=== seq_detect ===
==> seq_detect/power_grid.png <==
Scale bar: 10 µm. Pins as bars on the die edge.
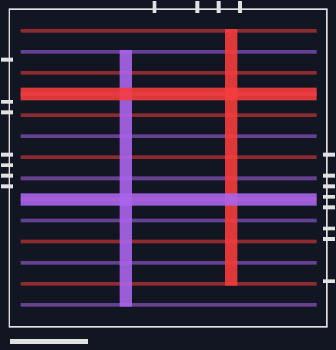
File: src/rtl/seq_detect.sv
// Serial pattern detector: tracks the longest matched prefix of PATTERN with full fallback.
// Optional lock on first match when SEQ_DETECT_LOCK_EN is defined.
module seq_detect #(
  parameter int               PAT_W   = 4,
  parameter logic [PAT_W-1:0] PATTERN = 4'b1101,
  parameter int               CNT_W   = 8
) (
  input  logic                       clk,
  input  logic                       arstn,
  input  logic                       clear,
  input  logic                       valid,
  input  logic                       data,
  input  logic                       overlap,
  output logic                       match,
  output logic [$clog2(PAT_W+1)-1:0] progress,
  output logic [CNT_W-1:0]           hit_count,
  output logic                       locked
);

  localparam int SW = $clog2(PAT_W+1);

  // Longest j such that the tail of (prefix kp, then bit b) equals the first j pattern bits.
  function automatic int next_len(input int kp, input int b);
    logic [PAT_W-1:0] pat;
    int               n;
    int               best;
    int               idx;
    logic             sb;
    logic             ok;
    pat  = PATTERN;
    n    = kp + 1;
    best = 0;
    for (int j = 1; j <= PAT_W; j++) begin
      if (j <= n) begin
        ok = 1'b1;
        for (int m = 0; m < PAT_W; m++) begin
          if (m < j) begin
            idx = n - j + m;
            if (idx == kp) sb = b[0];
            else           sb = pat[PAT_W-1-idx];
            if (sb != pat[PAT_W-1-m]) ok = 1'b0;
          end
        end
        if (ok) best = j;
      end
    end
    return best;
  endfunction

  logic [SW-1:0] nxt_tbl [PAT_W+1][2];

  for (genvar kp = 0; kp <= PAT_W; kp++) begin : g_k
    for (genvar b = 0; b < 2; b++) begin : g_b
      localparam int NX = next_len(kp, b);
      assign nxt_tbl[kp][b] = SW'(NX);
    end
  end

  logic [SW-1:0] state;
  logic [SW-1:0] state_nxt;
  logic [SW-1:0] src;
  logic [SW-1:0] cand;
  logic          adv;
  logic          enter;
  logic          frozen;

  always_ff @(posedge clk or negedge arstn) begin
    if (!arstn)     state <= '0;
    else if (clear) state <= '0;
    else            state <= state_nxt;
  end

  // A full match either continues as the whole pattern (overlap) or restarts from empty.
  always_comb begin
    src = state;
    if (state == SW'(PAT_W)) src = overlap ? SW'(PAT_W) : '0;
    cand      = nxt_tbl[src][data];
    adv       = valid && !frozen;
    state_nxt = adv ? cand : state;
    enter     = adv && (cand == SW'(PAT_W));
  end

  always_comb begin
    match    = (state == SW'(PAT_W));
    progress = state;
  end

  always_ff @(posedge clk or negedge arstn) begin
    if (!arstn)                           hit_count <= '0;
    else if (clear)                       hit_count <= '0;
    else if (enter && (hit_count != '1))  hit_count <= hit_count + 1'b1;
  end

`ifdef SEQ_DETECT_LOCK_EN
  logic lock_q;

  always_ff @(posedge clk or negedge arstn) begin
    if (!arstn)     lock_q <= 1'b0;
    else if (clear) lock_q <= 1'b0;
    else if (enter) lock_q <= 1'b1;
  end

  assign frozen = lock_q;
  assign locked = lock_q;
`else
  assign frozen = 1'b0;
  assign locked = 1'b0;
`endif

endmodule

File: config.mk
export PLATFORM = sky130hd
export DESIGN_NAME = seq_detect
export DESIGN_NICKNAME = d
export VERILOG_FILES = /design/src/rtl/seq_detect.sv
export SDC_FILE = /design/constraint.sdc
export NUM_CORES = 1
export LEC_CHECK = 0
export CAP_MARGIN = 5
export CORE_UTILIZATION = 45
export DETAILED_ROUTE_END_ITERATION = 10
export PLACE_DENSITY = 0.83
export SYNTH_ARGS = -nofsm -noshare
export SYNTH_HDL_FRONTEND = slang
export SYNTH_SLANG_ARGS = --single-unit
File: constraint.sdc
create_clock -name clk -period 2 [get_ports clk]
set_input_delay 0.3 -clock clk [delete_from_list [all_inputs] [get_ports clk]]
set_output_delay 0.3 -clock clk [all_outputs]
set_load 0.02 [all_outputs]
==> flow_metrics.py <==
# Metrics from the implementation run
metrics = {
    "worst_setup_path": {
        "worst_ep_required_time_ps": 2200,
        "critPathArrivalTime_ps": 2040,
        "cpPeakStageDelay_ps": 380,
    },
    "final_layout": {
        "area_delta_synth_final_pct": 34.4,
        "postLayoutCellArea_um2": 908,
        "final_util_pct": 67.3,
        "comb_area_um2": 378,
        "comb_share_pct": 41.6,
    },
    "power_and_ir_drop": {
        "p_clk_share_pct": 33.8,
        "p_leak_nw": 0.379,
    },
    "global_routing": {
        "grt_pass1_vias": 531,
        "antenna_found_initial": 0,
        "grtUsageMet2_pct": 33.7,
    },
    "synth": {
        "synth_top_area_share_pct": 40.7,
        "ys_cells": 76,
        "ys.flop_type": "dfrtp_1",
        "synthCells": 76,
        "xor_share_pct": 3.89,
    },
    "clock_tree": {
        "numCtsBuffers": 3,
    },
    "flow_run": {
        "cap_violations": 0,
    },
    "timing": {
        "setup_viol": 0,
        "setup_tns_ps": 0,
        "timing.final.crit_period_ps": 1850,
    },
    "status": {
        "status": "finished clean",
    },
    "floorplanning": {
        "fp.dieH_um": 40.8,
    },
    "detailed_routing": {
        "totalWireLength_um": 1390,
    },
}
About seq_detect/power_grid.png:
VSS -> purple
VDD -> red
signal pins = 19
met5 straps = 2
rows = 13
met4 straps = 2
met1 rails = 14

-- worst register-to-register path: stages (launching register included) --
cell,delay (ps)
dfrtp_1,380
inv_1,80
ha_1,330
a211oi_2,350
nand3_4,130
or3_1,370
a21oi_1,140
-- routing by layer --
layer	vias to the layer above	part of all wire, %
met5	-	0
met2	23	48
met4	0	2.4
met3	5	5.7
met1	298	44
li1	316	-

=== flag_branch_unit ===
==> flag_branch_unit/power_grid.png <==
Scale bar: 20 µm. Pins as bars on the die edge.
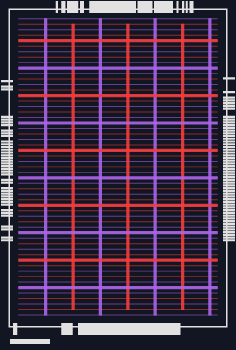
==> flag_branch_unit/clocks.png <==
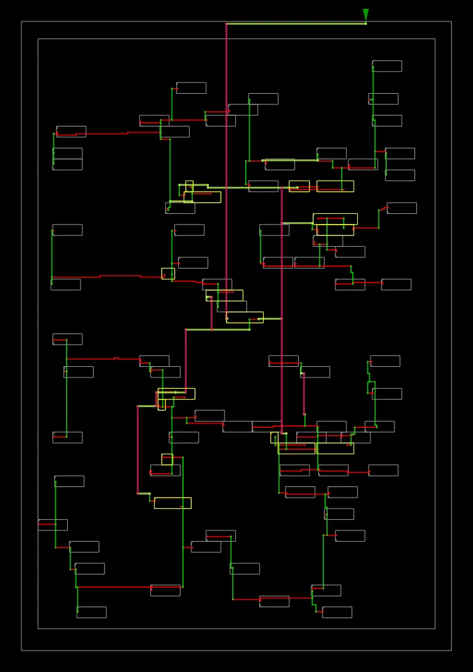
<file path="src/rtl/branch_pkg.sv">
// Shared types for the flag/branch path: branch kinds, condition codes,
// NZCV bit positions and the redirect FSM state encoding.
package branch_pkg;

    typedef enum logic [1:0] {
        BR_NONE  = 2'd0,
        BR_B     = 2'd1,
        BR_CBZ   = 2'd2,
        BR_BCOND = 2'd3
    } br_type_e;

    typedef enum logic [3:0] {
        COND_EQ = 4'h0, COND_NE = 4'h1,
        COND_HS = 4'h2, COND_LO = 4'h3,
        COND_MI = 4'h4, COND_PL = 4'h5,
        COND_VS = 4'h6, COND_VC = 4'h7,
        COND_HI = 4'h8, COND_LS = 4'h9,
        COND_GE = 4'hA, COND_LT = 4'hB,
        COND_GT = 4'hC, COND_LE = 4'hD,
        COND_AL = 4'hE, COND_NV = 4'hF
    } cond_e;

    localparam int FLAG_N = 3;
    localparam int FLAG_Z = 2;
    localparam int FLAG_C = 1;
    localparam int FLAG_V = 0;

    typedef enum logic {
        ST_RUN    = 1'b0,
        ST_SQUASH = 1'b1
    } state_e;

endpackage

</file>
<file path="src/rtl/cond_eval.sv">
// Combinational condition-code evaluator: {NZCV, cond} -> pass.
// Kept standalone so a conditional-select datapath can reuse it.
import branch_pkg::*;

module cond_eval (
    input  logic [3:0] flags,
    input  cond_e      cond,
    output logic       pass
);

    logic n;
    logic z;
    logic c;
    logic v;

    assign n = flags[FLAG_N];
    assign z = flags[FLAG_Z];
    assign c = flags[FLAG_C];
    assign v = flags[FLAG_V];

    // Decode the 16 condition codes against the supplied flags.
    always_comb begin
        pass = 1'b0;
        case (cond)
            COND_EQ: pass = z;
            COND_NE: pass = ~z;
            COND_HS: pass = c;
            COND_LO: pass = ~c;
            COND_MI: pass = n;
            COND_PL: pass = ~n;
            COND_VS: pass = v;
            COND_VC: pass = ~v;
            COND_HI: pass = c & ~z;
            COND_LS: pass = ~(c & ~z);
            COND_GE: pass = (n == v);
            COND_LT: pass = (n != v);
            COND_GT: pass = ~z & (n == v);
            COND_LE: pass = ~(~z & (n == v));
            COND_AL: pass = 1'b1;
            COND_NV: pass = 1'b1;
            default: pass = 1'b0;
        endcase
    end

endmodule

</file>
<file path="src/rtl/flag_branch_unit.sv">
// NZCV flag register plus EX-stage branch resolution with a registered
// redirect and a one-cycle wrong-path squash after every taken branch.
// Optional feature macro: BRANCH_STATS_EN adds saturating taken/not-taken
// counters and their output ports.
import branch_pkg::*;

module flag_branch_unit #(
    parameter int ADDR_W = 64,
    parameter int CNT_W  = 32
) (
    input  logic              clk,
    input  logic              reset,
    input  logic              ex_valid,
    input  logic              ex_set_flags,
    input  logic [3:0]        ex_flags,
    input  logic              br_valid,
    input  logic [1:0]        br_type,
    input  logic [3:0]        br_cond,
    input  logic              cbz_zero,
    input  logic [ADDR_W-1:0] br_pc,
    input  logic [ADDR_W-1:0] br_offset,
    output logic              take_branch,
    output logic [ADDR_W-1:0] target_pc,
    output logic              flush,
    output logic [3:0]        flags_q
`ifdef BRANCH_STATS_EN
    ,
    output logic [CNT_W-1:0]  taken_cnt,
    output logic [CNT_W-1:0]  nottaken_cnt
`endif
);

    // Reject parameterisations that cannot hold a word-aligned target or a count.
    if (ADDR_W < 3 || CNT_W < 1) begin : g_bad_params
        $error("flag_branch_unit: ADDR_W must be >= 3 and CNT_W >= 1");
    end

    state_e            state_reg;
    logic [3:0]        flags_reg;
    logic              take_reg;
    logic [ADDR_W-1:0] target_reg;

    logic              squashed;
    logic              flag_wr;
    logic [3:0]        eff_flags;
    logic              br_live;
    logic              cond_pass;
    logic              taken_next;
    logic [ADDR_W-1:0] target_next;

    // The cycle after a taken redirect carries wrong-path inputs.
    assign squashed    = (state_reg == ST_SQUASH);
    assign flag_wr     = ex_valid & ex_set_flags & ~squashed;
    // Same-cycle flag producer forwards straight into the condition check.
    assign eff_flags   = (ex_valid & ex_set_flags) ? ex_flags : flags_reg;
    assign br_live     = br_valid & ~squashed;
    assign target_next = br_pc + (br_offset << 2);

    cond_eval u_cond_eval (
        .flags (eff_flags),
        .cond  (cond_e'(br_cond)),
        .pass  (cond_pass)
    );

    // Taken decision for the live branch in EX.
    always_comb begin
        taken_next = 1'b0;
        if (br_live) begin
            case (br_type_e'(br_type))
                BR_B:     taken_next = 1'b1;
                BR_CBZ:   taken_next = cbz_zero;
                BR_BCOND: taken_next = cond_pass;
                default:  taken_next = 1'b0;
            endcase
        end
    end

    // Flag register, registered redirect outputs and the squash FSM.
    always_ff @(posedge clk) begin
        if (reset) begin
            state_reg  <= ST_RUN;
            flags_reg  <= 4'b0000;
            take_reg   <= 1'b0;
            target_reg <= '0;
        end else begin
            if (flag_wr) begin
                flags_reg <= ex_flags;
            end
            take_reg <= taken_next;
            if (taken_next) begin
                target_reg <= target_next;
            end
            case (state_reg)
                ST_RUN:    state_reg <= taken_next ? ST_SQUASH : ST_RUN;
                ST_SQUASH: state_reg <= ST_RUN;
                default:   state_reg <= ST_RUN;
            endcase
        end
    end

    assign take_branch = take_reg;
    assign flush       = take_reg;
    assign target_pc   = target_reg;
    assign flags_q     = flags_reg;

`ifdef BRANCH_STATS_EN
    logic [CNT_W-1:0] taken_cnt_reg;
    logic [CNT_W-1:0] nottaken_cnt_reg;
    logic             counted;

    assign counted = br_live & (br_type != BR_NONE);

    // Saturating per-outcome branch counters.
    always_ff @(posedge clk) begin
        if (reset) begin
            taken_cnt_reg    <= '0;
            nottaken_cnt_reg <= '0;
        end else if (counted) begin
            if (taken_next) begin
                if (taken_cnt_reg != {CNT_W{1'b1}}) begin
                    taken_cnt_reg <= taken_cnt_reg + 1'b1;
                end
            end else begin
                if (nottaken_cnt_reg != {CNT_W{1'b1}}) begin
                    nottaken_cnt_reg <= nottaken_cnt_reg + 1'b1;
                end
            end
        end
    end

    assign taken_cnt    = taken_cnt_reg;
    assign nottaken_cnt = nottaken_cnt_reg;
`endif

endmodule

</file>
<file path="config.mk">
export PLATFORM = sky130hd
export DESIGN_NAME = flag_branch_unit
export DESIGN_NICKNAME = d
export VERILOG_FILES = /design/src/rtl/branch_pkg.sv /design/src/rtl/cond_eval.sv /design/src/rtl/flag_branch_unit.sv
export SDC_FILE = /design/constraint.sdc
export NUM_CORES = 1
export LEC_CHECK = 0
export CORE_ASPECT_RATIO = 1.5
export CORE_MARGIN = 4
export CORE_UTILIZATION = 43
export DETAILED_ROUTE_END_ITERATION = 16
export PLACE_DENSITY = 0.77
export SLEW_MARGIN = 25
export SYNTH_ARGS = -nofsm -noshare
export SYNTH_HDL_FRONTEND = slang
export SYNTH_SLANG_ARGS = --single-unit
</file>
<file path="constraint.sdc">
create_clock -name clk -period 2.6 [get_ports clk]
set_input_delay 0.26 -clock clk [delete_from_list [all_inputs] [get_ports clk]]
set_output_delay 0.26 -clock clk [all_outputs]
set_load 0.02 [all_outputs]
</file>
==> flow_metrics.py <==
# Metrics from the implementation run
metrics = {
    "status": {
        "status": "finished, violations left",
        "violations": "negative setup slack",
    },
    "worst_setup_path": {
        "worst_ep_required_time_ps": 2880,
        "cp-endpoint": "target_pc[47]$_SDFFE_PP0P_",
        "critical_path.slowest_cell": "a2111oi_4",
        "critPathLaunch": "br_pc[6]",
        "critPathTopFamily": "AND-OR/OR-AND gates",
        "cpPeakStageDelay_ps": 400,
    },
    "final_layout": {
        "postLayoutCellArea_mm2": 0.0114,
        "clk_share_pct": 2.63,
        "layout-drive-gt1-share_pct": 33.6,
        "final_util_pct": 78.7,
        "comb_area_mm2": 0.00564,
    },
    "timing": {
        "setup_viol": 3,
        "finalClockSkew_ps": 5.84,
        "fin_ws_ps": -31.4,
        "hold_viol": 0,
        "min_period_over_period_pct": 101,
    },
    "synth": {
        "synthesis.nets": 1039,
        "netlist_area_mm2": 0.00633,
        "edf_count": 0,
        "xor_share_pct": 7.33,
        "synth-async-reset-ratio_pct": 0,
        "numSynthFlops": 70,
    },
    "place": {
        "dp_hpwl_um": 19200,
        "postPlaceCellArea_mm2": 0.00998,
        "place_congestion": 0.936,
    },
    "worst_hold_path": {
        "hold_depth": 4,
        "worstHoldStart": "br_pc[2]",
        "hold_class": "primary input to flop",
    },
    "floorplanning": {
        "die_w_um": 107,
        "fp_util_pct": 43.6,
        "chip_area_mm2": 0.0168,
    },
    "power_and_ir_drop": {
        "power_density_mw_per_mm2": 442,
        "internal_power_mw": 3.22,
        "p_switching_mw": 1.83,
        "p_leak_nw": 5.07,
    },
    "clock_tree": {
        "clock_path_buffers": 2,
        "numCtsBuffers": 9,
        "cts.clk_slew.worst_paths_ps": 60,
        "cts_root_buf": "clkbuf_16",
    },
    "global_routing": {
        "grt_max_degree": 32,
    },
    "detailed_routing": {
        "final_antenna_net_count": 0,
        "wl_met2_um": 14900,
        "num_vias": 8405,
    },
}
About flag_branch_unit/power_grid.png:
VSS -> purple
VDD -> red
met5 straps = 10
met4 straps = 7
rows = 54

About flag_branch_unit/clocks.png:
flip-flops: 70
clock buffers: 10
Skew-Pair Late Insertion Delay: 340 ps
clk pwr: 1.30 mW

-- power by group through the flow --
| stage | Sequential (mW) | Clock (mW) | Combinational [mW] |
|---|---|---|---|
| floorplan | 1.35 | 0 | 1.01 |
| global placement | 1.24 | 0 | 2.09 |
| detailed placement | 1.25 | 0 | 2.12 |
| CTS | 1.22 | 1.30 | 2.31 |
| global route | 1.24 | 1.35 | 2.69 |
| finish | 1.23 | 1.30 | 2.52 |
-- repair_timing --
item,CTS,global route
gates cloned,0,1
setup endpoints to repair,38,53
resized,175,137
pin swaps,78,83
hold buffers,0,0
setup buffers,40,11

=== spi_pad_arbiter ===
`src/rtl/spi_arb_pkg.sv`:
```
// Shared types and constants for the QSPI pad arbiter.
package spi_arb_pkg;

  typedef enum logic [1:0] {
    IDLE  = 2'd0,
    GNT0  = 2'd1,
    GNT1  = 2'd2,
    GUARD = 2'd3
  } arb_state_e;

  localparam logic [1:0] OWNER_NONE   = 2'b00;
  localparam logic [1:0] OWNER_R0     = 2'b01;
  localparam logic [1:0] OWNER_R1     = 2'b10;
  localparam logic [3:0] PAD_IDLE_OEB = 4'hF;

  // Width of a counter that must hold 0..max(x,1) without wrapping.
  function automatic int cnt_width(input int x);
    return $clog2(((x < 1) ? 1 : x) + 1);
  endfunction

endpackage

```
`src/rtl/spi_pad_arbiter.sv`:
```
// Two-master QSPI pad arbiter: registered grant, ownership changes only at
// cs_n-high boundaries, followed by a guard gap; pads are a combinational owner mux.
module spi_pad_arbiter
  import spi_arb_pkg::*;
#(
  parameter int   GUARD_CYC = 4,
  parameter int   MAX_HOLD  = 0,
  parameter logic CPOL      = 1'b0
) (
  input  logic       wb_clk_i,
  input  logic       wb_rst_n_i,
  input  logic       r0_req,
  output logic       r0_gnt,
  input  logic       r0_sck,
  input  logic       r0_cs_n,
  input  logic [3:0] r0_dq_o,
  input  logic [3:0] r0_dq_oe,
  output logic [3:0] r0_dq_i,
  input  logic       r1_req,
  output logic       r1_gnt,
  input  logic       r1_sck,
  input  logic       r1_cs_n,
  input  logic [3:0] r1_dq_o,
  input  logic [3:0] r1_dq_oe,
  output logic [3:0] r1_dq_i,
  output logic       pad_sck,
  output logic       pad_cs_n,
  output logic [3:0] pad_dq_o,
  output logic [3:0] pad_dq_oeb,
  input  logic [3:0] pad_dq_i,
  output logic [1:0] owner
);

  localparam int GW = cnt_width(GUARD_CYC);
  localparam int HW = cnt_width(MAX_HOLD);
  localparam logic [GW-1:0] GUARD_LAST = GW'(GUARD_CYC - 1);
  localparam logic [HW-1:0] HOLD_LIM   = HW'(MAX_HOLD);
  localparam logic          PREEMPT_EN = (MAX_HOLD != 0);

  arb_state_e    state_r;
  logic [GW-1:0] guard_cnt_r;
  logic [HW-1:0] hold_cnt_r;
  logic          rr_r;          // 1 = r1 favoured on a tie
  logic          gnt0_r;
  logic          gnt1_r;
  logic [1:0]    owner_r;

  logic any_req_s;
  logic pick_r1_s;
  logic rel0_s;
  logic rel1_s;

  assign any_req_s = r0_req | r1_req;
  assign pick_r1_s = r1_req & (~r0_req | rr_r);
  assign rel0_s = (~r0_req & r0_cs_n) |
                  (PREEMPT_EN & r1_req & (hold_cnt_r >= HOLD_LIM) & r0_cs_n);
  assign rel1_s = (~r1_req & r1_cs_n) |
                  (PREEMPT_EN & r0_req & (hold_cnt_r >= HOLD_LIM) & r1_cs_n);

  // Arbitration state, counters, round-robin pointer and registered grant.
  always_ff @(posedge wb_clk_i or negedge wb_rst_n_i) begin
    if (!wb_rst_n_i) begin
      state_r     <= IDLE;
      guard_cnt_r <= '0;
      hold_cnt_r  <= '0;
      rr_r        <= 1'b0;
      gnt0_r      <= 1'b0;
      gnt1_r      <= 1'b0;
      owner_r     <= OWNER_NONE;
    end else begin
      case (state_r)
        IDLE, GUARD: begin
          if ((state_r == IDLE || guard_cnt_r == GUARD_LAST) && any_req_s) begin
            state_r    <= pick_r1_s ? GNT1 : GNT0;
            owner_r    <= pick_r1_s ? OWNER_R1 : OWNER_R0;
            gnt0_r     <= ~pick_r1_s;
            gnt1_r     <= pick_r1_s;
            rr_r       <= ~pick_r1_s;
            hold_cnt_r <= '0;
          end else if (state_r == GUARD && guard_cnt_r == GUARD_LAST) begin
            state_r <= IDLE;
          end else if (state_r == GUARD) begin
            guard_cnt_r <= guard_cnt_r + GW'(1);
          end
        end
        GNT0, GNT1: begin
          if ((state_r == GNT0) ? rel0_s : rel1_s) begin
            state_r     <= GUARD;
            guard_cnt_r <= '0;
            gnt0_r      <= 1'b0;
            gnt1_r      <= 1'b0;
            owner_r     <= OWNER_NONE;
          end else if (((state_r == GNT0) ? r1_req : r0_req) && hold_cnt_r != HOLD_LIM) begin
            hold_cnt_r <= hold_cnt_r + HW'(1);
          end
        end
        default: begin
          state_r <= IDLE;
          gnt0_r  <= 1'b0;
          gnt1_r  <= 1'b0;
          owner_r <= OWNER_NONE;
        end
      endcase
    end
  end

  assign r0_gnt = gnt0_r;
  assign r1_gnt = gnt1_r;
  assign owner  = owner_r;

  // Pad mux: owner's signals pass straight through, otherwise idle levels.
  always_comb begin
    pad_sck    = CPOL;
    pad_cs_n   = 1'b1;
    pad_dq_o   = 4'h0;
    pad_dq_oeb = PAD_IDLE_OEB;
    r0_dq_i    = 4'h0;
    r1_dq_i    = 4'h0;
    case (state_r)
      GNT0: begin
        pad_sck    = r0_sck;
        pad_cs_n   = r0_cs_n;
        pad_dq_o   = r0_dq_o;
        pad_dq_oeb = ~r0_dq_oe;
        r0_dq_i    = pad_dq_i;
      end
      GNT1: begin
        pad_sck    = r1_sck;
        pad_cs_n   = r1_cs_n;
        pad_dq_o   = r1_dq_o;
        pad_dq_oeb = ~r1_dq_oe;
        r1_dq_i    = pad_dq_i;
      end
      default: begin
        pad_sck    = CPOL;
        pad_cs_n   = 1'b1;
        pad_dq_o   = 4'h0;
        pad_dq_oeb = PAD_IDLE_OEB;
      end
    endcase
  end

endmodule
```
`config.mk`:
```
export PLATFORM = sky130hd
export DESIGN_NAME = spi_pad_arbiter
export DESIGN_NICKNAME = d
export VERILOG_FILES = /design/src/rtl/spi_arb_pkg.sv /design/src/rtl/spi_pad_arbiter.sv
export SDC_FILE = /design/constraint.sdc
export NUM_CORES = 1
export LEC_CHECK = 0
export ABC_AREA = 1
export CAP_MARGIN = 20
export CORE_AREA = 2 2 48 50
export CTS_CLUSTER_SIZE = 28
export DETAILED_ROUTE_END_ITERATION = 12
export DIE_AREA = 0 0 50 52
export PLACE_DENSITY = 0.9
export SYNTH_ARGS = -nofsm -noshare
export SYNTH_HDL_FRONTEND = slang
export SYNTH_SLANG_ARGS = --single-unit
```
`constraint.sdc`:
```
create_clock -name wb_clk_i -period 2.38 [get_ports wb_clk_i]
set_input_delay 0.238 -clock wb_clk_i [delete_from_list [all_inputs] [get_ports wb_clk_i]]
set_output_delay 0.238 -clock wb_clk_i [all_outputs]
set_load 0.01 [all_outputs]
```
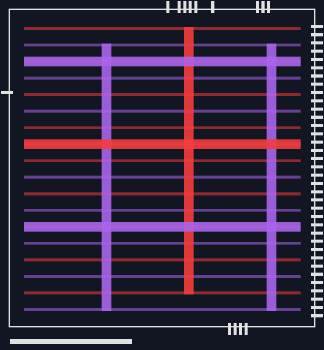
(spi_pad_arbiter/power_grid.png)
Scale bar: 20 µm. Pins as bars on the die edge.
VDD -> red
VSS -> purple
met4 straps = 3
met5 straps = 3

==> flow_metrics.py <==
# Metrics from the implementation run
metrics = {
    "status": {
        "status": "finished clean",
    },
    "worst_setup_path": {
        "critical_path_class": "flop to output pin",
    },
    "worst_hold_path": {
        "hold_class": "primary input to async pin",
    },
    "synth": {
        "synthAoiAreaFrac_pct": 9.75,
    },
    "final_layout": {
        "lay_top_count": "clkdlybuf4s50_1",
        "comb_share_pct": 34.1,
        "nNonClkBuffers": 51,
        "seq_share_pct": 15.7,
    },
    "global_routing": {
        "grtUsageMet1_pct": 19.6,
    },
    "clock_tree": {
        "cts.clk_slew.worst_paths_ps": 50,
        "cts_root_buf": "clkbuf_4",
    },
    "timing": {
        "fin_ws_ps": 150,
        "holdWs_ps": 260,
        "setup_tns_ps": 0,
    },
    "power_and_ir_drop": {
        "p_comb_share_pct": 80.0,
    },
    "floorplanning": {
        "row_count": 17,
    },
    "place": {
        "postPlaceCellArea_mm2": 0.00125,
    },
    "detailed_routing": {
        "num_vias": 902,
    },
}
-- registers in the layout, summed over array words and instances (netlist names) --
| signal | count |
|---|---|
| guard_cnt_r | 3 |
| state_r | 2 |
| owner | 1 |
| r1_gnt | 1 |
| rr_r | 1 |
-- critical path: stages (launching register included) --
cell and delay (ps):
dfrtp_1 400, inv_1 100, ha_2 480, inv_8 70
a21oi_1 140, clkdlybuf4s50_1 560
-- layer usage --
metal	vias to the layer above	share of wire, %
li1	453	-
met1	408	41
met2	39	50
met3	2	7.8
met4	0	0.69
met5	-	0

=== mult_seq_hs ===
## src/rtl/mult_seq_hs.sv

```systemverilog
// Sequential integer multiplier with a valid/ready handshake on both sides.
// Retires BITS_PER_CYCLE multiplier bits per cycle, LSB first; operands can be signed or unsigned per transaction.
module mult_seq_hs #(
    parameter int IN_SIZE_0      = 4,
    parameter int IN_SIZE_1      = 8,
    parameter int BITS_PER_CYCLE = 2
) (
    input  logic                           clk_i,
    input  logic                           rst_ni,
    input  logic                           in_valid_i,
    output logic                           in_ready_o,
    input  logic [IN_SIZE_0-1:0]           in_0_i,
    input  logic [IN_SIZE_1-1:0]           in_1_i,
    input  logic                           sign_0_i,
    input  logic                           sign_1_i,
    output logic                           out_valid_o,
    input  logic                           out_ready_i,
    output logic [IN_SIZE_0+IN_SIZE_1-1:0] out_o,
    output logic                           busy_o
);

    localparam int OUT_SIZE = IN_SIZE_0 + IN_SIZE_1;
    localparam int N_STEPS  = IN_SIZE_1 / BITS_PER_CYCLE;
    localparam int CW       = (N_STEPS > 1) ? $clog2(N_STEPS) : 1;
    localparam int AW       = OUT_SIZE + 1;

    if (BITS_PER_CYCLE < 1 || BITS_PER_CYCLE > IN_SIZE_1 ||
        (IN_SIZE_1 % BITS_PER_CYCLE) != 0) begin : g_bad_param
        $fatal(1, "mult_seq_hs: BITS_PER_CYCLE must be in 1..IN_SIZE_1 and divide IN_SIZE_1");
    end

    typedef enum logic [1:0] {S_IDLE, S_BUSY, S_DONE} state_t;

    state_t                    r_state;
    state_t                    w_state_next;
    logic [AW-1:0]             r_acc;
    logic [AW-1:0]             r_a_sh;
    logic [IN_SIZE_1-1:0]      r_b;
    logic                      r_sign_1;
    logic [CW-1:0]             r_cnt;
    logic [OUT_SIZE-1:0]       r_out;

    logic                      w_accept;
    logic                      w_last;
    logic [AW-1:0]             w_a_ext;
    logic [BITS_PER_CYCLE-1:0] w_chunk;
    logic                      w_chunk_neg;
    logic [AW-1:0]             w_chunk_ext;
    logic [AW-1:0]             w_pp;
    logic [AW-1:0]             w_acc_next;

    assign w_accept = in_valid_i & in_ready_o;
    assign w_last   = (r_cnt == CW'(N_STEPS - 1));

    assign w_a_ext = sign_0_i ? {{(AW-IN_SIZE_0){in_0_i[IN_SIZE_0-1]}}, in_0_i}
                              : {{(AW-IN_SIZE_0){1'b0}}, in_0_i};

    // On the final step of a signed B, the top chunk is read as two's complement,
    // which gives B's MSB its negative weight. Modular arithmetic keeps the rest exact.
    assign w_chunk     = r_b[BITS_PER_CYCLE-1:0];
    assign w_chunk_neg = r_sign_1 & w_last & w_chunk[BITS_PER_CYCLE-1];
    assign w_chunk_ext = {{(AW-BITS_PER_CYCLE){w_chunk_neg}}, w_chunk};
    assign w_pp        = r_a_sh * w_chunk_ext;
    assign w_acc_next  = r_acc + w_pp;

    always_ff @(posedge clk_i) begin
        if (!rst_ni) r_state <= S_IDLE;
        else         r_state <= w_state_next;
    end

    always_comb begin
        w_state_next = r_state;
        case (r_state)
            S_IDLE: if (w_accept) w_state_next = S_BUSY;
            S_BUSY: if (w_last)   w_state_next = S_DONE;
            S_DONE: if (out_ready_i) w_state_next = w_accept ? S_BUSY : S_IDLE;
            default: w_state_next = S_IDLE;
        endcase
    end

    always_comb begin
        in_ready_o  = 1'b0;
        out_valid_o = 1'b0;
        busy_o      = 1'b0;
        case (r_state)
            S_IDLE: in_ready_o = rst_ni;
            S_BUSY: busy_o = 1'b1;
            S_DONE: begin
                busy_o      = 1'b1;
                out_valid_o = 1'b1;
                in_ready_o  = rst_ni & out_ready_i;
            end
            default: ;
        endcase
    end

    // Multiplicand shifts left and multiplier shifts right, so each step sees its chunk at bit 0.
    always_ff @(posedge clk_i) begin
        if (!rst_ni) begin
            r_acc    <= '0;
            r_a_sh   <= '0;
            r_b      <= '0;
            r_sign_1 <= 1'b0;
            r_cnt    <= '0;
            r_out    <= '0;
        end else if (w_accept) begin
            r_acc    <= '0;
            r_a_sh   <= w_a_ext;
            r_b      <= in_1_i;
            r_sign_1 <= sign_1_i;
            r_cnt    <= '0;
        end else if (r_state == S_BUSY) begin
            r_acc  <= w_acc_next;
            r_a_sh <= r_a_sh << BITS_PER_CYCLE;
            r_b    <= r_b >> BITS_PER_CYCLE;
            r_cnt  <= r_cnt + CW'(1);
            if (w_last) r_out <= w_acc_next[OUT_SIZE-1:0];
        end
    end

    assign out_o = r_out;

endmodule

```

## config.mk

```make
export PLATFORM = sky130hd
export DESIGN_NAME = mult_seq_hs
export DESIGN_NICKNAME = d
export VERILOG_FILES = /design/src/rtl/mult_seq_hs.sv
export SDC_FILE = /design/constraint.sdc
export NUM_CORES = 1
export LEC_CHECK = 0
export CORE_AREA = 2 2 65 98
export CTS_CLUSTER_DIAMETER = 200
export DETAILED_ROUTE_END_ITERATION = 10
export DIE_AREA = 0 0 67 100
export PLACE_DENSITY = 0.74
export SYNTH_ARGS = -nofsm -noshare
export SYNTH_HDL_FRONTEND = slang
export SYNTH_SLANG_ARGS = --single-unit
```

## constraint.sdc

```tcl
create_clock -name clk_i -period 5.3 [get_ports clk_i]
set_input_delay 0.795 -clock clk_i [delete_from_list [all_inputs] [get_ports clk_i]]
set_output_delay 0.795 -clock clk_i [all_outputs]
set_load 0.02 [all_outputs]
```

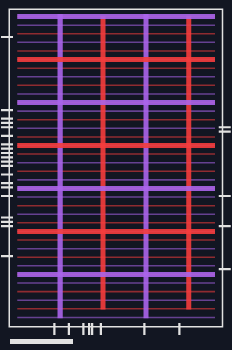
(mult_seq_hs/power_grid.png)
Scale bar: 20 µm. Pins as bars on the die edge.
VSS -> purple
VDD -> red
met1 rails = 36
signal pins = 33
rows = 35
met4 straps = 4

==> flow_metrics.py <==
# Metrics from the implementation run
metrics = {
    "synth": {
        "numSynthFlops": 49,
        "syn_avg_cell_area_um2": 8.79,
        "synth-warning-count": 0,
        "ys_sh_simple_pct": 16.7,
        "synth_top_area_share_pct": 31.1,
        "most_common_cell": "dfxtp_1",
        "synth_chip_area_mm2": 0.00316,
    },
    "final_layout": {
        "seq_share_pct": 27.0,
        "layout-drive-gt1-share_pct": 4.13,
        "regArea_um2": 981,
        "clk_share_pct": 2.52,
    },
    "worst_setup_path": {
        "worst_ep_required_time_ps": 5480,
        "rr_worst_depth": 14,
        "critical_path_class": "flop to flop",
        "critPathLaunch": "r_cnt[0]$_SDFFE_PP0P_",
        "reg2reg_to": "r_acc[10]$_SDFFE_PP0P_",
        "critPathTopFamily": "adder cells",
        "cpPeakStageDelay_ps": 520,
        "critPathLaunchType": "flop",
    },
    "power_and_ir_drop": {
        "p_comb_share_pct": 29.1,
        "p_seq_share_pct": 46.7,
    },
    "detailed_routing": {
        "detail_route.vias_per_cell": 5.43,
        "dr.max_layer_used": "met4",
        "final_antenna_net_count": 0,
    },
    "place": {
        "dp_hpwl_um": 5000,
        "dp_slack_ps": 732,
        "place_congestion": 0.876,
    },
    "clock_tree": {
        "htreeDepth": 2,
        "clk_latency_ps": 310,
    },
    "global_routing": {
        "grt_use_total_pct": 23.3,
    },
    "status": {
        "status": "finished clean",
    },
    "timing": {
        "holdWs_ps": 458,
        "hold_viol": 0,
    },
}
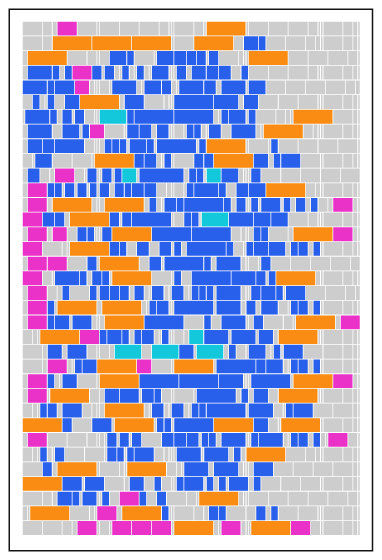
(mult_seq_hs/placement_by_type.png)
Fill, decap, tap and diode cells in gray.
other buffers and delay cells -> magenta  # cells 36, share of their area 9.9%
clock drivers and dummy loads -> cyan  # cells 8, share of their area 2.6%
flops -> orange  # cells 49, share of their area 28%
combinational and other logic -> blue  # cells 294, share of their area 60%

cell usage in the layout (no fill, tap or decap), drive strengths merged, types with 3 or more instances in the layout:
cell	synthesis	layout
dfxtp	49	49
nand2	39	39
nor2	34	34
inv	33	33
clkdlybuf4s50	0	32
a21oi	28	28
ha	26	26
and2	20	20
fa	20	20
mux2i	18	18
nand3	14	14
a211oi	13	13
o21ai	12	12
xnor2	8	8
clkbuf	11	5
a21o	4	4
xor2	4	4
buf	5	4
clkinvlp	0	3
metrics by stage:
stage               util [%]  instances
detailed placement      59.4        453
CTS                     60.9        461
global placement        59.4        453
floorplan                  -        359
global route            60.9        461
finish                  60.9        461

=== glb_tile_event_pipe ===
==> glb_tile_event_pipe/clk_routes.png <==
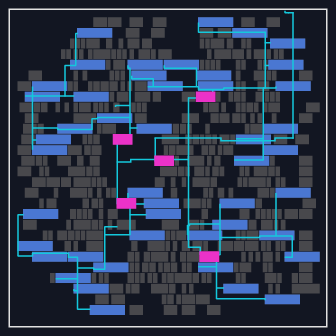
==> glb_tile_event_pipe/power_grid.png <==
Scale bar: 20 µm. Pins as bars on the die edge.
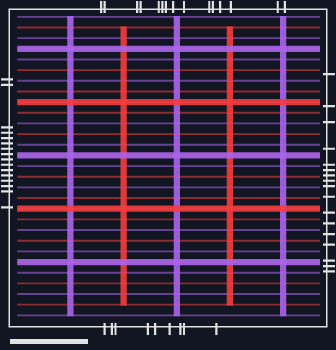
$ cat config.mk
export PLATFORM = sky130hd
export DESIGN_NAME = glb_tile_event_pipe
export DESIGN_NICKNAME = d
export VERILOG_FILES = /design/src/rtl/global_buffer_pkg.sv /design/src/rtl/glb_pulse_delay.sv /design/src/rtl/glb_tile_event_pipe.sv
export SDC_FILE = /design/constraint.sdc
export NUM_CORES = 1
export LEC_CHECK = 0
export ABC_AREA = 1
export CAP_MARGIN = 20
export CORE_MARGIN = 1.5
export CORE_UTILIZATION = 45
export DETAILED_ROUTE_END_ITERATION = 7
export PLACE_DENSITY = 0.72
export SLEW_MARGIN = 15
export SYNTH_ARGS = -nofsm -noshare
export SYNTH_HDL_FRONTEND = slang
export SYNTH_SLANG_ARGS = --single-unit
$ cat constraint.sdc
create_clock -name clk -period 1.8 [get_ports clk]
set_input_delay 0.45 -clock clk [delete_from_list [all_inputs] [get_ports clk]]
set_output_delay 0.45 -clock clk [all_outputs]
set_load 0.005 [all_outputs]
$ cat src/rtl/global_buffer_pkg.sv
// Shared types and constants for the global-buffer tile event pipe.
// Holds the per-channel FSM state encoding, the event channel indices and
// the default column fan-out of a global buffer tile.
package global_buffer_pkg;

    // Event channel indices
    localparam int unsigned CH_STRM_F2G = 0;
    localparam int unsigned CH_STRM_G2F = 1;
    localparam int unsigned CH_PCFG     = 2;
    localparam int unsigned NUM_EVT_CH  = CH_PCFG + 1;

    // CGRA columns served by one global buffer tile
    localparam int unsigned CGRA_PER_GLB = 4;

    // Per-channel event FSM state
    typedef enum logic [1:0] {
        ST_IDLE = 2'd0,
        ST_BUSY = 2'd1,
        ST_DONE = 2'd2
    } ch_state_e;

endpackage : global_buffer_pkg

$ cat src/rtl/glb_pulse_delay.sv
// Fixed-latency shift register used for every delayed path of the event pipe.
// Advances only while i_en is high; the async active-low clear empties
// every stage so nothing in flight survives a reset.
//   clk     in   clock
//   rst_n   in   asynchronous active-low clear
//   i_en    in   shift enable
//   i_data  in   WIDTH  value entering stage 1
//   o_data  out  WIDTH  value leaving stage DEPTH
module glb_pulse_delay #(
    parameter int unsigned WIDTH = 1,
    parameter int unsigned DEPTH = 1
) (
    input  logic             clk,
    input  logic             rst_n,
    input  logic             i_en,
    input  logic [WIDTH-1:0] i_data,
    output logic [WIDTH-1:0] o_data
);

    logic [DEPTH-1:0][WIDTH-1:0] r_stage;

    // Shift chain; stage 0 captures the input
    always_ff @(posedge clk or negedge rst_n) begin
        if (!rst_n) begin
            r_stage <= '0;
        end else if (i_en) begin
            r_stage[0] <= i_data;
            for (int i = 1; i < int'(DEPTH); i++) begin
                r_stage[i] <= r_stage[i-1];
            end
        end
    end

    assign o_data = r_stage[DEPTH-1];

endmodule : glb_pulse_delay

$ cat src/rtl/glb_tile_event_pipe.sv
// Global buffer tile event pipe: distributes the CGRA stall to the columns
// and runs one IDLE/BUSY/DONE handshake FSM per event channel, forwarding
// accepted starts to the core and turning completions into interrupts.
// Stall, start and interrupt paths share a PIPE_DEPTH (legal 1..4) delay.
//   clk              in   clock
//   reset_n          in   asynchronous active-low reset
//   clk_en           in   global clock enable, all state holds when 0
//   cgra_stall_in    in   global stall request
//   cfg_stall_mask   in   NUM_COL  1 = column ignores stall
//   cgra_stall       out  NUM_COL  per-column stall
//   start_pulse_in   in   NUM_CH   start triggers
//   start_pulse_out  out  NUM_CH   delayed accepted starts
//   done_pulse_in    in   NUM_CH   completion pulses from core
//   irq_ack          in   NUM_CH   interrupt acknowledge (level)
//   interrupt_pulse  out  NUM_CH   one-cycle interrupt per completion
//   irq_pending      out  NUM_CH   sticky pending flag
//   ch_busy          out  NUM_CH   channel in BUSY
//   overrun_cnt      out  NUM_CH x CNT_WIDTH  saturating rejected-start count
module glb_tile_event_pipe
    import global_buffer_pkg::*;
#(
    parameter int unsigned NUM_CH     = NUM_EVT_CH,
    parameter int unsigned NUM_COL    = CGRA_PER_GLB,
    parameter int unsigned PIPE_DEPTH = 1,
    parameter int unsigned CNT_WIDTH  = 8
) (
    input  logic                               clk,
    input  logic                               reset_n,
    input  logic                               clk_en,
    input  logic                               cgra_stall_in,
    input  logic [NUM_COL-1:0]                 cfg_stall_mask,
    output logic [NUM_COL-1:0]                 cgra_stall,
    input  logic [NUM_CH-1:0]                  start_pulse_in,
    output logic [NUM_CH-1:0]                  start_pulse_out,
    input  logic [NUM_CH-1:0]                  done_pulse_in,
    input  logic [NUM_CH-1:0]                  irq_ack,
    output logic [NUM_CH-1:0]                  interrupt_pulse,
    output logic [NUM_CH-1:0]                  irq_pending,
    output logic [NUM_CH-1:0]                  ch_busy,
    output logic [NUM_CH-1:0][CNT_WIDTH-1:0]   overrun_cnt
);

    ch_state_e                      r_state     [NUM_CH];
    ch_state_e                      w_state_nxt [NUM_CH];
    logic [NUM_CH-1:0]              w_start_acc;
    logic [NUM_CH-1:0]              w_done_acc;
    logic [NUM_CH-1:0]              w_overrun;
    logic [NUM_COL-1:0]             w_stall_req;
    logic [NUM_CH-1:0]              r_irq_pending;
    logic [NUM_CH-1:0]              r_ch_busy;
    logic [NUM_CH-1:0][CNT_WIDTH-1:0] r_overrun_cnt;

    // Mask is applied before stage 1 so a mask change follows the stall latency
    assign w_stall_req = {NUM_COL{cgra_stall_in}} & ~cfg_stall_mask;

    glb_pulse_delay #(
        .WIDTH (NUM_COL),
        .DEPTH (PIPE_DEPTH)
    ) u_stall_dly (
        .clk    (clk),
        .rst_n  (reset_n),
        .i_en   (clk_en),
        .i_data (w_stall_req),
        .o_data (cgra_stall)
    );

    glb_pulse_delay #(
        .WIDTH (NUM_CH),
        .DEPTH (PIPE_DEPTH)
    ) u_start_dly (
        .clk    (clk),
        .rst_n  (reset_n),
        .i_en   (clk_en),
        .i_data (w_start_acc),
        .o_data (start_pulse_out)
    );

    glb_pulse_delay #(
        .WIDTH (NUM_CH),
        .DEPTH (PIPE_DEPTH)
    ) u_irq_dly (
        .clk    (clk),
        .rst_n  (reset_n),
        .i_en   (clk_en),
        .i_data (w_done_acc),
        .o_data (interrupt_pulse)
    );

    // Next-state and event decode, independent per channel
    always_comb begin
        for (int c = 0; c < int'(NUM_CH); c++) begin
            w_state_nxt[c] = r_state[c];
            w_start_acc[c] = 1'b0;
            w_done_acc[c]  = 1'b0;
            w_overrun[c]   = 1'b0;
            case (r_state[c])
                ST_IDLE: begin
                    if (start_pulse_in[c]) begin
                        w_state_nxt[c] = ST_BUSY;
                        w_start_acc[c] = 1'b1;
                    end
                end
                ST_BUSY: begin
                    // A start arriving with the done is still a rejected start
                    w_overrun[c] = start_pulse_in[c];
                    if (done_pulse_in[c]) begin
                        w_state_nxt[c] = ST_DONE;
                        w_done_acc[c]  = 1'b1;
                    end
                end
                ST_DONE: begin
                    // Ack with start is treated as ack first, then a fresh start
                    if (irq_ack[c]) begin
                        w_state_nxt[c] = start_pulse_in[c] ? ST_BUSY : ST_IDLE;
                        w_start_acc[c] = start_pulse_in[c];
                    end else begin
                        w_overrun[c] = start_pulse_in[c];
                    end
                end
                default: begin
                    w_state_nxt[c] = ST_IDLE;
                end
            endcase
        end
    end

    // State, flags and saturating overrun counters
    always_ff @(posedge clk or negedge reset_n) begin
        if (!reset_n) begin
            for (int c = 0; c < int'(NUM_CH); c++) begin
                r_state[c] <= ST_IDLE;
            end
            r_irq_pending <= '0;
            r_ch_busy     <= '0;
            r_overrun_cnt <= '0;
        end else if (clk_en) begin
            for (int c = 0; c < int'(NUM_CH); c++) begin
                r_state[c]       <= w_state_nxt[c];
                r_irq_pending[c] <= (w_state_nxt[c] == ST_DONE);
                r_ch_busy[c]     <= (w_state_nxt[c] == ST_BUSY);
                if (w_overrun[c] && (r_overrun_cnt[c] != {CNT_WIDTH{1'b1}})) begin
                    r_overrun_cnt[c] <= r_overrun_cnt[c] + CNT_WIDTH'(1);
                end
            end
        end
    end

    assign irq_pending = r_irq_pending;
    assign ch_busy     = r_ch_busy;
    assign overrun_cnt = r_overrun_cnt;

endmodule : glb_tile_event_pipe

==> flow_metrics.py <==
# Metrics from the implementation run
metrics = {
    "status": {
        "status": "finished clean",
    },
    "synth": {
        "numSynthFlops": 46,
        "xor_share_pct": 4.52,
        "synthCells": 346,
        "adder_share_pct": 9.69,
        "synth_chip_area_mm2": 0.00271,
        "synthesis.nets": 384,
        "synth_seq_share_pct": 42.5,
    },
    "worst_setup_path": {
        "worst_ep_required_time_ps": 1350,
        "critPathMaxFanout": 6,
        "reg2reg_from": "r_state[2]$_DFFE_PN0P_",
        "r2r_slack_ps": 210,
        "critPathArrivalTime_ps": 1300,
    },
    "final_layout": {
        "seq_share_pct": 32.6,
        "lay_top_count": "nand2_1",
        "nNonClkBuffers": 69,
        "largest_reg_flops": 24,
    },
    "floorplanning": {
        "die_w_um": 80.6,
        "fp_util_pct": 46.1,
    },
    "flow_run": {
        "tool_warnings": 41,
    },
    "global_routing": {
        "grtUsageMet2_pct": 33.2,
        "grt_use_total_pct": 18.5,
        "grt-ovfl-total": 0,
        "met3_usage_pct": 3.86,
    },
    "detailed_routing": {
        "wl_met1_um": 2550,
        "detail_route.vias_per_cell": 4.80,
        "totalWireLength_um": 5480,
        "first_iter_violations": 94,
        "dr.max_layer_used": "met4",
    },
    "clock_tree": {
        "clock_path_buffers": 2,
        "cts_resized": 0,
        "post-cts-setup-buffers": 0,
        "cts_tree": "done",
    },
    "place": {
        "portBuffers": 56,
    },
    "timing": {
        "final-max-slew-violation-count": 0,
        "maxSlewHeadroom_pct": 78.3,
    },
    "power_and_ir_drop": {
        "power_density_mw_per_mm2": 1090,
        "finalPower_mw": 3.86,
        "p_comb_share_pct": 42.4,
        "p_leak_nw": 1.78,
        "p_seq_share_pct": 40.8,
    },
}
About glb_tile_event_pipe/clk_routes.png:
flip-flops -> blue  # count 46
clock drivers -> magenta  # count 5
clock wires -> cyan  # length 578 µm
routed clock nets = 6

About glb_tile_event_pipe/power_grid.png:
VSS -> purple
VDD -> red
met5 straps = 5
met4 straps = 5

-- stage by stage --
stage               setup slack, ps  area (µm²)  cells  TNS [ps]
CTS                            48.6        3520    492         0
global placement              -59.7        3430    484      -359
detailed placement            -93.3        3430    484      -506
floorplan                       374        2710    346         0
global route                   5.96        3530    492         0
finish                         50.8        3530    492         0
-- synthesized netlist by cell type, drive strengths merged, types with 2 or more instances --
cell and number:
a21oi 3, buf 5, dfrtp 46, ha 21, inv 42, nand2 130
nand3 26, nand3b 2, nor2 21, o21ai 27, o31ai 2, xnor2 4
xor2 10

=== vram_arbiter_flat ===
==> vram_arbiter_flat/power_grid.png <==
Scale bar: 20 µm. Pins as bars on the die edge.
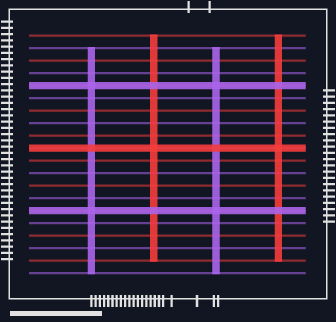
==> vram_arbiter_flat/placement_by_type.png <==
Fill, decap, tap and diode cells in gray.
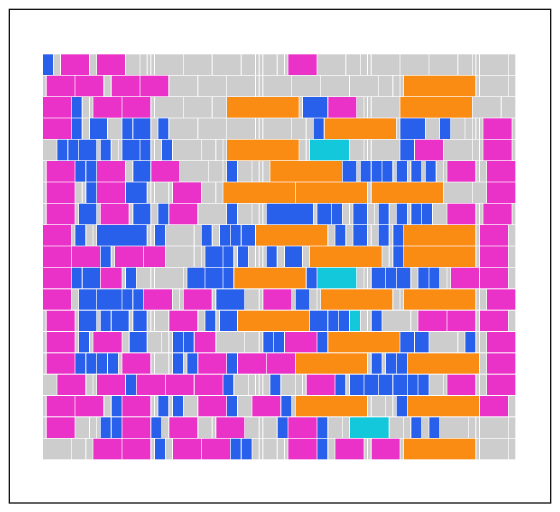
==> src/rtl/vram_arbiter_pkg.sv <==
// Shared constants, FSM state and issue-tag encodings for the text-RAM arbiter.
package vram_arbiter_pkg;

  localparam int         VRAM_DEPTH  = 2400;
  localparam int         VRAM_ADDR_W = 12;
  localparam int         VRAM_DATA_W = 8;
  localparam logic [7:0] CHAR_SPACE  = 8'h20;

  typedef enum logic [2:0] {
    ST_IDLE    = 3'd0,
    ST_WR_ACK  = 3'd1,
    ST_RD_WAIT = 3'd2,
    ST_RD_ACK  = 3'd3,
    ST_CLEAR   = 3'd4
  } state_e;

  // Records who owns the RAM read data arriving one cycle after issue.
  typedef enum logic [1:0] {
    TAG_NONE = 2'd0,
    TAG_VID  = 2'd1,
    TAG_HOST = 2'd2
  } tag_e;

endpackage

==> src/rtl/vram_arbiter_if.sv <==
// Bundles the video, host and RAM-side signals of the text-RAM arbiter.
interface vram_arbiter_if import vram_arbiter_pkg::*; #(
  parameter int ADDR_W = VRAM_ADDR_W,
  parameter int DATA_W = VRAM_DATA_W
) ();

  logic              vid_req;
  logic [ADDR_W-1:0] vid_addr;
  logic [DATA_W-1:0] vid_data;
  logic              vid_valid;
  logic              host_req;
  logic              host_we;
  logic [ADDR_W-1:0] host_addr;
  logic [DATA_W-1:0] host_wdata;
  logic [DATA_W-1:0] host_rdata;
  logic              host_ack;
  logic [ADDR_W-1:0] ram_addr;
  logic              ram_we;
  logic [DATA_W-1:0] ram_wdata;
  logic [DATA_W-1:0] ram_rdata;
  logic              busy;

  // Arbiter side.
  modport slave (
    input  vid_req, vid_addr, host_req, host_we, host_addr, host_wdata, ram_rdata,
    output vid_data, vid_valid, host_rdata, host_ack, ram_addr, ram_we, ram_wdata, busy
  );

  // Requester / RAM environment side.
  modport master (
    output vid_req, vid_addr, host_req, host_we, host_addr, host_wdata, ram_rdata,
    input  vid_data, vid_valid, host_rdata, host_ack, ram_addr, ram_we, ram_wdata, busy
  );

endinterface

==> src/rtl/vram_arbiter.sv <==
// Single-port text-RAM arbiter: video reads have absolute priority, host served when idle.
// Optional post-reset fill of the whole RAM with FILL_CHAR under macro VRAM_CLEAR_EN.
module vram_arbiter import vram_arbiter_pkg::*; #(
  parameter int                DEPTH     = VRAM_DEPTH,
  parameter int                ADDR_W    = VRAM_ADDR_W,
  parameter int                DATA_W    = VRAM_DATA_W,
  parameter logic [DATA_W-1:0] FILL_CHAR = DATA_W'(CHAR_SPACE)
) (
  input  logic          clk,
  input  logic          reset,
  vram_arbiter_if.slave bus
);

  localparam logic [ADDR_W:0] DEPTH_X = (ADDR_W+1)'(DEPTH);

  state_e            state_q, state_d;
  tag_e              tag_q, tag_d;
  logic [DATA_W-1:0] vid_data_q, vid_data_d;
  logic              vid_valid_q, vid_valid_d;
  logic [DATA_W-1:0] host_rdata_q, host_rdata_d;
  logic              host_ack_q, host_ack_d;
  logic [ADDR_W-1:0] ram_addr_s;
  logic              ram_we_s;
  logic [DATA_W-1:0] ram_wdata_s;
  logic              host_in_range_s;

`ifdef VRAM_CLEAR_EN
  localparam state_e            RESET_STATE = ST_CLEAR;
  localparam logic [ADDR_W-1:0] LAST_ADDR   = ADDR_W'(DEPTH - 1);
  logic [ADDR_W-1:0] clr_cnt_q, clr_cnt_d;
  logic              busy_q, busy_d;
`else
  localparam state_e RESET_STATE = ST_IDLE;
`endif

  // Arbitration, tag issue, data return routing and FSM next state.
  always_comb begin
    state_d         = state_q;
    tag_d           = TAG_NONE;
    ram_addr_s      = '0;
    ram_we_s        = 1'b0;
    ram_wdata_s     = FILL_CHAR;
    vid_data_d      = vid_data_q;
    vid_valid_d     = 1'b0;
    host_rdata_d    = host_rdata_q;
    host_in_range_s = ({1'b0, bus.host_addr} < DEPTH_X);
`ifdef VRAM_CLEAR_EN
    clr_cnt_d       = clr_cnt_q;
`endif

    if (tag_q == TAG_VID) begin
      vid_data_d  = bus.ram_rdata;
      vid_valid_d = 1'b1;
    end

    if (bus.vid_req) begin
      ram_addr_s = bus.vid_addr;
      tag_d      = TAG_VID;
    end else if ((state_q == ST_IDLE) && bus.host_req) begin
      state_d = bus.host_we ? ST_WR_ACK : ST_RD_WAIT;
      // Out-of-range host ops still complete, just without touching the RAM.
      if (host_in_range_s) begin
        ram_addr_s  = bus.host_addr;
        ram_we_s    = bus.host_we;
        ram_wdata_s = bus.host_wdata;
        tag_d       = TAG_HOST;
      end
    end
`ifdef VRAM_CLEAR_EN
    else if (state_q == ST_CLEAR) begin
      ram_addr_s  = clr_cnt_q;
      ram_we_s    = 1'b1;
      ram_wdata_s = FILL_CHAR;
      if (clr_cnt_q == LAST_ADDR) begin
        state_d = ST_IDLE;
      end else begin
        clr_cnt_d = clr_cnt_q + 1'b1;
      end
    end
`endif

    case (state_q)
      ST_WR_ACK:  state_d = ST_IDLE;
      ST_RD_WAIT: begin
        host_rdata_d = (tag_q == TAG_HOST) ? bus.ram_rdata : '0;
        state_d      = ST_RD_ACK;
      end
      ST_RD_ACK:  state_d = ST_IDLE;
      default:    ;
    endcase

    host_ack_d = (state_d == ST_WR_ACK) || (state_d == ST_RD_ACK);
`ifdef VRAM_CLEAR_EN
    busy_d = (state_d == ST_CLEAR);
`endif
  end

  // State, tag pipeline and registered outputs.
  always_ff @(posedge clk or posedge reset) begin
    if (reset) begin
      state_q      <= RESET_STATE;
      tag_q        <= TAG_NONE;
      vid_data_q   <= '0;
      vid_valid_q  <= 1'b0;
      host_rdata_q <= '0;
      host_ack_q   <= 1'b0;
`ifdef VRAM_CLEAR_EN
      clr_cnt_q    <= '0;
      busy_q       <= 1'b1;
`endif
    end else begin
      state_q      <= state_d;
      tag_q        <= tag_d;
      vid_data_q   <= vid_data_d;
      vid_valid_q  <= vid_valid_d;
      host_rdata_q <= host_rdata_d;
      host_ack_q   <= host_ack_d;
`ifdef VRAM_CLEAR_EN
      clr_cnt_q    <= clr_cnt_d;
      busy_q       <= busy_d;
`endif
    end
  end

  assign bus.vid_data   = vid_data_q;
  assign bus.vid_valid  = vid_valid_q;
  assign bus.host_rdata = host_rdata_q;
  assign bus.host_ack   = host_ack_q;
  assign bus.ram_addr   = ram_addr_s;
  assign bus.ram_we     = ram_we_s;
  assign bus.ram_wdata  = ram_wdata_s;
`ifdef VRAM_CLEAR_EN
  assign bus.busy       = busy_q;
`else
  assign bus.busy       = 1'b0;
`endif

endmodule

==> src/flat_wrapper.sv <==
// flat-port wrapper written by rule: the top's interface ports become plain ports
module vram_arbiter_flat import vram_arbiter_pkg::*;
#(
  parameter int                DEPTH     = VRAM_DEPTH,
  parameter int                ADDR_W    = VRAM_ADDR_W,
  parameter int                DATA_W    = VRAM_DATA_W,
  parameter logic [DATA_W-1:0] FILL_CHAR = DATA_W'(CHAR_SPACE)
)
  (clk, reset, bus_vid_req, bus_vid_addr, bus_host_req, bus_host_we, bus_host_addr, bus_host_wdata, bus_ram_rdata, bus_vid_data, bus_vid_valid, bus_host_rdata, bus_host_ack, bus_ram_addr, bus_ram_we, bus_ram_wdata, bus_busy);
  vram_arbiter_if #(.ADDR_W(ADDR_W), .DATA_W(DATA_W)) bus_i ();
  input  logic clk;
  input  logic reset;
  input wire logic [$bits(bus_i.vid_req)-1:0] bus_vid_req;
  input wire logic [$bits(bus_i.vid_addr)-1:0] bus_vid_addr;
  input wire logic [$bits(bus_i.host_req)-1:0] bus_host_req;
  input wire logic [$bits(bus_i.host_we)-1:0] bus_host_we;
  input wire logic [$bits(bus_i.host_addr)-1:0] bus_host_addr;
  input wire logic [$bits(bus_i.host_wdata)-1:0] bus_host_wdata;
  input wire logic [$bits(bus_i.ram_rdata)-1:0] bus_ram_rdata;
  output wire logic [$bits(bus_i.vid_data)-1:0] bus_vid_data;
  output wire logic [$bits(bus_i.vid_valid)-1:0] bus_vid_valid;
  output wire logic [$bits(bus_i.host_rdata)-1:0] bus_host_rdata;
  output wire logic [$bits(bus_i.host_ack)-1:0] bus_host_ack;
  output wire logic [$bits(bus_i.ram_addr)-1:0] bus_ram_addr;
  output wire logic [$bits(bus_i.ram_we)-1:0] bus_ram_we;
  output wire logic [$bits(bus_i.ram_wdata)-1:0] bus_ram_wdata;
  output wire logic [$bits(bus_i.busy)-1:0] bus_busy;
  assign bus_i.vid_req = bus_vid_req;
  assign bus_i.vid_addr = bus_vid_addr;
  assign bus_i.host_req = bus_host_req;
  assign bus_i.host_we = bus_host_we;
  assign bus_i.host_addr = bus_host_addr;
  assign bus_i.host_wdata = bus_host_wdata;
  assign bus_i.ram_rdata = bus_ram_rdata;
  assign bus_vid_data = bus_i.vid_data;
  assign bus_vid_valid = bus_i.vid_valid;
  assign bus_host_rdata = bus_i.host_rdata;
  assign bus_host_ack = bus_i.host_ack;
  assign bus_ram_addr = bus_i.ram_addr;
  assign bus_ram_we = bus_i.ram_we;
  assign bus_ram_wdata = bus_i.ram_wdata;
  assign bus_busy = bus_i.busy;
  vram_arbiter #(.DEPTH(DEPTH), .ADDR_W(ADDR_W), .DATA_W(DATA_W), .FILL_CHAR(FILL_CHAR)) u_core (.clk(clk), .reset(reset), .bus(bus_i));
endmodule
==> config.mk <==
export PLATFORM = sky130hd
export DESIGN_NAME = vram_arbiter_flat
export DESIGN_NICKNAME = d
export VERILOG_FILES = /design/src/rtl/vram_arbiter_pkg.sv /design/src/rtl/vram_arbiter_if.sv /design/src/rtl/vram_arbiter.sv /design/src/flat_wrapper.sv
export SDC_FILE = /design/constraint.sdc
export NUM_CORES = 1
export LEC_CHECK = 0
export ABC_AREA = 1
export CAP_MARGIN = 30
export CORE_ASPECT_RATIO = 0.9
export CORE_MARGIN = 4
export CORE_UTILIZATION = 38
export CTS_CLUSTER_DIAMETER = 40
export CTS_CLUSTER_SIZE = 25
export DETAILED_ROUTE_END_ITERATION = 7
export PLACE_DENSITY = 0.85
export SLEW_MARGIN = 20
export SYNTH_ARGS = -nofsm -noshare
export SYNTH_HDL_FRONTEND = slang
export SYNTH_SLANG_ARGS = --single-unit
==> constraint.sdc <==
create_clock -name clk -period 2.7 [get_ports clk]
set_input_delay 0.27 -clock clk [delete_from_list [all_inputs] [get_ports clk]]
set_output_delay 0.27 -clock clk [all_outputs]
set_load 0.03 [all_outputs]
==> flow_metrics.py <==
# Metrics from the implementation run
metrics = {
    "status": {
        "status": "finished clean",
    },
    "clock_tree": {
        "cts_hold_buf": 0,
        "clock-sinks": 23,
        "clk_latency_ps": 260,
        "cts_resized": 0,
    },
    "timing": {
        "final-max-slew-violation-count": 0,
        "finalClockSkew_ps": 2.28,
        "setup_tns_ps": 0,
        "max_freq_mhz": 422,
        "hold_viol": 0,
        "holdWs_ps": 325,
    },
    "global_routing": {
        "grt_pass1_vias": 1354,
        "grtUsageMet2_pct": 28.7,
        "grt_pass1_wl_um": 5790,
    },
    "synth": {
        "synth_cell_types": 26,
        "ys_sh_simple_pct": 35.0,
        "edf_count": 0,
        "synthesis.nets": 212,
        "synthTopCellsByArea": "dfrtp_1 46%, nand2_1 16%, inv_1 7.7%, nand4_1 6.4%, nor2_1 3.3%",
        "syn_avg_cell_area_um2": 7.57,
        "mux_area_share_pct": 0,
        "adder_share_pct": 0,
        "synth.cells.most_frequent": "55 x nand2_1, 26 x inv_1, 23 x dfrtp_1",
        "numSynthFlops": 23,
    },
    "final_layout": {
        "buf_share_pct": 39.9,
        "area_delta_synth_final_pct": 71.6,
        "seq_share_pct": 26.5,
        "instances_no_fill": 293,
        "clk_share_pct": 2.08,
        "comb_share_pct": 23.8,
    },
    "power_and_ir_drop": {
        "ir_drop_mv": 0.222,
        "p_comb_share_pct": 46.7,
        "p_switching_uw": 465,
        "internal_power_uw": 750,
    },
    "place": {
        "place_congestion": 0.740,
        "dp_hpwl_um": 2880,
        "dp_slack_ps": 334,
    },
    "detailed_routing": {
        "wl_met1_um": 1360,
        "wl_met2_um": 1670,
        "totalWireLength_um": 3570,
        "final_antenna_net_count": 0,
        "wl_per_cell_um": 12.2,
    },
    "floorplanning": {
        "die_w_um": 68.8,
        "row_count": 19,
    },
    "worst_setup_path": {
        "cp-endpoint": "bus_ram_addr[5]",
        "critPathMaxFanout": 12,
        "critPathLaunchType": "primary input",
        "critical_path_class": "primary input to output pin",
    },
    "flow_run": {
        "cap_violations": 0,
    },
}
Notes on vram_arbiter_flat/power_grid.png above:
VDD -> red
VSS -> purple
met4 straps = 4
signal pins = 85
rows = 19

Notes on vram_arbiter_flat/placement_by_type.png above:
other buffers and delay cells -> magenta  # cells 87, share of their area 41%
flops -> orange  # cells 23, share of their area 27%
clock drivers and dummy loads -> cyan  # cells 4, share of their area 2.1%
combinational and other logic -> blue  # cells 137, share of their area 30%

==> state kept, by name, summed over array words and instances, names as in the netlist <==
name and count:
u_core.bus.host_ack 1, u_core.bus.host_rdata 8, u_core.bus.vid_data 8, u_core.bus.vid_valid 1, u_core.state_q 3, u_core.tag_q 2
==> critical path, cell delays in order <==
cell and delay [ps]:
clkdlybuf4s50_1 520, inv_1 50, nand2_1 50, nor3_1 40
nand2_1 120, buf_4 200, nand4_1 90, nand2_1 70
clkdlybuf4s50_1 680

=== lklist_walker ===
--- src/rtl/lklist_pkg.sv ---
// -----------------------------------------------------------------------------
// lklist_pkg
//   Shared definitions for the linked-list walker: reduction mode encodings,
//   the walker state encoding and the null-pointer value that ends a list.
//   No ports (package).
// -----------------------------------------------------------------------------
package lklist_pkg;

   // Reduction applied to the node values, selected at start time.
   typedef enum logic [1:0] {
      MODE_SUM   = 2'd0,
      MODE_COUNT = 2'd1,
      MODE_MAX   = 2'd2,
      MODE_FIND  = 2'd3
   } mode_e;

   // Walker states: each node costs a value fetch then a next-pointer fetch.
   typedef enum logic [2:0] {
      ST_IDLE     = 3'd0,
      ST_REQ_VAL  = 3'd1,
      ST_WAIT_VAL = 3'd2,
      ST_REQ_NXT  = 3'd3,
      ST_WAIT_NXT = 3'd4,
      ST_DONE     = 3'd5
   } state_e;

   // Address value that terminates a list (also means "empty list" as head).
   localparam int unsigned NULL_PTR = 32'd0;

endpackage : lklist_pkg

--- src/rtl/lklist_acc.sv ---
// -----------------------------------------------------------------------------
// lklist_acc
//   Combinational mode-selected accumulate/compare unit. Holds no state; the
//   walker owns the accumulator register and decides when to load acc_nxt_o.
// Ports
//   mode_i     reduction mode
//   acc_i      current accumulator value
//   v_i        node value just returned by memory
//   key_i      FIND compare value
//   acc_nxt_o  accumulator value after folding in v_i
//   carry_o    SUM carried out of DATA_W
//   hit_o      FIND: v_i equals key_i
// -----------------------------------------------------------------------------
module lklist_acc
   import lklist_pkg::*;
#(
   parameter int unsigned DATA_W = 32
) (
   input  mode_e             mode_i,
   input  logic [DATA_W-1:0] acc_i,
   input  logic [DATA_W-1:0] v_i,
   input  logic [DATA_W-1:0] key_i,
   output logic [DATA_W-1:0] acc_nxt_o,
   output logic              carry_o,
   output logic              hit_o
);

   logic [DATA_W:0] sum_s;

   // Fold the node value into the accumulator according to the mode.
   always_comb begin
      // One extra bit so the carry-out of a wrapping add is visible.
      sum_s     = {1'b0, acc_i} + {1'b0, v_i};
      acc_nxt_o = acc_i;
      carry_o   = 1'b0;
      hit_o     = 1'b0;
      case (mode_i)
         MODE_SUM: begin
            acc_nxt_o = sum_s[DATA_W-1:0];
            carry_o   = sum_s[DATA_W];
         end
         MODE_COUNT: begin
            acc_nxt_o = acc_i + {{(DATA_W-1){1'b0}}, 1'b1};
         end
         MODE_MAX: begin
            if (v_i > acc_i) begin
               acc_nxt_o = v_i;
            end else begin
               acc_nxt_o = acc_i;
            end
         end
         MODE_FIND: begin
            hit_o = (v_i == key_i);
         end
         default: begin
            acc_nxt_o = acc_i;
         end
      endcase
   end

endmodule : lklist_acc

--- src/rtl/lklist_walker.sv ---
// -----------------------------------------------------------------------------
// lklist_walker
//   Linked-list traversal engine. Each node occupies two words: the value at
//   addr and the next pointer at addr+1 (low ADDR_W bits). A null next
//   pointer ends the list. The list is reduced by SUM, COUNT, MAX or FIND.
//   One memory read is outstanding at a time; latency is arbitrary (>= 1).
// Ports
//   clk_i        clock, rising edge
//   rst_ni       asynchronous active-low reset
//   start_i      level request, 4-phase handshake with done_o
//   mode_i       0 SUM, 1 COUNT, 2 MAX (unsigned), 3 FIND
//   head_addr_i  first node address, 0 = empty list
//   key_i        FIND compare value
//   mem_req_o    one-cycle read request pulse
//   mem_addr_o   read address, valid while mem_req_o = 1
//   mem_rdata_i  read data, qualified by mem_valid_i
//   mem_valid_i  read data return
//   busy_o       walk in progress
//   done_o       result available (held until start_i drops)
//   result_o     reduction result; FIND: matching node address
//   found_o      FIND matched
//   overflow_o   SUM carried out at least once during this run
//   err_limit_o  node limit reached while the list continued
// -----------------------------------------------------------------------------
module lklist_walker
   import lklist_pkg::*;
#(
   parameter int unsigned DATA_W    = 32,
   parameter int unsigned ADDR_W    = 8,
   parameter int unsigned MAX_NODES = 255
) (
   input  logic              clk_i,
   input  logic              rst_ni,
   input  logic              start_i,
   input  logic [1:0]        mode_i,
   input  logic [ADDR_W-1:0] head_addr_i,
   input  logic [DATA_W-1:0] key_i,
   output logic              mem_req_o,
   output logic [ADDR_W-1:0] mem_addr_o,
   input  logic [DATA_W-1:0] mem_rdata_i,
   input  logic              mem_valid_i,
   output logic              busy_o,
   output logic              done_o,
   output logic [DATA_W-1:0] result_o,
   output logic              found_o,
   output logic              overflow_o,
   output logic              err_limit_o
);

   state_e            state_q;
   mode_e             mode_q;
   logic [DATA_W-1:0] key_q;
   logic [ADDR_W-1:0] cur_q;
   logic [DATA_W-1:0] acc_q;
   logic [ADDR_W-1:0] node_cnt_q;
   logic              mem_req_q;
   logic [ADDR_W-1:0] mem_addr_q;
   logic              busy_q;
   logic              done_q;
   logic [DATA_W-1:0] result_q;
   logic              found_q;
   logic              overflow_q;
   logic              err_limit_q;

   logic [DATA_W-1:0] acc_nxt_s;
   logic              carry_s;
   logic              hit_s;
   logic [ADDR_W-1:0] nxt_ptr_s;
   logic [ADDR_W-1:0] node_cnt_d;
   logic              nxt_null_s;
   logic              at_limit_s;
   logic [DATA_W-1:0] final_result_s;

   lklist_acc #(
      .DATA_W (DATA_W)
   ) u_acc (
      .mode_i    (mode_q),
      .acc_i     (acc_q),
      .v_i       (mem_rdata_i),
      .key_i     (key_q),
      .acc_nxt_o (acc_nxt_s),
      .carry_o   (carry_s),
      .hit_o     (hit_s)
   );

   // Decode the next-pointer return and the node-limit condition.
   always_comb begin
      nxt_ptr_s  = mem_rdata_i[ADDR_W-1:0];
      node_cnt_d = node_cnt_q + {{(ADDR_W-1){1'b0}}, 1'b1};
      nxt_null_s = (nxt_ptr_s == ADDR_W'(NULL_PTR));
      at_limit_s = (node_cnt_d == ADDR_W'(MAX_NODES));
      // A FIND that runs off the end of the list reports address 0.
      if (mode_q == MODE_FIND) begin
         final_result_s = '0;
      end else begin
         final_result_s = acc_q;
      end
   end

   // Walker FSM with registered handshake, memory and result outputs.
   always_ff @(posedge clk_i or negedge rst_ni) begin
      if (!rst_ni) begin
         state_q     <= ST_IDLE;
         mode_q      <= MODE_SUM;
         key_q       <= '0;
         cur_q       <= '0;
         acc_q       <= '0;
         node_cnt_q  <= '0;
         mem_req_q   <= 1'b0;
         mem_addr_q  <= '0;
         busy_q      <= 1'b0;
         done_q      <= 1'b0;
         result_q    <= '0;
         found_q     <= 1'b0;
         overflow_q  <= 1'b0;
         err_limit_q <= 1'b0;
      end else begin
         // Requests are single-cycle pulses; only the entry into a REQ
         // state raises them again.
         mem_req_q <= 1'b0;
         case (state_q)
            ST_IDLE: begin
               if (start_i) begin
                  mode_q      <= mode_e'(mode_i);
                  key_q       <= key_i;
                  cur_q       <= head_addr_i;
                  acc_q       <= '0;
                  node_cnt_q  <= '0;
                  result_q    <= '0;
                  found_q     <= 1'b0;
                  overflow_q  <= 1'b0;
                  err_limit_q <= 1'b0;
                  if (head_addr_i == ADDR_W'(NULL_PTR)) begin
                     state_q <= ST_DONE;
                     done_q  <= 1'b1;
                  end else begin
                     state_q    <= ST_REQ_VAL;
                     busy_q     <= 1'b1;
                     mem_req_q  <= 1'b1;
                     mem_addr_q <= head_addr_i;
                  end
               end
            end
            ST_REQ_VAL: begin
               state_q <= ST_WAIT_VAL;
            end
            ST_WAIT_VAL: begin
               if (mem_valid_i) begin
                  if ((mode_q == MODE_FIND) && hit_s) begin
                     // Match: report this node and skip the pointer fetch.
                     result_q <= DATA_W'(cur_q);
                     found_q  <= 1'b1;
                     busy_q   <= 1'b0;
                     done_q   <= 1'b1;
                     state_q  <= ST_DONE;
                  end else begin
                     acc_q <= acc_nxt_s;
                     if (carry_s) begin
                        overflow_q <= 1'b1;
                     end
                     state_q    <= ST_REQ_NXT;
                     mem_req_q  <= 1'b1;
                     // Pointer word sits right after the value, wrapping.
                     mem_addr_q <= cur_q + {{(ADDR_W-1){1'b0}}, 1'b1};
                  end
               end
            end
            ST_REQ_NXT: begin
               state_q <= ST_WAIT_NXT;
            end
            ST_WAIT_NXT: begin
               if (mem_valid_i) begin
                  node_cnt_q <= node_cnt_d;
                  if (nxt_null_s || at_limit_s) begin
                     // End of list wins over the limit on the same node.
                     err_limit_q <= !nxt_null_s;
                     result_q    <= final_result_s;
                     busy_q      <= 1'b0;
                     done_q      <= 1'b1;
                     state_q     <= ST_DONE;
                  end else begin
                     cur_q      <= nxt_ptr_s;
                     state_q    <= ST_REQ_VAL;
                     mem_req_q  <= 1'b1;
                     mem_addr_q <= nxt_ptr_s;
                  end
               end
            end
            ST_DONE: begin
               if (!start_i) begin
                  done_q  <= 1'b0;
                  state_q <= ST_IDLE;
               end
            end
            default: begin
               busy_q  <= 1'b0;
               done_q  <= 1'b0;
               state_q <= ST_IDLE;
            end
         endcase
      end
   end

   assign mem_req_o   = mem_req_q;
   assign mem_addr_o  = mem_addr_q;
   assign busy_o      = busy_q;
   assign done_o      = done_q;
   assign result_o    = result_q;
   assign found_o     = found_q;
   assign overflow_o  = overflow_q;
   assign err_limit_o = err_limit_q;

endmodule : lklist_walker
--- config.mk ---
export PLATFORM = sky130hd
export DESIGN_NAME = lklist_walker
export DESIGN_NICKNAME = d
export VERILOG_FILES = /design/src/rtl/lklist_pkg.sv /design/src/rtl/lklist_acc.sv /design/src/rtl/lklist_walker.sv
export SDC_FILE = /design/constraint.sdc
export NUM_CORES = 1
export LEC_CHECK = 0
export CORE_MARGIN = 3
export CORE_UTILIZATION = 57
export DETAILED_ROUTE_END_ITERATION = 7
export PLACE_DENSITY = 0.85
export SETUP_SLACK_MARGIN = 0.05
export SYNTH_ARGS = -nofsm -noshare
export SYNTH_HDL_FRONTEND = slang
export SYNTH_SLANG_ARGS = --single-unit
--- constraint.sdc ---
create_clock -name clk_i -period 3.5 [get_ports clk_i]
set_clock_uncertainty 0.15 [all_clocks]
set_input_delay 1.05 -clock clk_i [delete_from_list [all_inputs] [get_ports clk_i]]
set_output_delay 1.05 -clock clk_i [all_outputs]
set_load 0.02 [all_outputs]
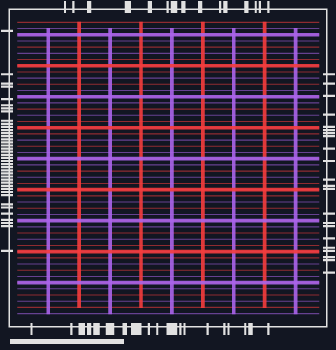
(lklist_walker/power_grid.png)
Scale bar: 50 µm. Pins as bars on the die edge.
VDD -> red
VSS -> purple
met5 straps = 9
signal pins = 124

==> flow_metrics.py <==
# Metrics from the implementation run
metrics = {
    "final_layout": {
        "lay_top_count": "nand2_1",
        "buf_share_pct": 21.4,
        "regArea_mm2": 0.00328,
        "comb_share_pct": 47.9,
        "instances_no_fill": 1780,
        "postLayoutCellArea_mm2": 0.0145,
    },
    "timing": {
        "setup_viol": 28,
        "fin_ws_ps": -196,
        "timing.final.crit_period_ps": 3700,
        "maxSlewHeadroom_pct": 45.9,
        "hold_viol": 0,
        "final-max-slew-violation-count": 0,
    },
    "worst_setup_path": {
        "crit_chain": "dlygate4sd2_1, ha_4, nand4_1, nor4_2, buf_4, nand2_1, o21ai_4, nor3b_4, a21oi_4, nor2_1, buf_4, buf_12, a32o_1",
        "critPathTopFamily": "simple AND/OR/NAND/NOR gates",
        "critical_path.slowest_cell": "nor4_2",
        "cp-endpoint": "acc_q[9]$_DFFE_PN0P_",
    },
    "clock_tree": {
        "cts_tree": "done",
        "clock_path_buffers": 2,
        "numCtsBuffers": 17,
        "clock-sinks": 131,
    },
    "synth": {
        "most_common_cell": "nand2_1",
        "ys_sh_simple_pct": 21.7,
        "synthAoiAreaFrac_pct": 21.6,
        "synth_seq_share_pct": 32.7,
        "syn_avg_cell_area_um2": 8.14,
        "synth-async-reset-ratio_pct": 100,
        "edf_count": 0,
        "xor_share_pct": 7.68,
        "synth_top_area_share_pct": 32.7,
    },
    "global_routing": {
        "grt_max_degree": 132,
        "grt-busiest-layer": "met2",
    },
    "floorplanning": {
        "fp.dieH_um": 139,
        "chip_area_mm2": 0.0192,
        "nWellTaps": 220,
    },
    "status": {
        "status": "finished, violations left",
        "violations": "design-rule violations, negative setup slack",
    },
    "worst_hold_path": {
        "worstHoldStart": "result_o[26]$_DFFE_PN0P_",
        "hold_depth": 2,
    },
    "place": {
        "place_congestion": 1.03,
    },
    "power_and_ir_drop": {
        "ir_drop_mv": 0.771,
        "power-top-group": "combinational logic",
        "p_comb_share_pct": 62.1,
        "p_seq_share_pct": 21.4,
    },
    "detailed_routing": {
        "final_antenna_net_count": 0,
        "drc": 4,
    },
}
[layer usage]
metal	wire [µm]	share of wire (%)	up-vias
met4	2030	5.0	0
met1	15000	37	5494
met3	5140	13	218
li1	-	-	5012
met2	18000	45	896
met5	0	0	-
[per-stage QoR]
stage	hold slack (ps)	setup WS, ps
floorplan	315	55.0
global placement	309	-1110
detailed placement	316	-1120
CTS	330	2.23
global route	347	-150
finish	327	-196
[timing repair]
action                                  in CTS  in global routing
endpoints found under the setup margin      76                 73
pin swaps                                   41                 48
gates cloned                                 2                  1
buffers inserted                            12                 10
gates resized                              122                 84

=== room_fade_compositor ===
==> room_fade_compositor/power_grid.png <==
Scale bar: 20 µm. Pins as bars on the die edge.
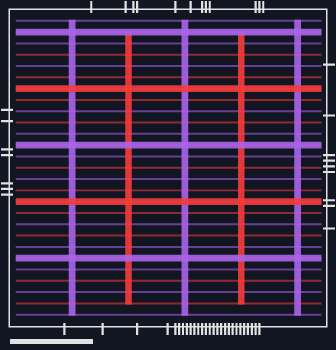
==> room_fade_compositor/placement_by_type.png <==
Fill, decap, tap and diode cells in gray.
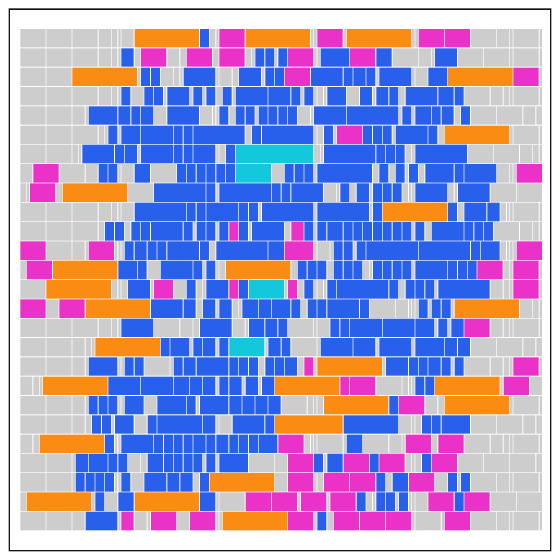
==> room_fade_compositor/clk_routes.png <==
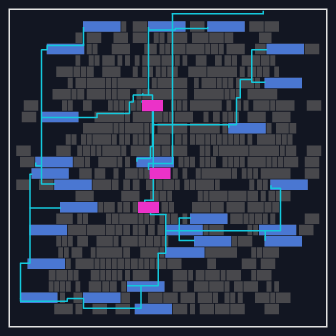
<file path="config.mk">
export PLATFORM = sky130hd
export DESIGN_NAME = room_fade_compositor
export DESIGN_NICKNAME = d
export VERILOG_FILES = /design/src/rtl/room_fade_compositor.sv
export SDC_FILE = /design/constraint.sdc
export NUM_CORES = 1
export LEC_CHECK = 0
export ABC_AREA = 1
export CAP_MARGIN = 20
export CORE_MARGIN = 1
export CORE_UTILIZATION = 52
export CTS_CLUSTER_DIAMETER = 100
export DETAILED_ROUTE_END_ITERATION = 6
export GPL_TIMING_DRIVEN = 0
export HOLD_SLACK_MARGIN = 0.05
export PLACE_DENSITY = 0.89
export SETUP_SLACK_MARGIN = 0.05
export SLEW_MARGIN = 20
export SYNTH_ARGS = -nofsm -noshare
export SYNTH_HDL_FRONTEND = slang
export SYNTH_SLANG_ARGS = --single-unit
</file>
<file path="constraint.sdc">
create_clock -name vga_clk -period 8.3 [get_ports vga_clk]
set_clock_uncertainty 0.15 [all_clocks]
set_input_delay 0.83 -clock vga_clk [delete_from_list [all_inputs] [get_ports vga_clk]]
set_output_delay 0.83 -clock vga_clk [all_outputs]
set_load 0.01 [all_outputs]
</file>
<file path="src/rtl/room_fade_compositor.sv">
`timescale 1ns/1ps
// room_fade_compositor
//   Final colour stage behind the map background renderers. Scales the
//   renderer RGB by a global brightness level (0..16) and runs the room
//   transition: fade out, hold black (pulsing map_swap once), fade in.
//
// Ports
//   vga_clk           pixel clock, all state on its rising edge
//   reset_n           asynchronous active-low reset
//   DrawX, DrawY      current pixel position (same timing as blank)
//   blank             active-video flag, 1 = visible
//   red_in/green_in/
//   blue_in           renderer colour, one cycle behind DrawX/DrawY
//   start_transition  single-cycle request, honoured only when idle
//   red/green/blue    scaled colour, 1 cycle after *_in, 2 after DrawX/DrawY
//   map_swap          one-cycle pulse when the screen reaches full black
//   busy              high while a transition is in progress
//   fade_level        current brightness, 0..16
module room_fade_compositor #(
  parameter int unsigned FRAMES_PER_STEP = 2,
  parameter int unsigned BLACK_FRAMES    = 4
) (
  input  logic       vga_clk,
  input  logic       reset_n,
  input  logic [9:0] DrawX,
  input  logic [9:0] DrawY,
  input  logic       blank,
  input  logic [3:0] red_in,
  input  logic [3:0] green_in,
  input  logic [3:0] blue_in,
  input  logic       start_transition,
  output logic [3:0] red,
  output logic [3:0] green,
  output logic [3:0] blue,
  output logic       map_swap,
  output logic       busy,
  output logic [4:0] fade_level
);

  localparam int unsigned FW = (FRAMES_PER_STEP > 1) ? $clog2(FRAMES_PER_STEP) : 1;
  localparam int unsigned BW = (BLACK_FRAMES > 1) ? $clog2(BLACK_FRAMES) : 1;
  localparam logic [FW-1:0] FRAME_LAST = FW'(FRAMES_PER_STEP - 1);
  localparam logic [BW-1:0] BLACK_LAST = BW'(BLACK_FRAMES - 1);
  localparam logic [4:0]    LEVEL_MAX  = 5'd16;

  typedef enum logic [1:0] {
    IDLE,
    FADE_OUT,
    BLACK,
    FADE_IN
  } state_t;

  state_t        state;
  logic [FW-1:0] frame_cnt;
  logic [BW-1:0] black_cnt;
  logic          blank_d;
  logic          prev_origin;
  logic          origin;
  logic          tick;

  // (c * lvl) >> 4 on a 9-bit product; level 16 is exact passthrough.
  function automatic logic [3:0] scale(input logic [3:0] c, input logic [4:0] lvl);
    logic [8:0] prod;
    prod = 9'(c) * 9'(lvl);
    return 4'(prod >> 4);
  endfunction

  // One tick per frame: rising edge of "at origin", so a held origin
  // position cannot advance the sequence more than once.
  always_comb begin
    origin = (DrawX == '0) && (DrawY == '0);
    tick   = origin && !prev_origin;
  end

  always_ff @(posedge vga_clk or negedge reset_n) begin
    if (!reset_n) begin
      prev_origin <= 1'b0;
    end else begin
      prev_origin <= origin;
    end
  end

  // blank is delayed one cycle to line up with the renderer colour.
  always_ff @(posedge vga_clk or negedge reset_n) begin
    if (!reset_n) begin
      blank_d <= 1'b0;
      red     <= '0;
      green   <= '0;
      blue    <= '0;
    end else begin
      blank_d <= blank;
      if (blank_d) begin
        red   <= scale(red_in,   fade_level);
        green <= scale(green_in, fade_level);
        blue  <= scale(blue_in,  fade_level);
      end else begin
        red   <= '0;
        green <= '0;
        blue  <= '0;
      end
    end
  end

  // Transition sequencer. Level changes land on the tick edge, so the
  // first pixel of the frame is already drawn at the new brightness.
  always_ff @(posedge vga_clk or negedge reset_n) begin
    if (!reset_n) begin
      state      <= IDLE;
      fade_level <= LEVEL_MAX;
      frame_cnt  <= '0;
      black_cnt  <= '0;
      map_swap   <= 1'b0;
      busy       <= 1'b0;
    end else begin
      map_swap <= 1'b0;
      case (state)
        IDLE: begin
          fade_level <= LEVEL_MAX;
          if (start_transition) begin
            state     <= FADE_OUT;
            frame_cnt <= '0;
            busy      <= 1'b1;
          end else begin
            busy <= 1'b0;
          end
        end

        FADE_OUT: begin
          busy <= 1'b1;
          if (tick) begin
            if (frame_cnt == FRAME_LAST) begin
              frame_cnt  <= '0;
              fade_level <= fade_level - 5'd1;
              if (fade_level == 5'd1) begin
                state     <= BLACK;
                black_cnt <= '0;
                map_swap  <= 1'b1;
              end
            end else begin
              frame_cnt <= frame_cnt + 1'b1;
            end
          end
        end

        BLACK: begin
          busy       <= 1'b1;
          fade_level <= '0;
          if (tick) begin
            if (black_cnt == BLACK_LAST) begin
              state     <= FADE_IN;
              frame_cnt <= '0;
            end else begin
              black_cnt <= black_cnt + 1'b1;
            end
          end
        end

        FADE_IN: begin
          busy <= 1'b1;
          if (tick) begin
            if (frame_cnt == FRAME_LAST) begin
              frame_cnt  <= '0;
              fade_level <= fade_level + 5'd1;
              if (fade_level == LEVEL_MAX - 5'd1) begin
                state <= IDLE;
                busy  <= 1'b0;
              end
            end else begin
              frame_cnt <= frame_cnt + 1'b1;
            end
          end
        end

        default: begin
          state      <= IDLE;
          fade_level <= LEVEL_MAX;
          busy       <= 1'b0;
        end
      endcase
    end
  end

endmodule

</file>
==> flow_metrics.py <==
# Metrics from the implementation run
metrics = {
    "worst_hold_path": {
        "hold_depth": 2,
        "hold_class": "flop to flop",
        "min_to": "black_cnt[1]$_DFFE_PN0P_",
        "worstHoldStart": "black_cnt[1]$_DFFE_PN0P_",
    },
    "worst_setup_path": {
        "crit_chain": "clkdlybuf4s50_1, nand2_1, inv_1, fa_1, inv_1, fa_1, inv_1, ha_1, a21o_1, inv_1, nand2_1, nand2_1, inv_1, nor3_1, nor2_1",
        "cp_common_cell": "inv_1",
        "critPathLaunch": "red_in[3]",
        "critPathLaunchType": "primary input",
        "endpoint_kind": "flop",
        "critPathArrivalTime_ps": 3630,
        "critical_path_class": "primary input to flop",
        "r2r_slack_ps": 4740,
        "reg2reg_from": "fade_level[2]$_DFFE_PN0P_",
    },
    "synth": {
        "most_common_cell": "nand2_1",
        "synth_cell_types": 40,
        "ys_sh_simple_pct": 26.2,
        "mux_area_share_pct": 0,
        "syn_avg_cell_area_um2": 7.52,
        "synth_seq_share_pct": 22.9,
        "adder_share_pct": 26.3,
        "synthesis.nets": 466,
        "synthAoiAreaFrac_pct": 9.87,
        "numSynthFlops": 26,
    },
    "timing": {
        "fin_ws_ps": 4690,
        "rsz0062_at_grt": "false",
        "holdWs_ps": 358,
        "min_period_over_period_pct": 43.5,
        "timing.final.crit_period_ps": 3610,
    },
    "clock_tree": {
        "cts_root_buf": "clkbuf_8",
        "clock-sinks": 26,
        "cts_hold_buf": 0,
        "numCtsBuffers": 3,
    },
    "final_layout": {
        "fillerInstances": 374,
        "layout-drive-gt1-share_pct": 7.09,
        "buf_share_pct": 16.3,
        "num-nonclk-inverters": 78,
        "comb_share_pct": 52.4,
        "final_util_pct": 68.1,
        "instances_no_fill": 507,
        "area_delta_synth_final_pct": 24.4,
        "antenna_cells": 0,
        "comb_area_mm2": 0.00186,
    },
    "detailed_routing": {
        "num_vias": 2589,
        "wl_per_cell_um": 12.7,
        "totalWireLength_um": 6460,
        "drtPass1Iterations": 5,
        "wl_met2_um": 3300,
        "wl_met3_um": 291,
        "detail_route.vias_per_cell": 5.11,
        "final_antenna_net_count": 0,
    },
    "floorplanning": {
        "fp.dieH_um": 76.1,
        "ioPinCount": 55,
    },
    "global_routing": {
        "grtUsageMet1_pct": 29.3,
        "grt-ovfl-total": 0,
        "antenna_found_initial": 0,
        "grt_pass1_vias": 2608,
        "grt-busiest-layer": "met2",
    },
    "place": {
        "dp_hpwl_um": 4930,
        "dp_cells": 503,
        "portBuffers": 54,
    },
    "power_and_ir_drop": {
        "p_leak_nw": 2.01,
        "finalPower_uw": 410,
        "power_density_mw_per_mm2": 116,
        "ir_drop_mv": 0.0953,
    },
    "status": {
        "status": "finished clean",
    },
}
## Picture notes: room_fade_compositor/power_grid.png
VSS -> purple
VDD -> red
met4 straps = 5
rows = 26
met1 rails = 27
signal pins = 55

## Picture notes: room_fade_compositor/placement_by_type.png
other buffers and delay cells -> magenta  # cells 62, share of their area 17%
flops -> orange  # cells 26, share of their area 19%
clock drivers and dummy loads -> cyan  # cells 4, share of their area 2.1%
combinational and other logic -> blue  # cells 345, share of their area 62%

## Picture notes: room_fade_compositor/clk_routes.png
clock wires -> cyan  # length 457 µm
flip-flops -> blue  # count 26
clock drivers -> magenta  # count 3
routed clock nets = 4

==> report_power, final <==
part           internal, mW  leakage (nW)  switching (mW)
clock                0.0647        0.0357          0.0473
combinational        0.0784          1.66          0.0775
sequential            0.138         0.312         0.00393
total                 0.281          2.01           0.129
==> sequential cells by signal, summed over array words and instances (netlist names), 2 cells and up <==
register	flops
state	2
fade_level	5
blue	4
green	4
black_cnt	2
red	4
==> cells by family (layout without fill, tap and decap cells) <==
group	count (synthesis)	after routing
xor+xnor	9	9
compound gates	46	46
flops	26	26
fa+ha+maj	51	51
buf+inv	86	144
simple gates	161	161

=== serial_tx_flat ===
===== src/rtl/serial_tx_if.sv =====
// Word handshake plus serial line bundle for serial_tx.
// The slave side is the transmitter; the master side is the word source and line observer.
interface serial_tx_if #(
    parameter int WIDTH = 4
);
    logic [WIDTH-1:0] data;
    logic             valid;
    logic             ready;
    logic             sout;
    logic             frame;
    logic             done;

    modport master (
        output data, valid,
        input  ready, sout, frame, done
    );

    modport slave (
        input  data, valid,
        output ready, sout, frame, done
    );
endinterface


===== src/rtl/serial_tx.sv =====
// Parallel-in, serial-out transmitter: one WIDTH-bit word per WIDTH clocks,
// with a frame strobe and an end-of-word pulse; back-to-back words stream without a gap.
module serial_tx #(
    parameter int WIDTH     = 4,
    parameter bit MSB_FIRST = 1'b1
) (
    input  logic       clk,
    input  logic       reset_n,
    serial_tx_if.slave bus
);
    localparam int              CW   = $clog2(WIDTH);
    localparam logic [CW-1:0]   LAST = CW'(WIDTH - 1);

    typedef enum logic {
        IDLE,
        SHIFT
    } state_t;

    state_t           state, state_nxt;
    logic [CW-1:0]    count, count_nxt;
    logic [WIDTH-1:0] shreg, shreg_nxt;
    logic             sout, sout_nxt;
    logic             frame, frame_nxt;
    logic             done, done_nxt;
    logic             ready;
    logic             accept;

    function automatic logic lead_bit(input logic [WIDTH-1:0] w);
        return MSB_FIRST ? w[WIDTH-1] : w[0];
    endfunction

    function automatic logic [WIDTH-1:0] advance(input logic [WIDTH-1:0] w);
        return MSB_FIRST ? {w[WIDTH-2:0], 1'b0} : {1'b0, w[WIDTH-1:1]};
    endfunction

    // Ready opens on the last-bit cycle so the next word follows with no idle gap.
    assign ready  = (state == IDLE) || ((state == SHIFT) && (count == LAST));
    assign accept = bus.valid && ready;

    always_comb begin
        // NOTE: every signal gets a default first, so no path can infer a latch.
        state_nxt = state;
        count_nxt = count;
        shreg_nxt = shreg;
        sout_nxt  = sout;
        frame_nxt = frame;

        if (accept) begin
            state_nxt = SHIFT;
            count_nxt = '0;
            shreg_nxt = bus.data;
            sout_nxt  = lead_bit(bus.data);
            frame_nxt = 1'b1;
        end else if (state == SHIFT) begin
            if (count != LAST) begin
                count_nxt = count + 1'b1;
                shreg_nxt = advance(shreg);
                sout_nxt  = lead_bit(shreg_nxt);
            end else begin
                state_nxt = IDLE;
                count_nxt = '0;
                shreg_nxt = '0;
                sout_nxt  = 1'b0;
                frame_nxt = 1'b0;
            end
        end

        // done is registered so it lines up with the last bit on sout.
        done_nxt = (state_nxt == SHIFT) && (count_nxt == LAST);
    end

    // NOTE: sequential state uses non-blocking assignments only, so every register
    // samples the pre-edge values regardless of statement order.
    always_ff @(posedge clk or negedge reset_n) begin
        if (!reset_n) begin
            state <= IDLE;
            count <= '0;
            shreg <= '0;
            sout  <= 1'b0;
            frame <= 1'b0;
            done  <= 1'b0;
        end else begin
            state <= state_nxt;
            count <= count_nxt;
            shreg <= shreg_nxt;
            sout  <= sout_nxt;
            frame <= frame_nxt;
            done  <= done_nxt;
        end
    end

    assign bus.ready = ready;
    assign bus.sout  = sout;
    assign bus.frame = frame;
    assign bus.done  = done;
endmodule


===== src/flat_wrapper.sv =====
// flat-port wrapper written by rule: the top's interface ports become plain ports
module serial_tx_flat 
#(
    parameter int WIDTH     = 4,
    parameter bit MSB_FIRST = 1'b1
)
  (clk, reset_n, bus_data, bus_valid, bus_ready, bus_sout, bus_frame, bus_done);
  serial_tx_if #(.WIDTH(WIDTH)) bus_i ();
  input  logic clk;
  input  logic reset_n;
  input wire logic [$bits(bus_i.data)-1:0] bus_data;
  input wire logic [$bits(bus_i.valid)-1:0] bus_valid;
  output wire logic [$bits(bus_i.ready)-1:0] bus_ready;
  output wire logic [$bits(bus_i.sout)-1:0] bus_sout;
  output wire logic [$bits(bus_i.frame)-1:0] bus_frame;
  output wire logic [$bits(bus_i.done)-1:0] bus_done;
  assign bus_i.data = bus_data;
  assign bus_i.valid = bus_valid;
  assign bus_ready = bus_i.ready;
  assign bus_sout = bus_i.sout;
  assign bus_frame = bus_i.frame;
  assign bus_done = bus_i.done;
  serial_tx #(.WIDTH(WIDTH), .MSB_FIRST(MSB_FIRST)) u_core (.clk(clk), .reset_n(reset_n), .bus(bus_i));
endmodule

===== config.mk =====
export PLATFORM = sky130hd
export DESIGN_NAME = serial_tx_flat
export DESIGN_NICKNAME = d
export VERILOG_FILES = /design/src/rtl/serial_tx_if.sv /design/src/rtl/serial_tx.sv /design/src/flat_wrapper.sv
export SDC_FILE = /design/constraint.sdc
export NUM_CORES = 1
export LEC_CHECK = 0
export ABC_AREA = 1
export CORE_MARGIN = 8
export CORE_UTILIZATION = 28
export DETAILED_ROUTE_END_ITERATION = 10
export PLACE_DENSITY = 0.56
export RECOVER_POWER = 50
export SLEW_MARGIN = 20
export SYNTH_ARGS = -nofsm -noshare
export SYNTH_HDL_FRONTEND = slang
export SYNTH_SLANG_ARGS = --single-unit

===== constraint.sdc =====
create_clock -name clk -period 1.4 [get_ports clk]
set_clock_uncertainty 0.2 [all_clocks]
set_input_delay 0.21 -clock clk [delete_from_list [all_inputs] [get_ports clk]]
set_output_delay 0.21 -clock clk [all_outputs]
set_load 0.03 [all_outputs]

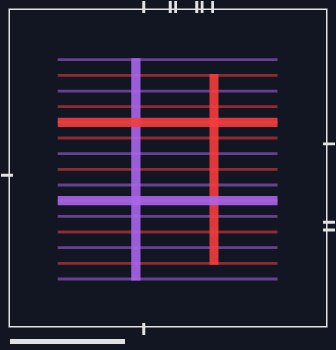
(serial_tx_flat/power_grid.png)
Scale bar: 20 µm. Pins as bars on the die edge.
VSS -> purple
VDD -> red
rows = 14
met1 rails = 15
met4 straps = 2
signal pins = 11

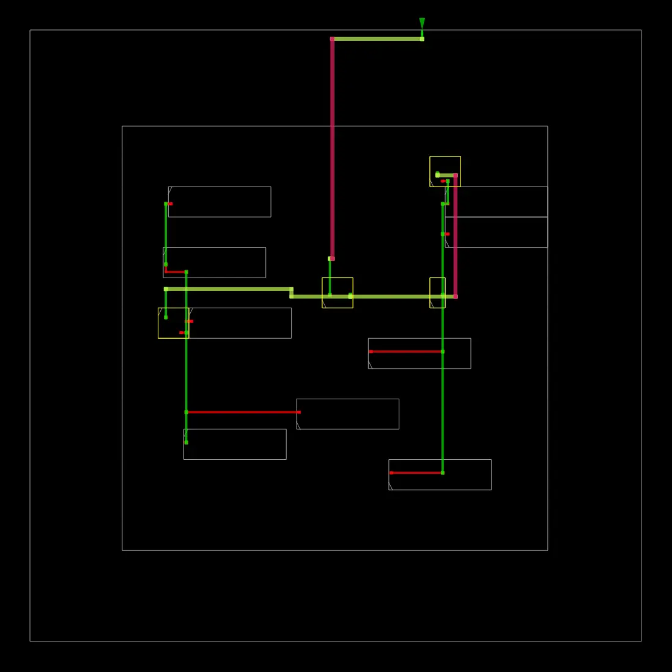
(serial_tx_flat/clocks.png)
TritonCTS Sinks: 9
Num CTS Buffers: 3

[cell usage in the layout, fill, tap and decap left out, types with 2 or more instances in the layout]
cell type,synthesis,routed
buf_4,0,8
clkbuf_4,0,3
clkdlybuf4s50_1,0,5
dfrtp_1,9,9
inv_1,7,6
nand2_1,17,17
nand2_4,2,2
nand3_1,6,6
[worst max-delay path, delay by kind of cell (launching register included)]
kind | cells | cell delay, ps
flip-flops | 1 | 410
adder cells (fa/ha/maj) | 1 | 180
AND/OR/NAND/NOR | 1 | 40
buffers and inverters | 2 | 190
==> flow_metrics.py <==
# Metrics from the implementation run
metrics = {
    "worst_setup_path": {
        "critPathArrivalTime_ps": 1090,
        "critical_path_class": "flop to output pin",
        "r2r_slack_ps": -70,
        "reg2reg_from": "u_core.count[1]$_DFF_PN0_",
        "cpPeakStageDelay_ps": 410,
        "critPathLaunchType": "flop",
    },
    "floorplanning": {
        "chip_area_mm2": 0.00301,
    },
    "clock_tree": {
        "cts_root_buf": "clkbuf_4",
        "post-cts-setup-buffers": 2,
    },
    "synth": {
        "adder_share_pct": 2.96,
        "synthAoiAreaFrac_pct": 1.18,
        "topCombFamilyByArea": "simple AND/OR/NAND/NOR gates",
        "synthTopCellsByArea": "dfrtp_1 53%, nand2_1 15%, nand3_1 7.1%, inv_1 6.2%, nand2_4 5.3%",
        "edf_count": 0,
        "largest_area_cell": "dfrtp_1",
        "synth.cells.most_frequent": "17 x nand2_1, 9 x dfrtp_1, 7 x inv_1",
        "most_common_cell": "nand2_1",
    },
    "detailed_routing": {
        "wl_met1_um": 336,
        "drc": 0,
        "detail_route.vias_per_cell": 4.20,
    },
    "timing": {
        "fin_ws_ps": -95.4,
        "hold_viol": 0,
        "holdWs_ps": 114,
        "setup_tns_ps": -162,
        "setup_viol": 2,
    },
    "final_layout": {
        "clk_share_pct": 4.25,
        "nClkBuffers": 4,
        "comb_area_um2": 183,
        "buf_share_pct": 21.3,
        "regArea_um2": 225,
        "num-nonclk-inverters": 8,
        "largest_reg_flops": 3,
        "postLayoutCellArea_um2": 618,
        "seq_share_pct": 36.4,
    },
    "power_and_ir_drop": {
        "ir_drop_mv": 0.724,
        "internal_power_uw": 803,
        "p_clk_share_pct": 14.8,
    },
    "global_routing": {
        "grt_pass1_wl_um": 1350,
        "grt_pass1_vias": 326,
        "antenna_found_initial": 0,
    },
    "status": {
        "status": "finished, violations left",
        "violations": "negative setup slack",
    },
}

=== pin_verifier ===
==> pin_verifier/power_grid.png <==
Scale bar: 20 µm. Pins as bars on the die edge.
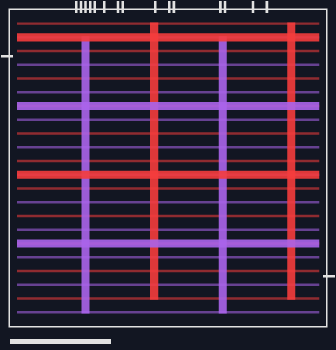
File: src/rtl/alarm_pkg.sv
// Shared types for the alarm PIN path: PIN width and verifier FSM states.
// Latency: n/a (declarations only).
// Backpressure: n/a.
package alarm_pkg;

  localparam int PIN_W = 4;

  typedef enum logic [1:0] {
    IDLE    = 2'd0,
    CHECK   = 2'd1,
    LOCKOUT = 2'd2
  } state_t;

endpackage

File: src/rtl/pin_verifier_lockout_timer.sv
// Loadable down-counter that times the PIN lockout window.
// Latency: load takes effect on the next edge; o_expired is combinational from the count.
// Backpressure: none; counts down every cycle until it rests at zero.
//
// Ports:
//   i_clk, i_rst_n  clock, async active-low reset
//   load            load load_val this cycle (wins over decrement)
//   load_val        value to load
//   o_expired       count is zero
import alarm_pkg::*;

module lockout_timer #(
  parameter int W = 26
) (
  input  logic         i_clk,
  input  logic         i_rst_n,
  input  logic         load,
  input  logic [W-1:0] load_val,
  output logic         o_expired
);

  logic [W-1:0] r_count;

  always_ff @(posedge i_clk or negedge i_rst_n) begin
    if (!i_rst_n) begin
      r_count <= '0;
    end else if (load) begin
      r_count <= load_val;
    end else if (r_count != '0) begin
      r_count <= r_count - 1'b1;
    end
  end

  assign o_expired = (r_count == '0);

endmodule

File: src/rtl/pin_verifier.sv
// Compares user PIN entries against the stored Master PIN; locks out after repeated failures.
// Latency: result pulse exactly 2 cycles after the cycle the submit rising edge is seen.
// Backpressure: submit edges arriving outside IDLE are dropped, never queued.
//
// Ports:
//   i_clk, i_rst_n   clock, async active-low reset
//   i_submit         debounced submit button level
//   i_sw_val         PIN entry from switches
//   i_stored_pin     Master PIN from the storage register
//   o_pin_ok         1-cycle pulse, entry matched
//   o_pin_fail       1-cycle pulse, entry mismatched
//   o_locked         lockout active (level)
//   o_fail_cnt       consecutive-failure count, saturates at MAX_TRIES
//   o_busy           FSM not in IDLE
import alarm_pkg::*;

module pin_verifier #(
  parameter  int PIN_W       = alarm_pkg::PIN_W,
  parameter  int MAX_TRIES   = 3,
  parameter  int LOCK_CYCLES = 50_000_000,
  localparam int CNT_W       = $clog2(MAX_TRIES + 1),
  localparam int TMR_W       = $clog2(LOCK_CYCLES)
) (
  input  logic             i_clk,
  input  logic             i_rst_n,
  input  logic             i_submit,
  input  logic [PIN_W-1:0] i_sw_val,
  input  logic [PIN_W-1:0] i_stored_pin,
  output logic             o_pin_ok,
  output logic             o_pin_fail,
  output logic             o_locked,
  output logic [CNT_W-1:0] o_fail_cnt,
  output logic             o_busy
);

  localparam logic [CNT_W-1:0] MAX_CNT  = CNT_W'(MAX_TRIES);
  // Count value at which one more mismatch triggers lockout.
  localparam logic [CNT_W-1:0] LAST_CNT = CNT_W'(MAX_TRIES - 1);
  localparam logic [TMR_W-1:0] LOCK_LD  = TMR_W'(LOCK_CYCLES - 1);

  state_t             r_state;
  logic               r_submit_q;
  logic [PIN_W-1:0]   r_entry;
  logic               r_pin_ok;
  logic               r_pin_fail;
  logic               r_locked;
  logic [CNT_W-1:0]   r_fail_cnt;
  logic               r_busy;

  state_t             w_state_nxt;
  logic [PIN_W-1:0]   w_entry_nxt;
  logic               w_pin_ok_nxt;
  logic               w_pin_fail_nxt;
  logic               w_locked_nxt;
  logic [CNT_W-1:0]   w_fail_cnt_nxt;
  logic               w_tmr_load;
  logic               w_tmr_expired;
  logic               w_sub_rise;

  // Edge register resets to 0, so a button held through reset release counts as a press.
  assign w_sub_rise = i_submit & ~r_submit_q;

  lockout_timer #(
    .W(TMR_W)
  ) u_lockout_timer (
    .i_clk     (i_clk),
    .i_rst_n   (i_rst_n),
    .load      (w_tmr_load),
    .load_val  (LOCK_LD),
    .o_expired (w_tmr_expired)
  );

  always_ff @(posedge i_clk or negedge i_rst_n) begin
    if (!i_rst_n) begin
      r_state    <= IDLE;
      r_submit_q <= 1'b0;
      r_entry    <= '0;
      r_pin_ok   <= 1'b0;
      r_pin_fail <= 1'b0;
      r_locked   <= 1'b0;
      r_fail_cnt <= '0;
      r_busy     <= 1'b0;
    end else begin
      r_state    <= w_state_nxt;
      r_submit_q <= i_submit;
      r_entry    <= w_entry_nxt;
      r_pin_ok   <= w_pin_ok_nxt;
      r_pin_fail <= w_pin_fail_nxt;
      r_locked   <= w_locked_nxt;
      r_fail_cnt <= w_fail_cnt_nxt;
      r_busy     <= (w_state_nxt != IDLE);
    end
  end

  always_comb begin
    w_state_nxt    = r_state;
    w_entry_nxt    = r_entry;
    w_pin_ok_nxt   = 1'b0;
    w_pin_fail_nxt = 1'b0;
    w_locked_nxt   = r_locked;
    w_fail_cnt_nxt = r_fail_cnt;
    w_tmr_load     = 1'b0;
    case (r_state)
      IDLE: begin
        if (w_sub_rise) begin
          w_entry_nxt = i_sw_val;
          w_state_nxt = CHECK;
        end
      end
      CHECK: begin
        // Stored PIN is sampled here, not at latch time.
        if (r_entry == i_stored_pin) begin
          w_pin_ok_nxt   = 1'b1;
          w_fail_cnt_nxt = '0;
          w_state_nxt    = IDLE;
        end else if (r_fail_cnt < LAST_CNT) begin
          w_pin_fail_nxt = 1'b1;
          w_fail_cnt_nxt = r_fail_cnt + 1'b1;
          w_state_nxt    = IDLE;
        end else begin
          w_pin_fail_nxt = 1'b1;
          w_fail_cnt_nxt = MAX_CNT;
          w_locked_nxt   = 1'b1;
          w_tmr_load     = 1'b1;
          w_state_nxt    = LOCKOUT;
        end
      end
      LOCKOUT: begin
        // Timer at zero marks the last locked cycle.
        if (w_tmr_expired) begin
          w_locked_nxt   = 1'b0;
          w_fail_cnt_nxt = '0;
          w_state_nxt    = IDLE;
        end
      end
      default: begin
        w_state_nxt = IDLE;
      end
    endcase
  end

  assign o_pin_ok   = r_pin_ok;
  assign o_pin_fail = r_pin_fail;
  assign o_locked   = r_locked;
  assign o_fail_cnt = r_fail_cnt;
  assign o_busy     = r_busy;

endmodule

File: config.mk
export PLATFORM = sky130hd
export DESIGN_NAME = pin_verifier
export DESIGN_NICKNAME = d
export VERILOG_FILES = /design/src/rtl/alarm_pkg.sv /design/src/rtl/pin_verifier_lockout_timer.sv /design/src/rtl/pin_verifier.sv
export SDC_FILE = /design/constraint.sdc
export NUM_CORES = 1
export LEC_CHECK = 0
export CAP_MARGIN = 15
export CORE_UTILIZATION = 56
export CTS_CLUSTER_DIAMETER = 50
export DETAILED_ROUTE_END_ITERATION = 12
export GPL_TIMING_DRIVEN = 0
export PLACE_DENSITY = 0.82
export SLEW_MARGIN = 15
export SYNTH_ARGS = -nofsm -noshare
export SYNTH_HDL_FRONTEND = slang
export SYNTH_SLANG_ARGS = --single-unit
File: constraint.sdc
create_clock -name i_clk -period 2.9 [get_ports i_clk]
set_input_delay 0.435 -clock i_clk [delete_from_list [all_inputs] [get_ports i_clk]]
set_output_delay 0.435 -clock i_clk [all_outputs]
set_load 0.02 [all_outputs]
==> flow_metrics.py <==
# Metrics from the implementation run
metrics = {
    "place": {
        "portBuffers": 16,
        "postPlaceCellArea_mm2": 0.00229,
        "dp_hpwl_um": 3320,
        "dp_cells": 260,
    },
    "global_routing": {
        "grtUsageMet1_pct": 32.9,
        "grt-busiest-layer": "met2",
        "grtUsageMet2_pct": 43.2,
        "antenna_found_initial": 0,
        "grt_pass1_wl_um": 7820,
    },
    "synth": {
        "mux_area_share_pct": 2.68,
        "synth_top_area_share_pct": 47.6,
        "xor_share_pct": 3.41,
        "adder_share_pct": 0.610,
        "edf_count": 0,
        "ys.flop_type": "dfrtp_1",
        "synthAoiAreaFrac_pct": 14.5,
        "numSynthFlops": 39,
        "synth_seq_share_pct": 47.6,
        "synthTopCellsByArea": "dfrtp_1 48%, xnor2_1 3.4%, nor2_1 2.7%, o21ai_2 2.6%, a21oi_1 2.4%",
        "ys_sh_simple_pct": 27.2,
        "netlist_area_mm2": 0.00205,
    },
    "worst_setup_path": {
        "cp-endpoint": "u_lockout_timer.r_count[19]$_DFFE_PN0P_",
        "path_depth": 5,
        "critPathMaxFanout": 7,
        "r2r_slack_ps": 410,
        "reg2reg_from": "u_lockout_timer.r_count[10]$_DFFE_PN0P_",
        "reg2reg_to": "u_lockout_timer.r_count[19]$_DFFE_PN0P_",
        "rr_worst_depth": 5,
        "cpPeakStageDelay_ps": 630,
        "critPathTopFamily": "simple AND/OR/NAND/NOR gates",
        "critPathArrivalTime_ps": 2720,
        "critical_path_class": "flop to flop",
        "critPathLaunchType": "flop",
    },
    "clock_tree": {
        "cts.clk_slew.worst_paths_ps": 120,
        "cts_resized": 0,
        "numCtsBuffers": 5,
        "cts_tree": "done",
        "clock_path_buffers": 2,
        "clk_latency_ps": 360,
    },
    "timing": {
        "final-max-slew-violation-count": 0,
        "worst_pin_slew_ps": 629,
        "holdWs_ps": 5.52,
        "min_period_over_period_pct": 86.0,
        "maxSlewHeadroom_pct": 58.1,
    },
    "power_and_ir_drop": {
        "seq-power_uw": 758,
        "p_switching_uw": 500,
        "finalPower_mw": 1.43,
        "ir_drop_mv": 0.481,
        "clk-power_uw": 279,
        "p_comb_share_pct": 27.6,
    },
    "floorplanning": {
        "nWellTaps": 46,
        "fp_util_pct": 60.1,
        "fp.dieH_um": 62.5,
    },
    "final_layout": {
        "area_delta_synth_final_pct": 14.3,
        "antenna_cells": 0,
        "largest_class": "combinational gates",
        "fillerInstances": 277,
        "final_cell_mix": "39 x dfrtp_1, 15 x nor2_1, 15 x clkdlybuf4s50_1, 10 x a21oi_1, 9 x nand2_1",
        "comb_area_um2": 992,
        "layout-drive-gt1-share_pct": 21.6,
        "final_util_pct": 68.7,
    },
    "detailed_routing": {
        "wl_per_cell_um": 17.0,
        "drc": 0,
        "wl_met2_um": 2360,
        "final_antenna_net_count": 0,
    },
    "status": {
        "status": "finished clean",
    },
    "flow_run": {
        "tool_warnings": 26,
    },
}
Notes on pin_verifier/power_grid.png above:
VSS -> purple
VDD -> red
met5 straps = 4
signal pins = 17
met4 straps = 4
rows = 21
met1 rails = 22

==> synth_stat cells (all sizes together) (5+ instances only) <==
cell type and instances:
o21ai 15, dfrtp 39, nand2 9, xnor2 8, nor4 5, inv 5
nand4 5, nor2 16, a21oi 15, nand3 5, or3 10, or4 7
nor3 6, buf 5, and4 5
==> state kept, by name, summed over array words and instances (netlist names) <==
register,count
u_lockout_timer.r_count,26
r_entry,4
o_fail_cnt,2
r_state,2
o_busy,1
o_locked,1
o_pin_fail,1
o_pin_ok,1
r_submit_q,1

=== pkt_rx_framer ===
==> pkt_rx_framer/placement_by_type.png <==
Fill, decap, tap and diode cells in gray.
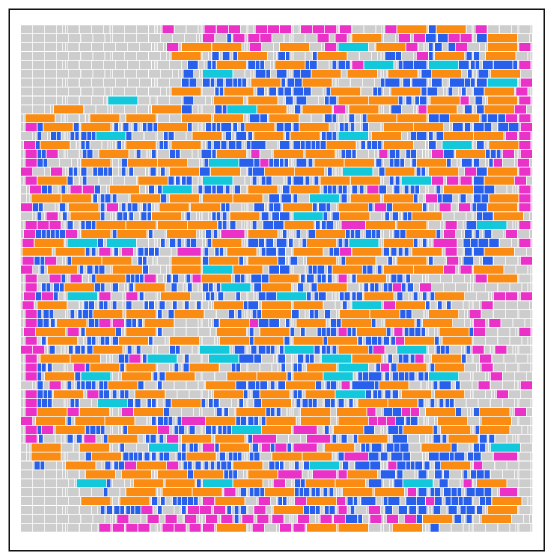
==> pkt_rx_framer/wires.png <==
Scale bar: 50 µm. Only two layers are drawn.
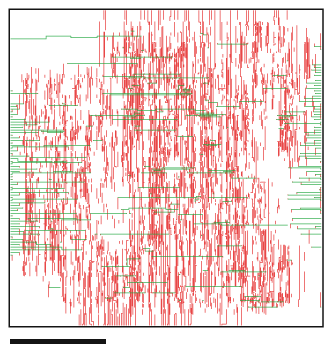
[src/rtl/pkt_rx_pkg.sv]
// Shared definitions for the packet-RX framer: state encoding, header layout and patterns.
package pkt_rx_pkg;

  typedef enum logic [2:0] {
    ST_IDLE = 3'd0,
    ST_HDR  = 3'd1,
    ST_PAY  = 3'd2,
    ST_TRL  = 3'd3,
    ST_DONE = 3'd4
  } state_e;

  localparam logic [31:0] DEF_SYNC_WORD = 32'hEB90_146F;
  localparam logic [31:0] TRAILER_PAT   = 32'hA5A5_A5A5;

  localparam int unsigned HDR_SYNC_LSB = 96;
  localparam int unsigned HDR_SEQ_LSB  = 64;
  localparam int unsigned HDR_CHAN_LSB = 48;
  localparam int unsigned HDR_LEN_LSB  = 32;

  function automatic logic [127:0] build_header(input logic [31:0] sync,
                                                input logic [31:0] seq,
                                                input logic [15:0] chan,
                                                input logic [15:0] len);
    logic [127:0] h;
    h = '0;
    h[HDR_SYNC_LSB +: 32] = sync;
    h[HDR_SEQ_LSB  +: 32] = seq;
    h[HDR_CHAN_LSB +: 16] = chan;
    h[HDR_LEN_LSB  +: 16] = len;
    return h;
  endfunction

endpackage

[src/rtl/pkt_lane_packer.sv]
// Packs accepted 32-bit samples MSB-first into 128-bit words; word_done marks the
// cycle the fourth sample arrives, with the complete word presented on word.
module pkt_lane_packer (
  input  logic         clk,
  input  logic         rst_n,
  input  logic         clr,
  input  logic         in_vld,
  input  logic [31:0]  in_data,
  output logic [127:0] word,
  output logic         word_done
);

  logic [95:0] shreg_q, shreg_d;
  logic [1:0]  lane_q, lane_d;

  always_comb begin
    shreg_d = shreg_q;
    lane_d  = lane_q;
    if (clr) begin
      shreg_d = '0;
      lane_d  = '0;
    end else if (in_vld) begin
      shreg_d = {shreg_q[63:0], in_data};
      lane_d  = lane_q + 2'd1;
    end
  end

  always_ff @(posedge clk or negedge rst_n) begin
    if (!rst_n) begin
      shreg_q <= '0;
      lane_q  <= '0;
    end else begin
      shreg_q <= shreg_d;
      lane_q  <= lane_d;
    end
  end

  // Earlier samples already sit in the upper lanes; the arriving one fills [31:0].
  assign word      = {shreg_q, in_data};
  assign word_done = in_vld && !clr && (lane_q == 2'd3);

endmodule

[src/rtl/pkt_rx_framer.sv]
// Frames a 32-bit sample stream into fixed-length 128-bit-word packets for the RX FIFO.
// Define PKT_RX_FRAMER_CHECKSUM_EN to append a checksum trailer as the last frame word.
module pkt_rx_framer
  import pkt_rx_pkg::*;
#(
  parameter int unsigned FRAME_WORDS = 4,
  parameter logic [31:0] SYNC_WORD   = DEF_SYNC_WORD,
  parameter logic [15:0] CHAN_ID     = 16'h0001
) (
  input  logic         PL_CLK,
  input  logic         RESETn,
  input  logic         enable,
  input  logic [31:0]  s_data,
  input  logic         s_valid,
  output logic         s_ready,
  output logic         fifo_wrreq_pkt_rx,
  output logic [127:0] fifo_data_pkt_rx,
  input  logic         fifo_prog_full_pkt_rx,
  output logic         busy,
  output logic [31:0]  frame_cnt
);

`ifdef PKT_RX_FRAMER_CHECKSUM_EN
  localparam int unsigned PAY_WORDS = FRAME_WORDS - 2;
`else
  localparam int unsigned PAY_WORDS = FRAME_WORDS - 1;
`endif
  localparam logic [15:0] FRAME_LEN = 16'(FRAME_WORDS);
  localparam logic [15:0] LAST_PAY  = 16'(PAY_WORDS - 1);

  state_e        state_q, state_d;
  logic          s_ready_q, s_ready_d;
  logic          wrreq_q, wrreq_d;
  logic [127:0]  data_q, data_d;
  logic          busy_q, busy_d;
  logic [31:0]   frame_cnt_q, frame_cnt_d;
  logic [31:0]   seq_q, seq_d;
  logic [15:0]   pay_cnt_q, pay_cnt_d;
`ifdef PKT_RX_FRAMER_CHECKSUM_EN
  logic [31:0]   sum_q, sum_d;
`endif

  logic          accept;
  logic          packer_clr;
  logic          word_done;
  logic [127:0]  packed_word;

  assign accept     = (state_q == ST_PAY) && s_valid && s_ready_q;
  assign packer_clr = (state_q == ST_HDR);

  pkt_lane_packer u_packer (
    .clk       (PL_CLK),
    .rst_n     (RESETn),
    .clr       (packer_clr),
    .in_vld    (accept),
    .in_data   (s_data),
    .word      (packed_word),
    .word_done (word_done)
  );

  always_comb begin
    state_d     = state_q;
    wrreq_d     = 1'b0;
    data_d      = data_q;
    frame_cnt_d = frame_cnt_q;
    seq_d       = seq_q;
    pay_cnt_d   = pay_cnt_q;
`ifdef PKT_RX_FRAMER_CHECKSUM_EN
    sum_d       = accept ? (sum_q + s_data) : sum_q;
`endif
    case (state_q)
      ST_IDLE: begin
        if (enable && !fifo_prog_full_pkt_rx) state_d = ST_HDR;
      end
      ST_HDR: begin
        wrreq_d   = 1'b1;
        data_d    = build_header(SYNC_WORD, seq_q, CHAN_ID, FRAME_LEN);
        pay_cnt_d = '0;
`ifdef PKT_RX_FRAMER_CHECKSUM_EN
        sum_d     = '0;
`endif
        state_d   = ST_PAY;
      end
      ST_PAY: begin
        // A completed word is always written; prog_full headroom covers it.
        if (word_done) begin
          wrreq_d   = 1'b1;
          data_d    = packed_word;
          pay_cnt_d = pay_cnt_q + 16'd1;
          if (pay_cnt_q == LAST_PAY) begin
`ifdef PKT_RX_FRAMER_CHECKSUM_EN
            state_d = ST_TRL;
`else
            state_d = ST_DONE;
`endif
          end
        end
      end
`ifdef PKT_RX_FRAMER_CHECKSUM_EN
      ST_TRL: begin
        wrreq_d = 1'b1;
        data_d  = {sum_q, ~sum_q, TRAILER_PAT, seq_q};
        state_d = ST_DONE;
      end
`endif
      ST_DONE: begin
        frame_cnt_d = frame_cnt_q + 32'd1;
        seq_d       = seq_q + 32'd1;
        state_d     = ST_IDLE;
      end
      default: state_d = ST_IDLE;
    endcase
    // Leaving PAY after the last sample drops s_ready, so nothing of the next frame is taken early.
    s_ready_d = (state_d == ST_PAY) && !fifo_prog_full_pkt_rx;
    busy_d    = (state_d != ST_IDLE);
  end

  always_ff @(posedge PL_CLK or negedge RESETn) begin
    if (!RESETn) begin
      state_q     <= ST_IDLE;
      s_ready_q   <= 1'b0;
      wrreq_q     <= 1'b0;
      data_q      <= '0;
      busy_q      <= 1'b0;
      frame_cnt_q <= '0;
      seq_q       <= '0;
      pay_cnt_q   <= '0;
`ifdef PKT_RX_FRAMER_CHECKSUM_EN
      sum_q       <= '0;
`endif
    end else begin
      state_q     <= state_d;
      s_ready_q   <= s_ready_d;
      wrreq_q     <= wrreq_d;
      data_q      <= data_d;
      busy_q      <= busy_d;
      frame_cnt_q <= frame_cnt_d;
      seq_q       <= seq_d;
      pay_cnt_q   <= pay_cnt_d;
`ifdef PKT_RX_FRAMER_CHECKSUM_EN
      sum_q       <= sum_d;
`endif
    end
  end

  assign s_ready           = s_ready_q;
  assign fifo_wrreq_pkt_rx = wrreq_q;
  assign fifo_data_pkt_rx  = data_q;
  assign busy              = busy_q;
  assign frame_cnt         = frame_cnt_q;

endmodule

[config.mk]
export PLATFORM = sky130hd
export DESIGN_NAME = pkt_rx_framer
export DESIGN_NICKNAME = d
export VERILOG_FILES = /design/src/rtl/pkt_rx_pkg.sv /design/src/rtl/pkt_lane_packer.sv /design/src/rtl/pkt_rx_framer.sv
export SDC_FILE = /design/constraint.sdc
export NUM_CORES = 1
export LEC_CHECK = 0
export CAP_MARGIN = 20
export CORE_AREA = 3 3 160 162
export CTS_CLUSTER_SIZE = 8
export DETAILED_ROUTE_END_ITERATION = 7
export DIE_AREA = 0 0 163 165
export HOLD_SLACK_MARGIN = 0.02
export PLACE_DENSITY = 0.79
export SYNTH_ARGS = -nofsm -noshare
export SYNTH_HDL_FRONTEND = slang
export SYNTH_SLANG_ARGS = --single-unit
[constraint.sdc]
create_clock -name PL_CLK -period 2.4 [get_ports PL_CLK]
set_input_delay 0.72 -clock PL_CLK [delete_from_list [all_inputs] [get_ports PL_CLK]]
set_output_delay 0.72 -clock PL_CLK [all_outputs]
set_load 0.01 [all_outputs]
==> flow_metrics.py <==
# Metrics from the implementation run
metrics = {
    "final_layout": {
        "postLayoutCellArea_mm2": 0.0167,
        "area_delta_synth_final_pct": 28.0,
        "instances_no_fill": 1909,
        "antenna_cells": 0,
        "regArea_mm2": 0.00781,
    },
    "power_and_ir_drop": {
        "p_switching_mw": 5.16,
        "internal_power_mw": 12.4,
    },
    "floorplanning": {
        "core_area_mm2": 0.0242,
    },
    "clock_tree": {
        "clock-sinks": 312,
        "cts_tree": "done",
        "htreeDepth": 2,
    },
    "flow_run": {
        "cap_violations": 0,
    },
    "global_routing": {
        "met3_usage_pct": 5.84,
    },
    "worst_setup_path": {
        "critical_path.slowest_cell": "clkdlybuf4s50_1",
        "r2r_slack_ps": 180,
        "critPathArrivalTime_ps": 1580,
    },
    "detailed_routing": {
        "wl_per_cell_um": 17.5,
        "final_antenna_net_count": 0,
    },
    "status": {
        "status": "finished clean",
    },
}
Notes on pkt_rx_framer/placement_by_type.png above:
other buffers and delay cells -> magenta  # cells 243, share of their area 15%
clock drivers and dummy loads -> cyan  # cells 45, share of their area 6.9%
flops -> orange  # cells 312, share of their area 48%
combinational and other logic -> blue  # cells 985, share of their area 30%

Notes on pkt_rx_framer/wires.png above:
metal 2 -> red  # wire length 15500 µm
metal 3 -> green  # wire length 2640 µm

[layout make-up]
| cell class | count | area share, % |
|---|---|---|
| clock buffers | 45 | 6.74 |
| multi-input cells | 980 | 29.1 |
| inverters | 5 | 0.112 |
| flip-flops and latches | 312 | 46.7 |
| well taps | 324 | 2.43 |
| repair buffers | 243 | 14.9 |
[registers in the layout, summed over array words and instances (netlist names)]
signal             count
seq_q                 32
fifo_wrreq_pkt_rx      1
fifo_data_pkt_rx     128
frame_cnt             32
u_packer.lane_q        2
state_q                3
busy                   1
pay_cnt_q             16
u_packer.shreg_q      96
s_ready                1


==> layout pictures side by side <==
Metal layers overlaid.
Scale bar: 20 µm. Only two layers are drawn.
panel A
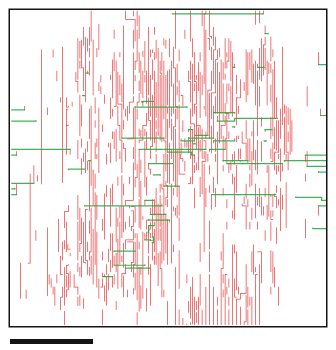
panel B
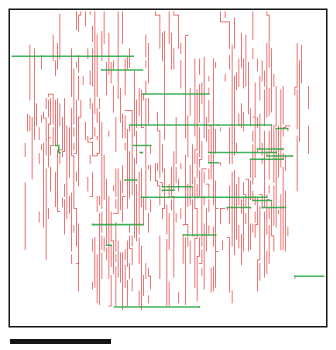
panel C
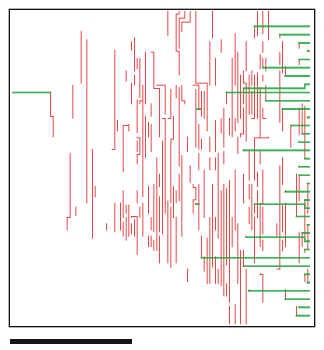
panel D
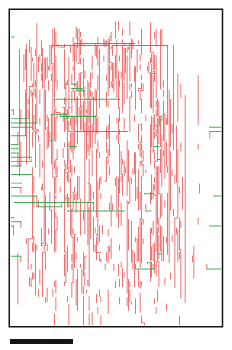
panel E
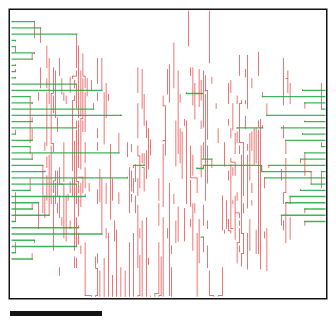
panel F
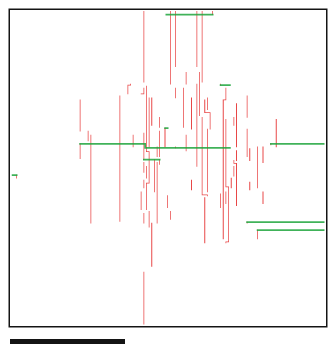
| picture | from |
|---|---|
| panel B | pin_verifier |
| panel A | room_fade_compositor |
| panel D | mult_seq_hs |
| panel C | spi_pad_arbiter |
| panel F | serial_tx_flat |
| panel E | vram_arbiter_flat |
Of these, smallest die: panel C
Of these, largest die: panel D


==> notes/layouts.md <==
Pictures saved along the way, in no particular order.

Metal layers overlaid.
picture 1
Scale bar: 10 µm. Only two layers are drawn.
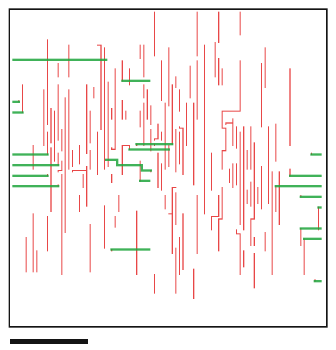
picture 2
Scale bar: 20 µm. Only two layers are drawn.
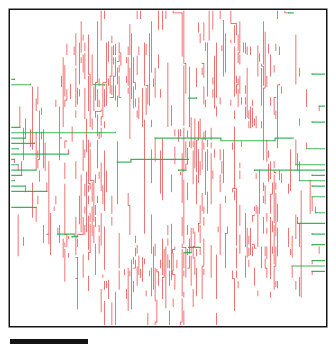
picture 3
Scale bar: 20 µm. Only two layers are drawn.
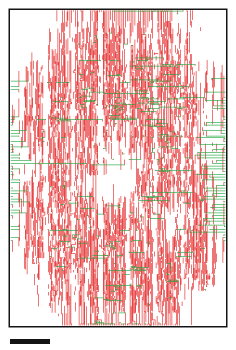
picture 4
Scale bar: 50 µm. Only two layers are drawn.
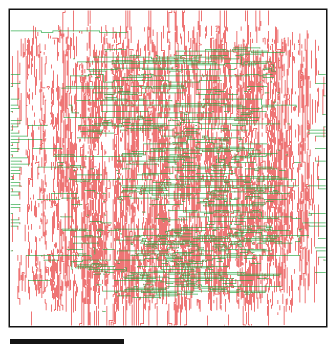
| from | picture |
|---|---|
| glb_tile_event_pipe | picture 2 |
| flag_branch_unit | picture 3 |
| seq_detect | picture 1 |
| lklist_walker | picture 4 |

Key to picture 2:
metal 3 -> green  # wire length 247 µm
metal 2 -> red  # wire length 2610 µm

Power figures rest on the tool's default switching activity, not on a simulated workload.
